==================== ir_frame_receiver_flat
ir_frame_receiver_flat, a small window of the routed layout:
Window x 40 to 90, y 44 to 94 um. Cells in grey, sequential cells in the stronger grey; small squares are vias.
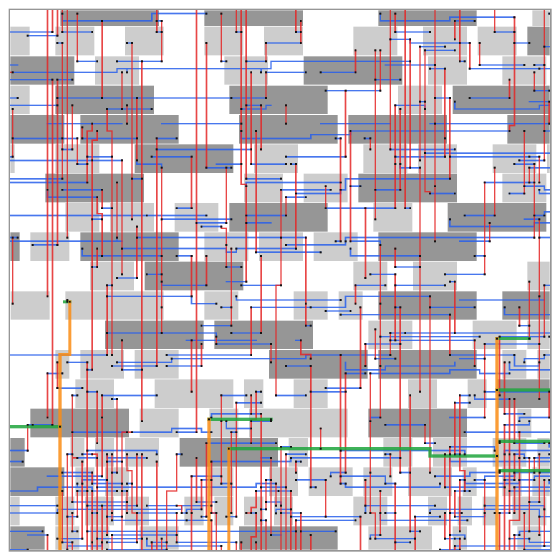
==> src/rtl/ir_pkg.sv <==
// Shared types and NEC timing windows for the IR frame receiver.
// All widths are in sample ticks; one NEC unit (562.5 us) is 8 ticks.
package ir_pkg;

    typedef enum logic [2:0] {
        IDLE,
        LEAD_MARK,
        LEAD_SPACE,
        BIT_MARK,
        BIT_SPACE,
        RPT_MARK
    } ir_state_t;

    // Observation bundle for checkers: FSM state, filtered pin level,
    // current width count and received bit index.
    typedef struct packed {
        ir_state_t  state;
        logic       level;
        logic [7:0] width;
        logic [5:0] bit_idx;
    } ir_debug_t;

    // Leader mark: 9 ms nominal (128 ticks).
    localparam logic [7:0] LEAD_MARK_MIN   = 8'd112;
    localparam logic [7:0] LEAD_MARK_MAX   = 8'd144;
    // Space after the leader of a data frame: 4.5 ms nominal (64 ticks).
    localparam logic [7:0] FRAME_SPACE_MIN = 8'd56;
    localparam logic [7:0] FRAME_SPACE_MAX = 8'd72;
    // Space after the leader of a repeat code: 2.25 ms nominal (32 ticks).
    localparam logic [7:0] RPT_SPACE_MIN   = 8'd28;
    localparam logic [7:0] RPT_SPACE_MAX   = 8'd36;
    // One unit: bit marks, zero spaces and the stop mark (8 ticks).
    localparam logic [7:0] UNIT_MIN        = 8'd5;
    localparam logic [7:0] UNIT_MAX        = 8'd11;
    // Space encoding a one: three units (24 ticks).
    localparam logic [7:0] ONE_SPACE_MIN   = 8'd19;
    localparam logic [7:0] ONE_SPACE_MAX   = 8'd29;
    // Width counter saturation value; reaching it outside IDLE aborts.
    localparam logic [7:0] TIMEOUT_TICKS   = 8'd255;

    localparam logic [5:0] FRAME_BITS      = 6'd32;

    function automatic logic in_window(input logic [7:0] w,
                                       input logic [7:0] lo,
                                       input logic [7:0] hi);
        return (w >= lo) && (w <= hi);
    endfunction

endpackage

==> src/rtl/ir_frame_receiver_if.sv <==
// Bundle between the raw IR pin and the decoded-frame consumer.
//
// Handshake: there is no backpressure. valid, repeat_code and error are
// one-cycle strobes, at most one of them high in any cycle; the consumer
// must sample them every clock. value/address are stable from the cycle
// valid rises until the next valid. held is a level.
interface ir_frame_receiver_if;
    logic        ir_signal;
    logic [7:0]  value;
    logic [15:0] address;
    logic        valid;
    logic        repeat_code;
    logic        error;
    logic        held;

    modport master (
        output ir_signal,
        input  value, address, valid, repeat_code, error, held
    );

    modport slave (
        input  ir_signal,
        output value, address, valid, repeat_code, error, held
    );
endinterface

==> src/rtl/ir_edge_filter.sv <==
// Pin conditioning: tick prescaler, 2-FF synchronizer, polarity fix and a
// 3-sample majority-free agreement filter. Both edges are delayed by the
// same 2 ticks, so mark/space widths survive filtering unchanged.
// rise/fall are registered together with level, one cycle after the tick
// that caused the change.
module ir_edge_filter #(
    parameter int unsigned CLKS_PER_TICK = 3516,
    parameter bit          ACTIVE_LOW    = 1'b1
) (
    input  logic clk,
    input  logic reset,
    input  logic ir_signal,
    output logic tick,
    output logic level,
    output logic rise,
    output logic fall
);
    localparam logic [11:0] PRESC_LAST = 12'(CLKS_PER_TICK - 1);
    localparam logic [1:0]  PIN_IDLE   = {2{ACTIVE_LOW}};

    logic [11:0] presc;
    logic [1:0]  sync;
    logic        mark_now;
    logic [1:0]  hist;
    logic        agree_mark;
    logic        agree_space;

    // Free-running prescaler producing a one-cycle tick every CLKS_PER_TICK clocks.
    always_ff @(posedge clk or posedge reset) begin
        if (reset) begin
            presc <= '0;
        end else if (presc == PRESC_LAST) begin
            presc <= '0;
        end else begin
            presc <= presc + 12'd1;
        end
    end

    assign tick = (presc == PRESC_LAST);

    // Two-flop synchronizer; resets to the idle pin level so reset never looks like a mark.
    always_ff @(posedge clk or posedge reset) begin
        if (reset) begin
            sync <= PIN_IDLE;
        end else begin
            sync <= {sync[0], ir_signal};
        end
    end

    assign mark_now    = sync[1] ^ ACTIVE_LOW;
    assign agree_mark  = mark_now & hist[0] & hist[1];
    assign agree_space = ~(mark_now | hist[0] | hist[1]);

    // Per-tick sampling: level flips only when three consecutive samples agree.
    always_ff @(posedge clk or posedge reset) begin
        if (reset) begin
            hist  <= '0;
            level <= 1'b0;
            rise  <= 1'b0;
            fall  <= 1'b0;
        end else begin
            rise <= 1'b0;
            fall <= 1'b0;
            if (tick) begin
                hist <= {hist[0], mark_now};
                if (agree_mark && !level) begin
                    level <= 1'b1;
                    rise  <= 1'b1;
                end else if (agree_space && level) begin
                    level <= 1'b0;
                    fall  <= 1'b1;
                end
            end
        end
    end

endmodule

==> src/rtl/ir_frame_receiver.sv <==
// NEC frame receiver: times filtered marks/spaces in ticks, walks the NEC
// leader/bit/stop sequence, checks the command inverse and keeps a hold
// window during which repeat codes are reported.
// CLKS_PER_TICK must be at least 2 so an edge never lands on a tick cycle.
module ir_frame_receiver
    import ir_pkg::*;
#(
    parameter int unsigned CLKS_PER_TICK = 3516,
    parameter int unsigned HOLD_TICKS    = 2844,
    parameter bit          ACTIVE_LOW    = 1'b1
) (
    input  logic               clk,
    input  logic               reset,
    ir_frame_receiver_if.slave bus,
    output ir_debug_t          debug
);
    localparam logic [11:0] HOLD_LOAD = 12'(HOLD_TICKS);

    logic        tick;
    logic        level;
    logic        rise;
    logic        fall;

    logic [7:0]  width;
    ir_state_t   state;
    ir_state_t   state_n;
    logic [5:0]  bit_idx;
    logic [5:0]  bit_idx_n;
    logic [31:0] shreg;
    logic [31:0] shreg_n;
    logic        do_valid;
    logic        do_repeat;
    logic        do_error;

    logic [11:0] hold_cnt;
    logic        held_q;
    logic        valid_q;
    logic        repeat_q;
    logic        error_q;
    logic [7:0]  value_q;
    logic [15:0] address_q;

    ir_edge_filter #(
        .CLKS_PER_TICK (CLKS_PER_TICK),
        .ACTIVE_LOW    (ACTIVE_LOW)
    ) u_filter (
        .clk       (clk),
        .reset     (reset),
        .ir_signal (bus.ir_signal),
        .tick      (tick),
        .level     (level),
        .rise      (rise),
        .fall      (fall)
    );

    // Ticks since the last filtered edge; at an edge it equals the width just ended.
    always_ff @(posedge clk or posedge reset) begin
        if (reset) begin
            width <= '0;
        end else if (rise || fall) begin
            width <= '0;
        end else if (tick && (width != TIMEOUT_TICKS)) begin
            width <= width + 8'd1;
        end
    end

    // FSM state, bit index and shift register.
    always_ff @(posedge clk or posedge reset) begin
        if (reset) begin
            state   <= IDLE;
            bit_idx <= '0;
            shreg   <= '0;
        end else begin
            state   <= state_n;
            bit_idx <= bit_idx_n;
            shreg   <= shreg_n;
        end
    end

    // Next-state decode: mark ends are falls, space ends are rises.
    always_comb begin
        state_n   = state;
        bit_idx_n = bit_idx;
        shreg_n   = shreg;
        do_valid  = 1'b0;
        do_repeat = 1'b0;
        do_error  = 1'b0;

        case (state)
            IDLE: begin
                if (rise) begin
                    state_n = LEAD_MARK;
                end
            end
            LEAD_MARK: begin
                if (fall) begin
                    if (in_window(width, LEAD_MARK_MIN, LEAD_MARK_MAX)) begin
                        state_n = LEAD_SPACE;
                    end else begin
                        do_error = 1'b1;
                        state_n  = IDLE;
                    end
                end
            end
            LEAD_SPACE: begin
                if (rise) begin
                    if (in_window(width, FRAME_SPACE_MIN, FRAME_SPACE_MAX)) begin
                        bit_idx_n = '0;
                        state_n   = BIT_MARK;
                    end else if (in_window(width, RPT_SPACE_MIN, RPT_SPACE_MAX)) begin
                        state_n = RPT_MARK;
                    end else begin
                        do_error = 1'b1;
                        state_n  = IDLE;
                    end
                end
            end
            BIT_MARK: begin
                if (fall) begin
                    if (!in_window(width, UNIT_MIN, UNIT_MAX)) begin
                        do_error = 1'b1;
                        state_n  = IDLE;
                    end else if (bit_idx == FRAME_BITS) begin
                        // Stop mark: command byte must match its inverse.
                        if (shreg[23:16] == ~shreg[31:24]) begin
                            do_valid = 1'b1;
                        end else begin
                            do_error = 1'b1;
                        end
                        state_n = IDLE;
                    end else begin
                        state_n = BIT_SPACE;
                    end
                end
            end
            BIT_SPACE: begin
                if (rise) begin
                    if (in_window(width, UNIT_MIN, UNIT_MAX)) begin
                        shreg_n   = {1'b0, shreg[31:1]};
                        bit_idx_n = bit_idx + 6'd1;
                        state_n   = BIT_MARK;
                    end else if (in_window(width, ONE_SPACE_MIN, ONE_SPACE_MAX)) begin
                        shreg_n   = {1'b1, shreg[31:1]};
                        bit_idx_n = bit_idx + 6'd1;
                        state_n   = BIT_MARK;
                    end else begin
                        do_error = 1'b1;
                        state_n  = IDLE;
                    end
                end
            end
            RPT_MARK: begin
                if (fall) begin
                    // A repeat with nothing held is dropped without complaint.
                    if (in_window(width, UNIT_MIN, UNIT_MAX)) begin
                        do_repeat = held_q;
                    end else begin
                        do_error = 1'b1;
                    end
                    state_n = IDLE;
                end
            end
            default: begin
                state_n = IDLE;
            end
        endcase

        // A level that never ends aborts the frame.
        if ((state != IDLE) && (width == TIMEOUT_TICKS) && !rise && !fall) begin
            do_valid  = 1'b0;
            do_repeat = 1'b0;
            do_error  = 1'b1;
            state_n   = IDLE;
        end
    end

    // Hold window: reloaded by a valid frame or honoured repeat, counts down per tick.
    always_ff @(posedge clk or posedge reset) begin
        if (reset) begin
            held_q   <= 1'b0;
            hold_cnt <= '0;
        end else if (do_valid || do_repeat) begin
            held_q   <= 1'b1;
            hold_cnt <= HOLD_LOAD;
        end else if (tick && held_q) begin
            if (hold_cnt <= 12'd1) begin
                held_q   <= 1'b0;
                hold_cnt <= '0;
            end else begin
                hold_cnt <= hold_cnt - 12'd1;
            end
        end
    end

    // Registered strobes and the last accepted command/address.
    always_ff @(posedge clk or posedge reset) begin
        if (reset) begin
            valid_q   <= 1'b0;
            repeat_q  <= 1'b0;
            error_q   <= 1'b0;
            value_q   <= '0;
            address_q <= '0;
        end else begin
            valid_q  <= do_valid;
            repeat_q <= do_repeat;
            error_q  <= do_error;
            if (do_valid) begin
                value_q   <= shreg[23:16];
                address_q <= shreg[15:0];
            end
        end
    end

    assign bus.value       = value_q;
    assign bus.address     = address_q;
    assign bus.valid       = valid_q;
    assign bus.repeat_code = repeat_q;
    assign bus.error       = error_q;
    assign bus.held        = held_q;

    assign debug.state   = state;
    assign debug.level   = level;
    assign debug.width   = width;
    assign debug.bit_idx = bit_idx;

endmodule

==> src/flat_wrapper.sv <==
// flat-port wrapper written by rule: the top's interface ports become plain ports
module ir_frame_receiver_flat import ir_pkg::*;
#(
    parameter int unsigned CLKS_PER_TICK = 3516,
    parameter int unsigned HOLD_TICKS    = 2844,
    parameter bit          ACTIVE_LOW    = 1'b1
)
  (clk, reset, debug, bus_ir_signal, bus_value, bus_address, bus_valid, bus_repeat_code, bus_error, bus_held);
  ir_frame_receiver_if bus_i ();
  input  logic clk;
  input  logic reset;
  output ir_debug_t debug;
  input wire logic [$bits(bus_i.ir_signal)-1:0] bus_ir_signal;
  output wire logic [$bits(bus_i.value)-1:0] bus_value;
  output wire logic [$bits(bus_i.address)-1:0] bus_address;
  output wire logic [$bits(bus_i.valid)-1:0] bus_valid;
  output wire logic [$bits(bus_i.repeat_code)-1:0] bus_repeat_code;
  output wire logic [$bits(bus_i.error)-1:0] bus_error;
  output wire logic [$bits(bus_i.held)-1:0] bus_held;
  assign bus_i.ir_signal = bus_ir_signal;
  assign bus_value = bus_i.value;
  assign bus_address = bus_i.address;
  assign bus_valid = bus_i.valid;
  assign bus_repeat_code = bus_i.repeat_code;
  assign bus_error = bus_i.error;
  assign bus_held = bus_i.held;
  ir_frame_receiver #(.CLKS_PER_TICK(CLKS_PER_TICK), .HOLD_TICKS(HOLD_TICKS), .ACTIVE_LOW(ACTIVE_LOW)) u_core (.clk(clk), .reset(reset), .bus(bus_i), .debug(debug));
endmodule
==> config.mk <==
export PLATFORM = sky130hd
export DESIGN_NAME = ir_frame_receiver_flat
export DESIGN_NICKNAME = d
export VERILOG_FILES = /design/src/rtl/ir_pkg.sv /design/src/rtl/ir_frame_receiver_if.sv /design/src/rtl/ir_edge_filter.sv /design/src/rtl/ir_frame_receiver.sv /design/src/flat_wrapper.sv
export SDC_FILE = /design/constraint.sdc
export NUM_CORES = 1
export LEC_CHECK = 0
export ABC_CLOCK_PERIOD_IN_PS = 3000
export CELL_PAD_IN_SITES_DETAIL_PLACEMENT = 1
export CELL_PAD_IN_SITES_GLOBAL_PLACEMENT = 1
export CORE_ASPECT_RATIO = 0.75
export CORE_UTILIZATION = 41
export CTS_CLUSTER_DIAMETER = 200
export DETAILED_ROUTE_END_ITERATION = 12
export PLACE_DENSITY = 0.74
export REMOVE_ABC_BUFFERS = 1
export SLEW_MARGIN = 0
export SYNTH_ARGS = -nofsm -noshare
export SYNTH_HDL_FRONTEND = slang
export SYNTH_SLANG_ARGS = --single-unit
==> constraint.sdc <==
create_clock -name clk -period 3 [get_ports clk]
set_input_delay 0.3 -clock clk [delete_from_list [all_inputs] [get_ports clk]]
set_output_delay 0.3 -clock clk [all_outputs]
set_load 0.05 [all_outputs]
==> impl_metrics.ini <==
; flow metrics
[status]
status = finished, final reports clean

[yosys]
mux_area_share_pct = 12.6
synth.logic.top_family = simple AND/OR/NAND/NOR gates
ff_type = dfrtp_1
synth_chip_area_um2 = 5080
aoi_share_pct = 8.61
synth_cell_types = 52

[finish]
signal_buffers = 59
final_common_cell = dfrtp_1
comb_area_share_pct = 36.5
seqCellArea_um2 = 2710
nonClkBufAreaFrac_pct = 9.50

[drt]
drc = 0
highest_layer = met4
vias = 3745

[setup_path]
reg2reg_from = u_core.width[0]
crit_type = reg2reg
crit_end = u_core.bit_idx[3]
r2r_cells = 7
startpoint = u_core.width[0]
r2r-end = u_core.bit_idx[3]

[die]
core_um2 = 11800

[pwr]
swShare_pct = 23.8
power_leader = sequential cells
pwr.group.sequential_w = 0.00146

[min_path]
min_from = bus_ir_signal

[clock_network]
cts-resized-gates = 0
clkLatencyLatePin_ns = 0.36

[flow_run]
drv_cap = 0
## Picture notes: 'a small window of the routed layout' of ir_frame_receiver_flat
layer	colour
met4	orange
met1	blue
met2	red
met3	green
netlist names of flops here include	u_core.shreg (15), u_core.bus.value (6), u_core.bus.address (4)
most frequent	dfrtp_1 (31), mux2_1 (13), clkdlybuf4s50_1 (13)
cells with their middle in the window	121
sequential cells in the window	31

[state kept, by name, indices dropped and copies added (netlist names)]
name and flops:
u_core.bus.held 1, u_core.u_filter.hist 2, u_core.bus.value 8, u_core.bus.error 1, u_core.bus.address 16, u_core.bus.valid 1, u_core.u_filter.sync 2, u_core.width 8
u_core.u_filter.rise 1, u_core.u_filter.level 1, u_core.state 3, u_core.u_filter.presc 12, u_core.hold_cnt 12, u_core.bus.repeat_code 1, u_core.bit_idx 6, u_core.shreg 32
u_core.u_filter.fall 1
[through the flow]
| stage | utilization, % | cell area [um2] | instances | setup TNS [ns] |
|---|---|---|---|---|
| after floorplan | - | 4990 | 430 | -20.35 |
| after global placement | 48.8 | 5770 | 651 | 0 |
| after detailed placement | 48.8 | 5770 | 651 | 0 |
| after CTS | 51.2 | 6060 | 667 | 0 |
| after global routing | 51.2 | 6060 | 667 | 0 |
| final | 51.2 | 6060 | 667 | 0 |
[cell families (layout without fill, tap and decap cells)]
logic type	Yosys count	in the layout
compound gates	65	65
xor+xnor	23	23
fa+ha+maj	9	9
buf+inv	37	94
flops	108	108
mux	57	57
simple gates	149	149

==================== reg_file_sb
reg_file_sb, floorplan with the power grid:
Drawn at 1 px/um. Pins as bars on the die edge.
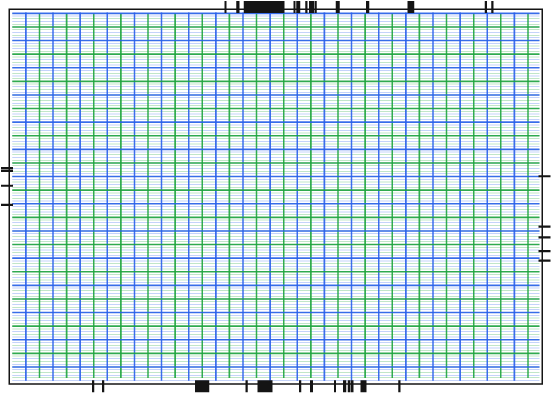
reg_file_sb, a small window of the routed layout:
Window x 241 to 291, y 236 to 286 um. Cells in grey, sequential cells in the stronger grey; small squares are vias.
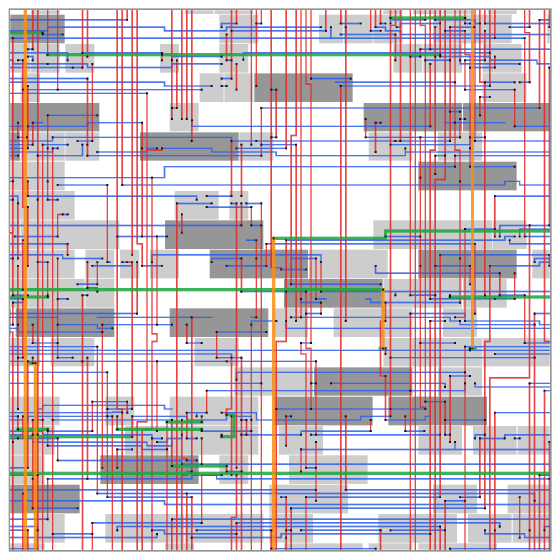
[src/rtl/reg_file_sb.sv]
// reg_file_sb: parametrised register file with two registered read ports,
// one write port, write-to-read bypass and a per-register pending scoreboard.
module reg_file_sb #(
    parameter int WIDTH   = 32,
    parameter int DEPTH   = 32,
    parameter int ADDR_W  = 5,
    parameter int ZERO_R0 = 1
) (
    input  logic              Clk,
    input  logic              Rst_n,
    input  logic [ADDR_W-1:0] Ard1,
    input  logic [ADDR_W-1:0] Ard2,
    output logic [WIDTH-1:0]  Dout1,
    output logic [WIDTH-1:0]  Dout2,
    input  logic              WE,
    input  logic [ADDR_W-1:0] Awr,
    input  logic [WIDTH-1:0]  Din,
    input  logic              Rsv_en,
    input  logic [ADDR_W-1:0] Rsv_addr,
    output logic              Busy1,
    output logic              Busy2
);

    logic [WIDTH-1:0] regs [DEPTH];
    logic [DEPTH-1:0] pend;
    logic [DEPTH-1:0] pend_nxt;
    logic [WIDTH-1:0] rd1;
    logic [WIDTH-1:0] rd2;

    // An address is usable when in range and not the hardwired-zero R0.
    function automatic logic wr_ok(input logic [ADDR_W-1:0] a);
        logic in_rng;
        logic is_r0;
        in_rng = (32'(a) < DEPTH);
        is_r0  = (ZERO_R0 != 0) && (a == '0);
        wr_ok  = in_rng && !is_r0;
    endfunction

    // Read value seen by a port, with the same-cycle write bypassed in.
    function automatic logic [WIDTH-1:0] rd(input logic [ADDR_W-1:0] a);
        rd = '0;
        if (wr_ok(a)) begin
            if (WE && (Awr == a))
                rd = Din;
            else
                rd = regs[a];
        end
    endfunction

    // Combinational read data for both ports.
    always_comb begin
        rd1 = rd(Ard1);
        rd2 = rd(Ard2);
    end

    // Storage update: at most one write per clock.
    always_ff @(posedge Clk or negedge Rst_n) begin
        if (!Rst_n) begin
            for (int i = 0; i < DEPTH; i++)
                regs[i] <= '0;
        end else if (WE && wr_ok(Awr)) begin
            regs[Awr] <= Din;
        end
    end

    // Registered read outputs.
    always_ff @(posedge Clk or negedge Rst_n) begin
        if (!Rst_n) begin
            Dout1 <= '0;
            Dout2 <= '0;
        end else begin
            Dout1 <= rd1;
            Dout2 <= rd2;
        end
    end

    // Scoreboard next state: a new reservation beats a completing write.
    always_comb begin
        pend_nxt = pend;
        if (WE && wr_ok(Awr))
            pend_nxt[Awr] = 1'b0;
        if (Rsv_en && wr_ok(Rsv_addr))
            pend_nxt[Rsv_addr] = 1'b1;
    end

    // Scoreboard register.
    always_ff @(posedge Clk or negedge Rst_n) begin
        if (!Rst_n)
            pend <= '0;
        else
            pend <= pend_nxt;
    end

    // Stall flags; a write completing this cycle releases the stall.
    always_comb begin
        Busy1 = 1'b0;
        Busy2 = 1'b0;
        if (wr_ok(Ard1))
            Busy1 = pend[Ard1] && !(WE && (Awr == Ard1));
        if (wr_ok(Ard2))
            Busy2 = pend[Ard2] && !(WE && (Awr == Ard2));
    end

endmodule

[config.mk]
export PLATFORM = sky130hd
export DESIGN_NAME = reg_file_sb
export DESIGN_NICKNAME = d
export VERILOG_FILES = /design/src/rtl/reg_file_sb.sv
export SDC_FILE = /design/constraint.sdc
export NUM_CORES = 2
export LEC_CHECK = 0
export CORE_ASPECT_RATIO = 0.7
export CORE_MARGIN = 2
export CORE_UTILIZATION = 30
export CTS_CLUSTER_SIZE = 14
export DETAILED_ROUTE_END_ITERATION = 12
export PLACE_DENSITY = 0.48
export RECOVER_POWER = 25
export SLEW_MARGIN = 15
export SYNTH_ARGS = -nofsm -noshare
export SYNTH_HDL_FRONTEND = slang
export SYNTH_SLANG_ARGS = --single-unit
[constraint.sdc]
create_clock -name Clk -period 2.5 [get_ports Clk]
set_input_delay 0.5 -clock Clk [delete_from_list [all_inputs] [get_ports Clk]]
set_output_delay 0.5 -clock Clk [all_outputs]
set_load 0.02 [all_outputs]
==> impl_metrics.ini <==
; flow metrics
[setup_path]
critPathTopFamily = multiplexers
path_max_fanout = 2
crit_arrival_ns = 2.57
end_kind = primary output
cp.required_ns = 2.00

[clock_network]
cts_tree = yes

[sta]
layout_setup_ws_ns = -0.569
setup_viol = 376
slew_viol_final = 15
worstMarginPinSlew_ns = 2.23
finalClockSkew_ns = 0.0383

[yosys]
synth_chip_area_um2 = 58400
fp_nets = 4047
ff_type = dfrtp_1
synth_top_area_share_pct = 48.0
syn_inst = 3991

[drt]
routed_wl_mm = 220

[placed_design]
pre_cts_slack_ns = -0.660
dpl-instance-area_um2 = 66800
io_buffers = 121
placedCellCount = 6784

[finish]
sh_seq_area_pct = 39.6
largestClassByArea = combinational gates

[pwr]
p_leak_nw = 30.4

[flow_run]
drv_cap = 1
tool_warnings = 32

[die]
die_area_um2 = 198000

[status]
status = finished, violations left
violations = capacitance limit, slew limit, setup timing
Notes on 'floorplan with the power grid' of reg_file_sb above:
net	colour
VDD	green
VSS	blue
met4 straps	38
rows	135
met1 rails	136
chip width: 532 um
peak supply drop: 0.603 mV
Die Ht: 373 um
CORE AREA: 194000 um2

Notes on 'a small window of the routed layout' of reg_file_sb above:
layer	colour
met3	green
met2	red
met4	orange
met1	blue
sequential cells in the window	18
most frequent	dfrtp_1 (18), mux2_2 (14), buf_12 (11)
cells with their middle in the window	91
netlist names of flops here include	regs (14), Dout2 (3)

[timing repair]
action | in CTS | in global routing
hold buffers | 1 | 0
setup endpoints to repair | 16 | 2
hold endpoints to repair | 155 | 0
pin swaps | 5 | 3
gates resized | 25 | 1
[kinds of logic (layout without fill, tap and decap cells)]
family	count (synthesis)	in the layout	share of synthesized area (%)
AOI/OAI and AO/OA	501	501	5.93
and+or+nand+nor	256	256	2.31
buffers and inverters	447	854	3.80
xor gates and xnor gates	10	10	0.150
muxes	1657	1657	39.8
DFF	1120	1120	48.0
other	0	2	0
[worst min-delay path: cells and delay by family]
family / cells / cell delay (ns)
buffers and inverters: 2 / 0.38
AND-OR/OR-AND: 2 / 0.18
[sequential cells by signal (all words and copies together) (netlist names)]
signal / cells
pend: 32
Dout1: 32
regs: 1024
Dout2: 32
[power groups by stage]
| stage | registers [W] | clock network [W] | logic, W |
|---|---|---|---|
| floorplan | 0.0236 | 0 | 0.00768 |
| global placement | 0.0244 | 0 | 0.0115 |
| detailed placement | 0.0245 | 0 | 0.0116 |
| CTS | 0.0242 | 0.0192 | 0.0116 |
| global route | 0.0247 | 0.0199 | 0.0124 |
| finish | 0.0243 | 0.0188 | 0.0116 |

==================== muldiv_unit_flat
## src/rtl/muldiv_pkg.sv

```systemverilog
// Shared types for the iterative RV32M multiply/divide unit.
package muldiv_pkg;

  localparam int XLEN = 32;

  typedef enum logic [2:0] {
    F_MUL    = 3'b000,
    F_MULH   = 3'b001,
    F_MULHSU = 3'b010,
    F_MULHU  = 3'b011,
    F_DIV    = 3'b100,
    F_DIVU   = 3'b101,
    F_REM    = 3'b110,
    F_REMU   = 3'b111
  } funct3_e;

  typedef enum logic [1:0] {
    IDLE = 2'd0,
    MUL  = 2'd1,
    DIV  = 2'd2,
    DONE = 2'd3
  } state_e;

  // True when both operands are interpreted as two's-complement values.
  function automatic logic is_signed_op(funct3_e f);
    return (f == F_MUL) || (f == F_MULH) || (f == F_DIV) || (f == F_REM);
  endfunction

endpackage

```

## src/rtl/muldiv_if.sv

```systemverilog
// Issue/writeback bundle between the register file, the core and muldiv_unit.
// Handshake: an op is accepted on a rising edge where start=1, ready=1 and
// flush=0; the result is valid for exactly the single cycle in which done=1.
interface muldiv_if;
  logic        start;
  logic        flush;
  logic [2:0]  funct3;
  logic [31:0] x1;
  logic [31:0] x2;
  logic [4:0]  rd_in;
  logic        ready;
  logic        done;
  logic [4:0]  rd;
  logic [31:0] xd;
  logic        rd_en;

  modport master (
    output start, flush, funct3, x1, x2, rd_in,
    input  ready, done, rd, xd, rd_en
  );

  modport slave (
    input  start, flush, funct3, x1, x2, rd_in,
    output ready, done, rd, xd, rd_en
  );
endinterface

```

## src/rtl/muldiv_unit.sv

```systemverilog
// Iterative RV32M execute unit: radix-2 shift-add multiply and restoring
// divide, one bit per cycle, on magnitudes with a final sign fix-up.
module muldiv_unit
  import muldiv_pkg::*;
(
  input  logic   clk,
  input  logic   reset,
  muldiv_if.slave bus,
  output state_e dbg_state_o
);

  state_e          state_q, state_d;
  logic [4:0]      cnt_q, cnt_d;
  funct3_e         op_q, op_d;
  logic [4:0]      rd_lat_q, rd_lat_d;
  logic [XLEN-1:0] b_q, b_d;
  logic            a_neg_q, a_neg_d, b_neg_q, b_neg_d;
  logic [63:0]     acc_q, acc_d;
  logic [XLEN-1:0] xd_q, xd_d;
  logic [4:0]      rd_q, rd_d;

  funct3_e         f_in;
  logic            x1_neg, x2_neg, accept, div_zero;
  logic [XLEN-1:0] x1_mag, x2_mag, divz_res;

  assign f_in     = funct3_e'(bus.funct3);
  assign x1_neg   = (is_signed_op(f_in) || f_in == F_MULHSU) && bus.x1[31];
  assign x2_neg   = is_signed_op(f_in) && bus.x2[31];
  assign x1_mag   = x1_neg ? -bus.x1 : bus.x1;
  assign x2_mag   = x2_neg ? -bus.x2 : bus.x2;
  assign accept   = bus.start && bus.ready && !bus.flush;
  assign div_zero = f_in[2] && (bus.x2 == '0);
  assign divz_res = f_in[1] ? bus.x1 : '1;

  // acc_q holds {product high, multiplier} for MUL, {remainder, quotient} for DIV.
  logic [32:0]     mul_sum, div_sh, div_diff;
  logic [63:0]     mul_next, div_next, prod_fix;
  logic [XLEN-1:0] mul_res, div_res, quo_fix, rem_fix;

  assign mul_sum  = {1'b0, acc_q[63:32]} + (acc_q[0] ? {1'b0, b_q} : 33'd0);
  assign mul_next = {mul_sum, acc_q[31:1]};
  assign div_sh   = acc_q[63:31];
  assign div_diff = div_sh - {1'b0, b_q};
  assign div_next = div_diff[32] ? {div_sh[31:0], acc_q[30:0], 1'b0}
                                 : {div_diff[31:0], acc_q[30:0], 1'b1};

  // Sign flags are only ever set for signed operands, so no op check here.
  assign prod_fix = (a_neg_q ^ b_neg_q) ? -mul_next : mul_next;
  assign mul_res  = (op_q == F_MUL) ? prod_fix[31:0] : prod_fix[63:32];
  assign quo_fix  = (a_neg_q ^ b_neg_q) ? -div_next[31:0] : div_next[31:0];
  assign rem_fix  = a_neg_q ? -div_next[63:32] : div_next[63:32];
  assign div_res  = op_q[1] ? rem_fix : quo_fix;

  always_comb begin
    state_d  = state_q;
    cnt_d    = cnt_q;
    op_d     = op_q;
    rd_lat_d = rd_lat_q;
    b_d      = b_q;
    a_neg_d  = a_neg_q;
    b_neg_d  = b_neg_q;
    acc_d    = acc_q;
    xd_d     = xd_q;
    rd_d     = rd_q;
    case (state_q)
      IDLE: begin
        if (accept) begin
          op_d     = f_in;
          rd_lat_d = bus.rd_in;
          b_d      = x2_mag;
          a_neg_d  = x1_neg;
          b_neg_d  = x2_neg;
          cnt_d    = 5'd31;
          acc_d    = {32'd0, x1_mag};
          if (div_zero) begin
            state_d = DONE;
            xd_d    = divz_res;
            rd_d    = bus.rd_in;
          end else begin
            state_d = f_in[2] ? DIV : MUL;
          end
        end
      end
      MUL, DIV: begin
        acc_d = (state_q == MUL) ? mul_next : div_next;
        if (cnt_q == 5'd0) begin
          state_d = DONE;
          xd_d    = (state_q == MUL) ? mul_res : div_res;
          rd_d    = rd_lat_q;
        end else begin
          cnt_d = cnt_q - 5'd1;
        end
      end
      DONE:    state_d = IDLE;
      default: state_d = IDLE;
    endcase
    // A kill drops the in-flight op without touching the visible result.
    if (bus.flush && state_q != IDLE) begin
      state_d = IDLE;
      xd_d    = xd_q;
      rd_d    = rd_q;
    end
  end

  always_ff @(posedge clk) begin
    if (reset) begin
      state_q  <= IDLE;
      cnt_q    <= '0;
      op_q     <= F_MUL;
      rd_lat_q <= '0;
      b_q      <= '0;
      a_neg_q  <= 1'b0;
      b_neg_q  <= 1'b0;
      acc_q    <= '0;
      xd_q     <= '0;
      rd_q     <= '0;
    end else begin
      state_q  <= state_d;
      cnt_q    <= cnt_d;
      op_q     <= op_d;
      rd_lat_q <= rd_lat_d;
      b_q      <= b_d;
      a_neg_q  <= a_neg_d;
      b_neg_q  <= b_neg_d;
      acc_q    <= acc_d;
      xd_q     <= xd_d;
      rd_q     <= rd_d;
    end
  end

  assign bus.ready   = (state_q == IDLE) && !reset;
  assign bus.done    = (state_q == DONE) && !bus.flush && !reset;
  assign bus.rd_en   = bus.done;
  assign bus.xd      = xd_q;
  assign bus.rd      = rd_q;
  assign dbg_state_o = state_q;

endmodule
```

## src/flat_wrapper.sv

```systemverilog
// flat-port wrapper written by rule: the top's interface ports become plain ports
module muldiv_unit_flat import muldiv_pkg::*;
  (clk, reset, dbg_state_o, bus_start, bus_flush, bus_funct3, bus_x1, bus_x2, bus_rd_in, bus_ready, bus_done, bus_rd, bus_xd, bus_rd_en);
  muldiv_if bus_i ();
  input  logic clk;
  input  logic reset;
  output state_e dbg_state_o;
  input wire logic [$bits(bus_i.start)-1:0] bus_start;
  input wire logic [$bits(bus_i.flush)-1:0] bus_flush;
  input wire logic [$bits(bus_i.funct3)-1:0] bus_funct3;
  input wire logic [$bits(bus_i.x1)-1:0] bus_x1;
  input wire logic [$bits(bus_i.x2)-1:0] bus_x2;
  input wire logic [$bits(bus_i.rd_in)-1:0] bus_rd_in;
  output wire logic [$bits(bus_i.ready)-1:0] bus_ready;
  output wire logic [$bits(bus_i.done)-1:0] bus_done;
  output wire logic [$bits(bus_i.rd)-1:0] bus_rd;
  output wire logic [$bits(bus_i.xd)-1:0] bus_xd;
  output wire logic [$bits(bus_i.rd_en)-1:0] bus_rd_en;
  assign bus_i.start = bus_start;
  assign bus_i.flush = bus_flush;
  assign bus_i.funct3 = bus_funct3;
  assign bus_i.x1 = bus_x1;
  assign bus_i.x2 = bus_x2;
  assign bus_i.rd_in = bus_rd_in;
  assign bus_ready = bus_i.ready;
  assign bus_done = bus_i.done;
  assign bus_rd = bus_i.rd;
  assign bus_xd = bus_i.xd;
  assign bus_rd_en = bus_i.rd_en;
  muldiv_unit u_core (.clk(clk), .reset(reset), .bus(bus_i), .dbg_state_o(dbg_state_o));
endmodule
```

## config.mk

```make
export PLATFORM = sky130hd
export DESIGN_NAME = muldiv_unit_flat
export DESIGN_NICKNAME = d
export VERILOG_FILES = /design/src/rtl/muldiv_pkg.sv /design/src/rtl/muldiv_if.sv /design/src/rtl/muldiv_unit.sv /design/src/flat_wrapper.sv
export SDC_FILE = /design/constraint.sdc
export NUM_CORES = 1
export LEC_CHECK = 0
export CAP_MARGIN = 0
export CORE_MARGIN = 1.5
export CORE_UTILIZATION = 41
export DETAILED_ROUTE_END_ITERATION = 7
export GPL_ROUTABILITY_DRIVEN = 0
export GPL_TIMING_DRIVEN = 0
export PLACE_DENSITY = 0.61
export SLEW_MARGIN = 10
export SYNTH_ARGS = -nofsm -noshare
export SYNTH_HDL_FRONTEND = slang
export SYNTH_SLANG_ARGS = --single-unit
```

## constraint.sdc

```tcl
create_clock -name clk -period 7.3 [get_ports clk]
set_clock_uncertainty 0.1 [all_clocks]
set_input_delay 1.46 -clock clk [delete_from_list [all_inputs] [get_ports clk]]
set_output_delay 1.46 -clock clk [all_outputs]
set_load 0.02 [all_outputs]
```

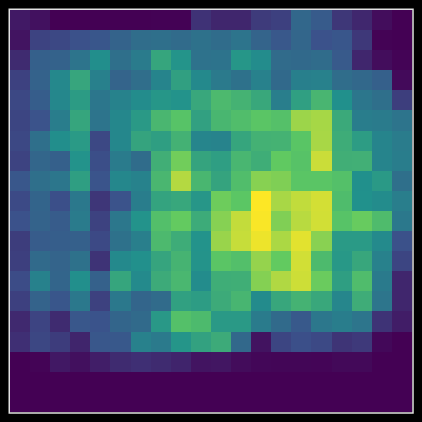
muldiv_unit_flat: routed metal per tile
Drawn at 2 px/um. The die is cut into 20 by 20 equal tiles; dark purple is low, yellow is high, scaled to the fullest tile. Values are wire area over tile area, all layers added.
nearly empty tiles	15%
emptiest ninth of the die	bottom left
fullest tile	0.85
tiles over half the peak	34%
mean over tiles	0.33
Routed WL: 74.3 mm
via count: 19200

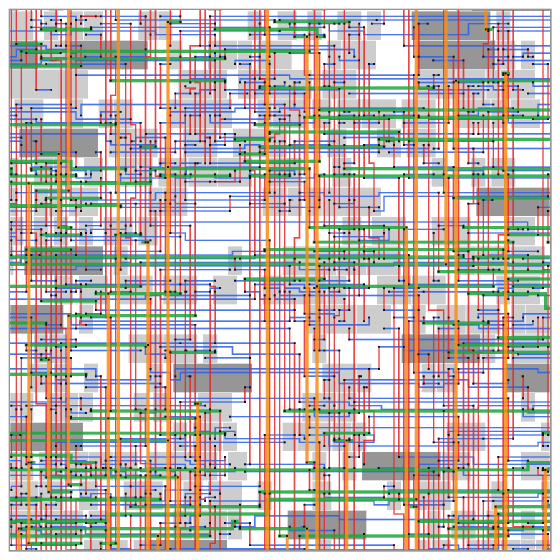
muldiv_unit_flat: a small window of the routed layout
Window x 76 to 126, y 116 to 166 um. Cells in grey, sequential cells in the stronger grey; small squares are vias.
layer	colour
met1	blue
met3	green
met2	red
met4	orange
cells with their middle in the window	204
most frequent	nand2_1 (34), clkbuf_1 (21), nor2_1 (16)
sequential cells in the window	13
netlist names of flops here include	u_core.acc_q (9), u_core.bus.xd (3)

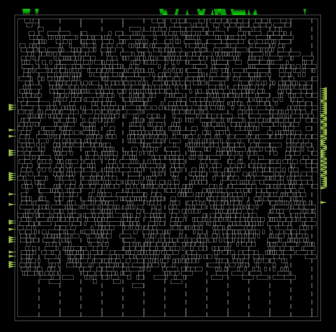
muldiv_unit_flat: placement view
post-layout util: 47.8%
site row count: 72
fraction of area in registers: 16.2%
CORE AREA: 38600 um2

==> impl_metrics.ini <==
; flow metrics
[sta]
layout_setup_ws_ns = 0.186
setup_tns_ns = 0
max_freq_mhz = 141
slew_viol_final = 0
min_period_over_period_pct = 97.5

[finish]
fill_cells = 3986
layout-drive-gt1-share_pct = 3.44
seqCellArea_um2 = 3000
final_common_cell = nor2_1
comb_area_um2 = 12200
lay_top_cells = nor2_1 (309), a21oi_1 (239), nand2_1 (230)

[pwr]
pg_clk_w = 0.000892
p_clk_share_pct = 9.9
total_power_w = 0.00900
p_leak_nw = 6.93
internal_power_w = 0.00350
ir_drop_mv = 0.323
p_sw_w = 0.00550

[setup_path]
cpMaxStageDelayCell = buf_1
r2r-end = u_core.bus.xd[2]
slowest_delay_ns = 0.63
crit_buf_inv = 6
crit_chain = inv_1, ha_1, fa_1, nand2b_1, a21oi_1, o21ai_0, o21ai_1, a31oi_1, xnor2_4, inv_2, buf_2, buf_2, buf_1, ha_1, clkbuf_1, o21ai_0, a21oi_1, a21oi_1, o22ai_1, o221ai_1, a21oi_1
crit_arrival_ns = 7.42
end_kind = flop

[clock_network]
cts-hold-fix-buffers = 0
h-tree-depth = 4
cts_tree = yes

[yosys]
ys_sh_xor_pct = 11.7
ff_type = dfxtp_1
yosys-top-cells-area = dfxtp_1 (19%), a21oi_1 (7.4%), nor2_1 (7.2%)
synth_chip_area_um2 = 16100
mux_area_share_pct = 4.14
synth.logic.top_family = AND-OR/OR-AND gates
aoi_share_pct = 29.5
synth-simple-area-share_pct = 24.1
yosys.area.top_type = dfxtp_1
syn_inst = 2320
synth.avg_cell_area_um2 = 6.94

[die]
dieHeight_um = 201
num_io_pins = 118
die_area_um2 = 40500

[status]
status = finished, final reports clean

[placed_design]
pre_cts_slack_ns = 0.244
dp_hpwl_mm = 57.7
## how the worst max path moves through the flow
stage,start,endpoint,slack [ns],depth (start not counted)
finish,u_core.acc_q[31],u_core.bus.xd[2],0.19,21
global route,u_core.acc_q[31],u_core.bus.xd[2],0.11,21
floorplan,u_core.acc_q[31],u_core.bus.xd[28],2.19,22
detailed placement,u_core.acc_q[31],u_core.bus.xd[18],0.24,22
CTS,u_core.acc_q[31],u_core.bus.xd[28],0.22,22
global placement,u_core.acc_q[31],u_core.bus.xd[28],0.25,22
## routing by layer
| layer | GRT usage, % | vias up | wire length (um) |
|---|---|---|---|
| met2 | 55.5 | 1284 | 31700 |
| met1 | 44.1 | 8973 | 28600 |
| met5 | 0 | - | 0 |
| met3 | 9.54 | 309 | 8630 |
| met4 | 23.3 | 0 | 5350 |
| li1 | - | 8671 | - |
## layout make-up
class	instances	share of cell area [%]
buffer	167	3.58
sequential	150	16.2
timing repair buffer	117	6.32
inverter	72	1.46
multi-input combinational	1931	65.9
clock inverter	13	0.609
clock buffer	19	2.40
tap	518	3.51
## tightest hold or removal path: stages (launching register included)
cell     delay (ns)
dfxtp_1        0.31
nand2_1        0.05
a21oi_1        0.05

==================== m_cycle_cpu
m_cycle_cpu, a small window of the routed layout:
Window x 191 to 241, y 278 to 328 um. Cells in grey, sequential cells in the stronger grey; small squares are vias.
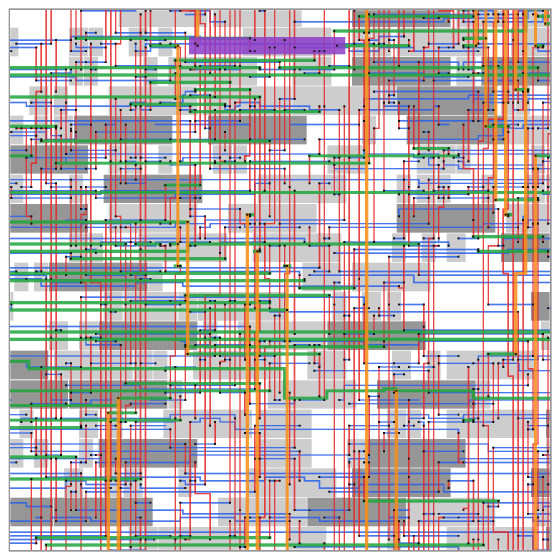
m_cycle_cpu, floorplan with the power grid:
Drawn at 1 px/um. Pins as bars on the die edge.
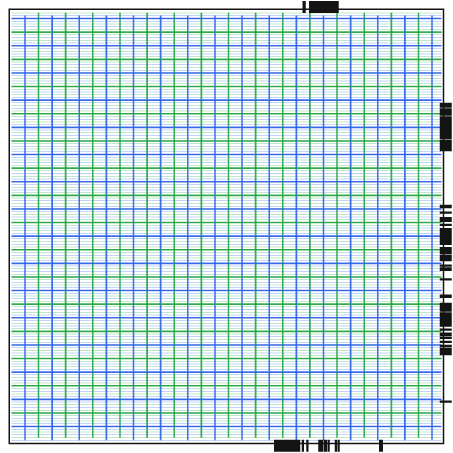
### src/rtl/m_cycle_cpu.sv
// Multi-cycle MIPS subset core with a single unified memory port.
// One instruction at a time: FETCH, DECODE, EXEC, optional MEM, optional WB.
module m_cycle_cpu #(
    parameter logic [31:0] RESET_PC    = 32'h0000_3000,
    parameter int unsigned MEM_TIMEOUT = 16
) (
    input  logic        clock,
    input  logic        reset,
    output logic        mem_req,
    output logic        mem_we,
    output logic [31:0] mem_addr,
    output logic [31:0] mem_wdata,
    input  logic [31:0] mem_rdata,
    input  logic        mem_ready,
    output logic        halt,
    output logic [31:0] pc_out,
    output logic [31:0] retired
);

    typedef enum logic [2:0] {
        S_FETCH,
        S_DECODE,
        S_EXEC,
        S_MEM,
        S_WB,
        S_HALT
    } state_t;

    localparam logic [5:0] OP_RTYPE = 6'h00;
    localparam logic [5:0] OP_J     = 6'h02;
    localparam logic [5:0] OP_JAL   = 6'h03;
    localparam logic [5:0] OP_BEQ   = 6'h04;
    localparam logic [5:0] OP_BNE   = 6'h05;
    localparam logic [5:0] OP_ADDIU = 6'h09;
    localparam logic [5:0] OP_ORI   = 6'h0D;
    localparam logic [5:0] OP_LUI   = 6'h0F;
    localparam logic [5:0] OP_LW    = 6'h23;
    localparam logic [5:0] OP_SW    = 6'h2B;

    localparam logic [5:0] FN_JR    = 6'h08;
    localparam logic [5:0] FN_ADDU  = 6'h21;
    localparam logic [5:0] FN_SUBU  = 6'h23;
    localparam logic [5:0] FN_AND   = 6'h24;
    localparam logic [5:0] FN_OR    = 6'h25;
    localparam logic [5:0] FN_SLT   = 6'h2A;

    localparam logic [31:0] WAIT_LAST = 32'(MEM_TIMEOUT) - 32'd1;

    state_t      state_q;
    logic [31:0] pc_q;
    logic [31:0] ir_q;
    logic [31:0] a_q;
    logic [31:0] b_q;
    logic [31:0] imm_q;
    logic [31:0] alu_q;
    logic [31:0] mdr_q;
    logic [31:0] retired_q;
    logic [31:0] wait_q;
    logic [31:0] rf_q [32];

    logic [5:0]  op;
    logic [5:0]  funct;
    logic [4:0]  rs;
    logic [4:0]  rt;
    logic [4:0]  rd;
    logic [15:0] imm16;

    logic is_r, is_addu, is_subu, is_and, is_or, is_slt, is_jr;
    logic is_addiu, is_ori, is_lui, is_lw, is_sw, is_beq, is_bne, is_j, is_jal;
    logic is_ralu, is_ialu, legal;
    logic branch_taken, mem_timeout;

    logic [31:0] alu_d;
    logic [31:0] br_target_d;
    logic [31:0] j_target_d;
    logic [31:0] wb_data_d;
    logic [4:0]  wb_idx_d;

    assign op    = ir_q[31:26];
    assign rs    = ir_q[25:21];
    assign rt    = ir_q[20:16];
    assign rd    = ir_q[15:11];
    assign funct = ir_q[5:0];
    assign imm16 = ir_q[15:0];

    assign is_r     = (op == OP_RTYPE);
    assign is_addu  = is_r && (funct == FN_ADDU);
    assign is_subu  = is_r && (funct == FN_SUBU);
    assign is_and   = is_r && (funct == FN_AND);
    assign is_or    = is_r && (funct == FN_OR);
    assign is_slt   = is_r && (funct == FN_SLT);
    assign is_jr    = is_r && (funct == FN_JR);
    assign is_addiu = (op == OP_ADDIU);
    assign is_ori   = (op == OP_ORI);
    assign is_lui   = (op == OP_LUI);
    assign is_lw    = (op == OP_LW);
    assign is_sw    = (op == OP_SW);
    assign is_beq   = (op == OP_BEQ);
    assign is_bne   = (op == OP_BNE);
    assign is_j     = (op == OP_J);
    assign is_jal   = (op == OP_JAL);

    assign is_ralu = is_addu || is_subu || is_and || is_or || is_slt;
    assign is_ialu = is_addiu || is_ori || is_lui;
    assign legal   = is_ralu || is_ialu || is_lw || is_sw || is_beq || is_bne
                  || is_j || is_jal || is_jr;

    always_comb begin
        alu_d = '0;
        if (is_subu)       alu_d = a_q - b_q;
        else if (is_and)   alu_d = a_q & b_q;
        else if (is_or)    alu_d = a_q | b_q;
        else if (is_slt)   alu_d = {31'b0, ($signed(a_q) < $signed(b_q))};
        else if (is_addu)  alu_d = a_q + b_q;
        else if (is_ori)   alu_d = a_q | imm_q;
        else if (is_lui)   alu_d = {imm16, 16'h0000};
        else               alu_d = a_q + imm_q;
    end

    assign branch_taken = (is_beq && (a_q == b_q)) || (is_bne && (a_q != b_q));
    assign br_target_d  = pc_q + {imm_q[29:0], 2'b00};
    assign j_target_d   = {pc_q[31:28], ir_q[25:0], 2'b00};
    assign wb_idx_d     = is_ralu ? rd : rt;
    assign wb_data_d    = is_lw ? mdr_q : alu_q;
    assign mem_timeout  = (MEM_TIMEOUT != 0) && (wait_q == WAIT_LAST);

    // Gated by reset so the bus is idle during reset yet the very first
    // cycle after release already presents the fetch of RESET_PC.
    always_comb begin
        mem_req   = 1'b0;
        mem_we    = 1'b0;
        mem_addr  = '0;
        mem_wdata = '0;
        if (!reset) begin
            if (state_q == S_FETCH) begin
                mem_req  = 1'b1;
                mem_addr = pc_q;
            end else if (state_q == S_MEM) begin
                mem_req  = 1'b1;
                mem_addr = alu_q;
                mem_we   = is_sw;
                if (is_sw) mem_wdata = b_q;
            end
        end
    end

    assign halt    = (state_q == S_HALT);
    assign pc_out  = pc_q;
    assign retired = retired_q;

    always_ff @(posedge clock or posedge reset) begin
        if (reset) begin
            state_q   <= S_FETCH;
            pc_q      <= RESET_PC;
            ir_q      <= '0;
            a_q       <= '0;
            b_q       <= '0;
            imm_q     <= '0;
            alu_q     <= '0;
            mdr_q     <= '0;
            retired_q <= '0;
            wait_q    <= '0;
            for (int unsigned i = 0; i < 32; i++) rf_q[i] <= '0;
        end else begin
            unique case (state_q)
                S_FETCH: begin
                    if (mem_ready) begin
                        ir_q    <= mem_rdata;
                        pc_q    <= pc_q + 32'd4;
                        wait_q  <= '0;
                        state_q <= S_DECODE;
                    end else if (mem_timeout) begin
                        state_q <= S_HALT;
                    end else begin
                        wait_q <= wait_q + 32'd1;
                    end
                end
                S_DECODE: begin
                    a_q   <= rf_q[rs];
                    b_q   <= rf_q[rt];
                    imm_q <= is_ori ? {16'h0000, imm16} : {{16{imm16[15]}}, imm16};
                    state_q <= legal ? S_EXEC : S_HALT;
                end
                S_EXEC: begin
                    if (is_ralu || is_ialu) begin
                        alu_q   <= alu_d;
                        state_q <= S_WB;
                    end else if (is_lw || is_sw) begin
                        alu_q   <= alu_d;
                        state_q <= (alu_d[1:0] != 2'b00) ? S_HALT : S_MEM;
                    end else if (is_beq || is_bne) begin
                        if (branch_taken) pc_q <= br_target_d;
                        retired_q <= retired_q + 32'd1;
                        state_q   <= S_FETCH;
                    end else if (is_j || is_jal) begin
                        pc_q <= j_target_d;
                        if (is_jal) rf_q[31] <= pc_q;
                        retired_q <= retired_q + 32'd1;
                        state_q   <= S_FETCH;
                    end else if (is_jr && (a_q[1:0] == 2'b00)) begin
                        pc_q      <= a_q;
                        retired_q <= retired_q + 32'd1;
                        state_q   <= S_FETCH;
                    end else begin
                        state_q <= S_HALT;
                    end
                end
                S_MEM: begin
                    if (mem_ready) begin
                        wait_q <= '0;
                        if (is_sw) begin
                            retired_q <= retired_q + 32'd1;
                            state_q   <= S_FETCH;
                        end else begin
                            mdr_q   <= mem_rdata;
                            state_q <= S_WB;
                        end
                    end else if (mem_timeout) begin
                        state_q <= S_HALT;
                    end else begin
                        wait_q <= wait_q + 32'd1;
                    end
                end
                S_WB: begin
                    if (wb_idx_d != 5'd0) rf_q[wb_idx_d] <= wb_data_d;
                    retired_q <= retired_q + 32'd1;
                    state_q   <= S_FETCH;
                end
                S_HALT: begin
                    state_q <= S_HALT;
                end
                default: begin
                    state_q <= S_HALT;
                end
            endcase
        end
    end

endmodule

### config.mk
export PLATFORM = sky130hd
export DESIGN_NAME = m_cycle_cpu
export DESIGN_NICKNAME = d
export VERILOG_FILES = /design/src/rtl/m_cycle_cpu.sv
export SDC_FILE = /design/constraint.sdc
export NUM_CORES = 2
export LEC_CHECK = 0
export CAP_MARGIN = 10
export CORE_UTILIZATION = 40
export CTS_BUF_LIST = sky130_fd_sc_hd__clkbuf_4 sky130_fd_sc_hd__clkbuf_8
export DETAILED_ROUTE_END_ITERATION = 10
export GPL_TIMING_DRIVEN = 0
export PLACE_DENSITY = 0.67
export SYNTH_ARGS = -nofsm -noshare
export SYNTH_HDL_FRONTEND = slang
export SYNTH_SLANG_ARGS = --single-unit
### constraint.sdc
create_clock -name clock -period 40.9 [get_ports clock]
set_input_delay 6.135 -clock clock [delete_from_list [all_inputs] [get_ports clock]]
set_output_delay 6.135 -clock clock [all_outputs]
set_load 0.005 [all_outputs]
==> impl_metrics.ini <==
; flow metrics
[setup_path]
r2r_cells = 13
r2r-end = pc_out[11]

[yosys]
syn_inst = 7097
synth.avg_cell_area_um2 = 10.5
async_flop_share_pct = 100
synth-edff-count = 0
synth_chip_area_um2 = 74300
ff_type = dfrtp_1
synth-simple-area-share_pct = 12.0

[status]
status = finished, final reports clean

[flow_run]
drv_cap = 0

[sta]
setup_tns_ns = 0
min_period_over_period_pct = 38.0

[drt]
routed_wl_mm = 313

[die]
die_area_um2 = 187000
num_rows = 157

[clock_network]
post_cts.repair.setup_buffers = 0
clkLatencyLatePin_ns = 1.04

[finish]
layout-drive-gt1-share_pct = 17.3
largestClassByArea = combinational gates
stdcell_area_um2 = 84800
signal_buffers = 856

[pwr]
seqPwrFrac_pct = 47.2

[placed_design]
dpl-instance-area_um2 = 79900
About 'a small window of the routed layout' of m_cycle_cpu:
layer	colour
met3	green
met4	orange
met2	red
met1	blue
met5	purple
most frequent	mux4_2 (25), o21ai_0 (24), dfrtp_1 (22)
cells with their middle in the window	134
sequential cells in the window	22
netlist names of flops here include	rf_q (22)

About 'floorplan with the power grid' of m_cycle_cpu:
net	colour
VSS	blue
VDD	green
rows	157
met4 straps	31
met5 straps	31
chip width: 433 um
peak supply drop: 0.0309 mV

[critical path, stage by stage]
cell and delay [ns]:
clkbuf_1 0.48, nor4_2 0.89, buf_4 0.33, clkbuf_1 0.63, and2_1 0.34, clkdlybuf4s50_1 0.56
[power groups by stage]
| stage | Sequential (W) | Clock, W | Combinational, W |
|---|---|---|---|
| 3_5_place_dp | 0.00132 | 0 | 0.000159 |
| 3_3_place_gp | 0.00133 | 0 | 0.000147 |
| 5_1_grt | 0.00130 | 0.00135 | 0.000169 |
| 2_1_floorplan | 0.00132 | 0 | 0.0000929 |
| 4_1_cts | 0.00130 | 0.00129 | 0.000160 |
| 6_report | 0.00130 | 0.00129 | 0.000161 |
[per-layer routing]
| metal | vias up | global-route usage [%] | share of wire, % | routed length [um] |
|---|---|---|---|---|
| met5 | - | 0 | 0.023 | 71 |
| met4 | 12 | 19.9 | 6.9 | 21600 |
| met3 | 824 | 9.20 | 11 | 33900 |
| met2 | 3971 | 51.4 | 45 | 142000 |
| met1 | 32300 | 41.4 | 37 | 116000 |
| li1 | 26600 | - | - | - |

==================== program_loader_flat
## src/rtl/program_loader_pkg.sv

```systemverilog
// Shared constants, FSM state type and program-id validity helper for the instruction-memory loader.
package program_loader_pkg;

    localparam int NUM_PROGRAMS = 3;
    localparam int BASE_INDEX   = 10;
    localparam int MAX_LEN      = 16;
    localparam int OFFSET_W     = $clog2(MAX_LEN);
    localparam int INSTR_W      = 16;

    localparam int PROG1_LEN = 13;
    localparam int PROG2_LEN = 7;
    localparam int PROG3_LEN = 8;

    typedef enum logic [1:0] {
        IDLE,
        LOAD,
        RELEASE
    } state_t;

    // Ids 1..NUM_PROGRAMS name a stored image; 0 means "nothing loaded".
    function automatic logic is_valid_id(input logic [7:0] id);
        return (id != 8'd0) && (id <= 8'(NUM_PROGRAMS));
    endfunction

endpackage

```

## src/rtl/program_loader_if.sv

```systemverilog
// CPU-facing side of the loader: instruction-memory write port plus the CPU reset held during a download.
interface program_loader_if;

    logic                                   cpu_reset;
    logic                                   write_enable;
    logic [7:0]                             write_instruction_index;
    logic [program_loader_pkg::INSTR_W-1:0] write_instruction;

    modport master (
        output cpu_reset,
        output write_enable,
        output write_instruction_index,
        output write_instruction
    );

    modport slave (
        input cpu_reset,
        input write_enable,
        input write_instruction_index,
        input write_instruction
    );

endinterface

```

## src/rtl/program_rom.sv

```systemverilog
// Combinational store of the program images: (id, offset) -> instruction word and last-word flag.
module program_rom
    import program_loader_pkg::*;
(
    input  logic [7:0]          i_id,
    input  logic [OFFSET_W-1:0] i_offset,
    output logic [INSTR_W-1:0]  o_instruction,
    output logic                o_last
);

    always_comb begin
        o_instruction = '0;
        o_last        = 1'b1;
        case (i_id)
            8'd1: begin
                o_last = (i_offset >= OFFSET_W'(PROG1_LEN - 1));
                case (i_offset)
                    4'd0:    o_instruction = 16'h2021;
                    4'd1:    o_instruction = 16'h0022;
                    4'd2:    o_instruction = 16'h0023;
                    4'd3:    o_instruction = 16'h202b;
                    4'd4:    o_instruction = 16'hfad0;
                    4'd5:    o_instruction = 16'h5200;
                    4'd6:    o_instruction = 16'h102b;
                    4'd7:    o_instruction = 16'h00da;
                    4'd8:    o_instruction = 16'h0132;
                    4'd9:    o_instruction = 16'h0133;
                    4'd10:   o_instruction = 16'h0a60;
                    4'd11:   o_instruction = 16'hf6e7;
                    4'd12:   o_instruction = 16'hfee7;
                    default: o_instruction = '0;
                endcase
            end
            8'd2: begin
                o_last = (i_offset >= OFFSET_W'(PROG2_LEN - 1));
                case (i_offset)
                    4'd0:    o_instruction = 16'h2021;
                    4'd1:    o_instruction = 16'h0020;
                    4'd2:    o_instruction = 16'h401c;
                    4'd3:    o_instruction = 16'h0860;
                    4'd4:    o_instruction = 16'hff28;
                    4'd5:    o_instruction = 16'hfbd1;
                    4'd6:    o_instruction = 16'he7fe;
                    default: o_instruction = '0;
                endcase
            end
            8'd3: begin
                o_last = (i_offset >= OFFSET_W'(PROG3_LEN - 1));
                case (i_offset)
                    4'd0:    o_instruction = 16'h0020;
                    4'd1:    o_instruction = 16'h0020;
                    4'd2:    o_instruction = 16'hd920;
                    4'd3:    o_instruction = 16'h2021;
                    4'd4:    o_instruction = 16'h0860;
                    4'd5:    o_instruction = 16'he7fe;
                    4'd6:    o_instruction = 16'h0240;
                    4'd7:    o_instruction = 16'h0240;
                    default: o_instruction = '0;
                endcase
            end
            default: begin
                o_instruction = '0;
                o_last        = 1'b1;
            end
        endcase
    end

endmodule

```

## src/rtl/program_loader.sv

```systemverilog
// Downloads the selected program image into CPU instruction memory, one word per clock, holding the CPU in reset meanwhile.
module program_loader
    import program_loader_pkg::*;
(
    input  logic             clk,
    input  logic             reset,
    input  logic [7:0]       program_select,
    input  logic             load_request,
    program_loader_if.master cpu_bus,
    output logic             busy,
    output logic             done,
    output logic [7:0]       loaded_program,
    output logic             bad_select
);

    state_t              r_state,        w_state;
    logic [7:0]          r_id,           w_id;
    logic [OFFSET_W-1:0] r_offset,       w_offset;
    logic                r_cpu_reset,    w_cpu_reset;
    logic                r_write_enable, w_write_enable;
    logic [7:0]          r_index,        w_index;
    logic [INSTR_W-1:0]  r_instr,        w_instr;
    logic [7:0]          r_loaded,       w_loaded;
    logic                r_was_release;
    logic                r_done;
    logic                w_trigger;
    logic                w_rom_last;
    logic [INSTR_W-1:0]  w_rom_instr;

    program_rom u_rom (
        .i_id          (r_id),
        .i_offset      (r_offset),
        .o_instruction (w_rom_instr),
        .o_last        (w_rom_last)
    );

    assign bad_select = !is_valid_id(program_select);
    assign w_trigger  = !bad_select && ((program_select != r_loaded) || load_request);

    always_comb begin
        // NOTE: every next-value is defaulted before the case so no path leaves one unassigned, which would infer a latch.
        w_state        = r_state;
        w_id           = r_id;
        w_offset       = r_offset;
        w_cpu_reset    = r_cpu_reset;
        w_write_enable = 1'b0;
        w_index        = r_index;
        w_instr        = '0;
        w_loaded       = r_loaded;
        case (r_state)
            IDLE: begin
                if (w_trigger) begin
                    w_state     = LOAD;
                    w_id        = program_select;
                    w_offset    = '0;
                    w_cpu_reset = 1'b1;
                end else begin
                    w_cpu_reset = 1'b0;
                end
            end
            LOAD: begin
                w_write_enable = 1'b1;
                w_index        = 8'(BASE_INDEX) + 8'(r_offset);
                w_instr        = w_rom_instr;
                w_cpu_reset    = 1'b1;
                // The offset cap backs up the ROM's last flag so a bad image can never overrun the counter.
                if (w_rom_last || (r_offset == OFFSET_W'(MAX_LEN - 1))) begin
                    w_state = RELEASE;
                end else begin
                    w_offset = r_offset + 1'b1;
                end
            end
            RELEASE: begin
                w_cpu_reset = 1'b1;
                w_loaded    = r_id;
                w_state     = IDLE;
            end
            default: begin
                w_state = IDLE;
            end
        endcase
    end

    always_ff @(posedge clk) begin
        // NOTE: state registers use non-blocking assignments so every register samples pre-edge values.
        if (!reset) begin
            r_state        <= IDLE;
            r_id           <= '0;
            r_offset       <= '0;
            r_cpu_reset    <= 1'b1;
            r_write_enable <= 1'b0;
            r_index        <= '0;
            r_instr        <= '0;
            r_loaded       <= '0;
            r_was_release  <= 1'b0;
            r_done         <= 1'b0;
        end else begin
            r_state        <= w_state;
            r_id           <= w_id;
            r_offset       <= w_offset;
            r_cpu_reset    <= w_cpu_reset;
            r_write_enable <= w_write_enable;
            r_index        <= w_index;
            r_instr        <= w_instr;
            r_loaded       <= w_loaded;
            // done lines up with the first IDLE cycle, the same edge cpu_reset is allowed to fall.
            r_was_release  <= (r_state == RELEASE);
            r_done         <= r_was_release;
        end
    end

    assign cpu_bus.cpu_reset               = r_cpu_reset;
    assign cpu_bus.write_enable            = r_write_enable;
    assign cpu_bus.write_instruction_index = r_index;
    assign cpu_bus.write_instruction       = r_instr;

    assign busy           = (r_state != IDLE);
    assign done           = r_done;
    assign loaded_program = r_loaded;

endmodule

```

## src/flat_wrapper.sv

```systemverilog
// flat-port wrapper written by rule: the top's interface ports become plain ports
module program_loader_flat import program_loader_pkg::*;
  (clk, reset, program_select, load_request, busy, done, loaded_program, bad_select, cpu_bus_cpu_reset, cpu_bus_write_enable, cpu_bus_write_instruction_index, cpu_bus_write_instruction);
  program_loader_if cpu_bus_i ();
  input  logic clk;
  input  logic reset;
  input  logic [7:0] program_select;
  input  logic load_request;
  output logic busy;
  output logic done;
  output logic [7:0] loaded_program;
  output logic bad_select;
  output wire logic [$bits(cpu_bus_i.cpu_reset)-1:0] cpu_bus_cpu_reset;
  output wire logic [$bits(cpu_bus_i.write_enable)-1:0] cpu_bus_write_enable;
  output wire logic [$bits(cpu_bus_i.write_instruction_index)-1:0] cpu_bus_write_instruction_index;
  output wire logic [$bits(cpu_bus_i.write_instruction)-1:0] cpu_bus_write_instruction;
  assign cpu_bus_cpu_reset = cpu_bus_i.cpu_reset;
  assign cpu_bus_write_enable = cpu_bus_i.write_enable;
  assign cpu_bus_write_instruction_index = cpu_bus_i.write_instruction_index;
  assign cpu_bus_write_instruction = cpu_bus_i.write_instruction;
  program_loader u_core (.clk(clk), .reset(reset), .program_select(program_select), .load_request(load_request), .cpu_bus(cpu_bus_i), .busy(busy), .done(done), .loaded_program(loaded_program), .bad_select(bad_select));
endmodule
```

## config.mk

```make
export PLATFORM = sky130hd
export DESIGN_NAME = program_loader_flat
export DESIGN_NICKNAME = d
export VERILOG_FILES = /design/src/rtl/program_loader_pkg.sv /design/src/rtl/program_loader_if.sv /design/src/rtl/program_rom.sv /design/src/rtl/program_loader.sv /design/src/flat_wrapper.sv
export SDC_FILE = /design/constraint.sdc
export NUM_CORES = 1
export LEC_CHECK = 0
export CAP_MARGIN = 0
export CORE_AREA = 2 2 117 119
export CTS_CLUSTER_SIZE = 25
export DETAILED_ROUTE_END_ITERATION = 10
export DIE_AREA = 0 0 119 121
export PLACE_DENSITY_LB_ADDON = 0.15
export REMOVE_ABC_BUFFERS = 1
export SKIP_CTS_REPAIR_TIMING = 1
export SLEW_MARGIN = 20
export SYNTH_ARGS = -nofsm -noshare
export SYNTH_HDL_FRONTEND = slang
export SYNTH_SLANG_ARGS = --single-unit
```

## constraint.sdc

```tcl
create_clock -name clk -period 3.6 [get_ports clk]
set_input_delay 0.54 -clock clk [delete_from_list [all_inputs] [get_ports clk]]
set_output_delay 0.54 -clock clk [all_outputs]
set_load 0.02 [all_outputs]
```

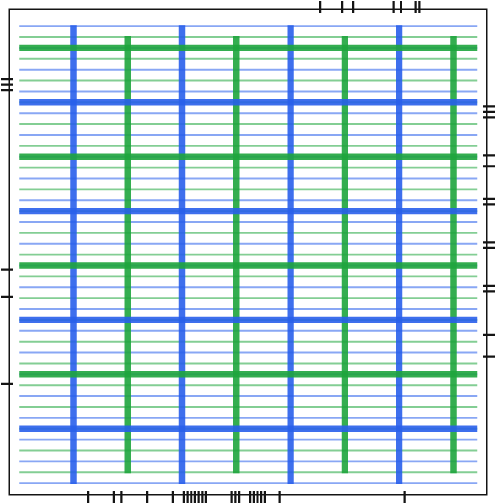
program_loader_flat: floorplan with the power grid
Drawn at 4 px/um. Pins as bars on the die edge.
net	colour
VSS	blue
VDD	green
signal pins	48
met1 rails	43
rows	42
met5 straps	8

==> impl_metrics.ini <==
; flow metrics
[status]
status = finished, final reports clean

[global_routing]
grtUsageTotal_pct = 12.2
grt_pass1_wl_mm = 13.7
globalRouteMet2Util_pct = 18.4

[clock_network]
ctsRootBufferMaster = clkbuf_16
cts_made_buffers = 9
h-tree-depth = 3
cts_tree = yes

[placed_design]
gp_congestion = 0.822
io_buffers = 44

[finish]
flops = 71
sh_seq_area_pct = 34.3
comb_cells = 241

[yosys]
synth_chip_area_um2 = 3220

[pwr]
ir_drop_mv = 0.178
p_clk_share_pct = 42.6

[drt]
avgViaCountPerCell = 4.44

[sta]
slew_viol_final = 0
max_freq_mhz = 327
[stage by stage]
step           setup slack, ns  hold slack, ns  total power [W]  utilization, %
5_1_grt                  0.282           0.462          0.00207            31.6
6_report                 0.543           0.435          0.00198            31.6
4_1_cts                  0.554           0.442          0.00200            31.6
2_1_floorplan            0.783           0.412          0.00103               -
3_5_place_dp             0.202           0.422          0.00115            29.5
3_3_place_gp             0.265           0.421          0.00115            29.4
[power by group through the flow]
stage | logic [W] | registers [W] | clock network, W
2_1_floorplan | 0.000157 | 0.000877 | 0
3_3_place_gp | 0.000297 | 0.000852 | 0
3_5_place_dp | 0.000299 | 0.000853 | 0
4_1_cts | 0.000300 | 0.000837 | 0.000869
5_1_grt | 0.000327 | 0.000841 | 0.000902
6_report | 0.000299 | 0.000835 | 0.000842
[worst max-delay path: stages]
cell	delay, ns
clkdlybuf4s50_1	0.45
nor4_2	0.33
a31oi_1	0.15
a31oi_1	0.27
and3_1	0.32
o32a_1	0.33
inv_1	0.15
ha_1	0.30
mux2i_1	0.15
a221oi_1	0.29


==> layout pictures side by side <==
Routed metal per tile.
Plate I
The die is cut into 27 by 19 equal tiles; dark purple is low, yellow is high, scaled to the fullest tile. Values are wire area over tile area, all layers added.
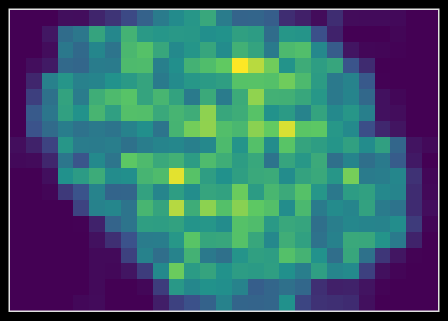
Plate II
Drawn at 3 px/um. The die is cut into 26 by 20 equal tiles; dark purple is low, yellow is high, scaled to the fullest tile. Values are wire area over tile area, all layers added.
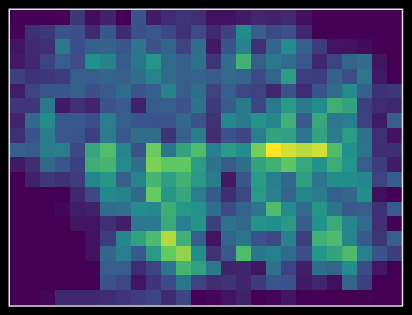
Plate III
Drawn at 3 px/um. The die is cut into 24 by 24 equal tiles; dark purple is low, yellow is high, scaled to the fullest tile. Values are wire area over tile area, all layers added.
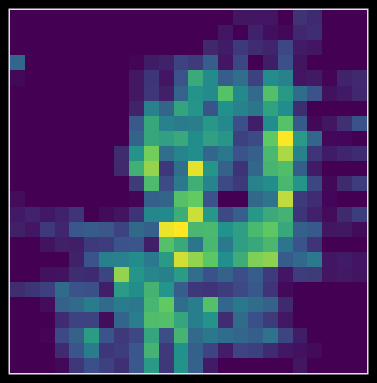
Plate IV
The die is cut into 22 by 22 equal tiles; dark purple is low, yellow is high, scaled to the fullest tile. Values are wire area over tile area, all layers added.
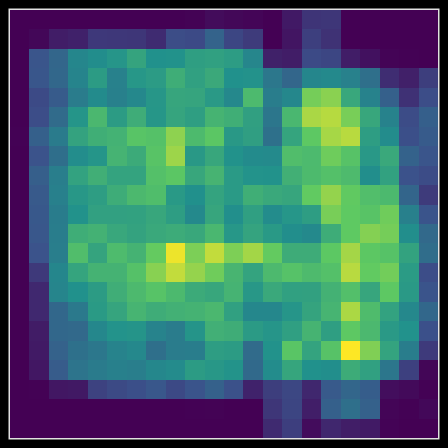
reg_file_sb: Plate I
m_cycle_cpu: Plate IV
program_loader_flat: Plate III
ir_frame_receiver_flat: Plate II


## Gallery

Cell sizes after repair.
panel A
Drawn at 2 px/um.
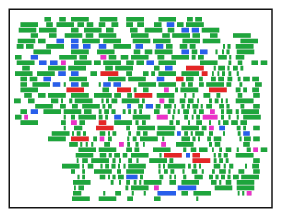
panel B
Drawn at 1.5 px/um.
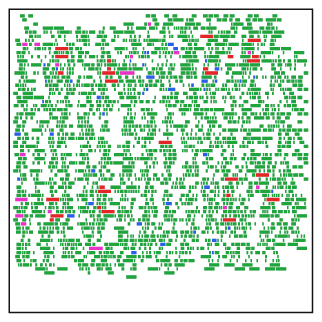
panel C
Drawn at 2 px/um.
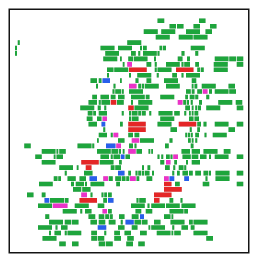
- most cells: panel B
- largest die: panel B
panel B: muldiv_unit_flat
panel A: ir_frame_receiver_flat
panel C: program_loader_flat

Power figures rest on the tool's default switching activity, not on a simulated workload.
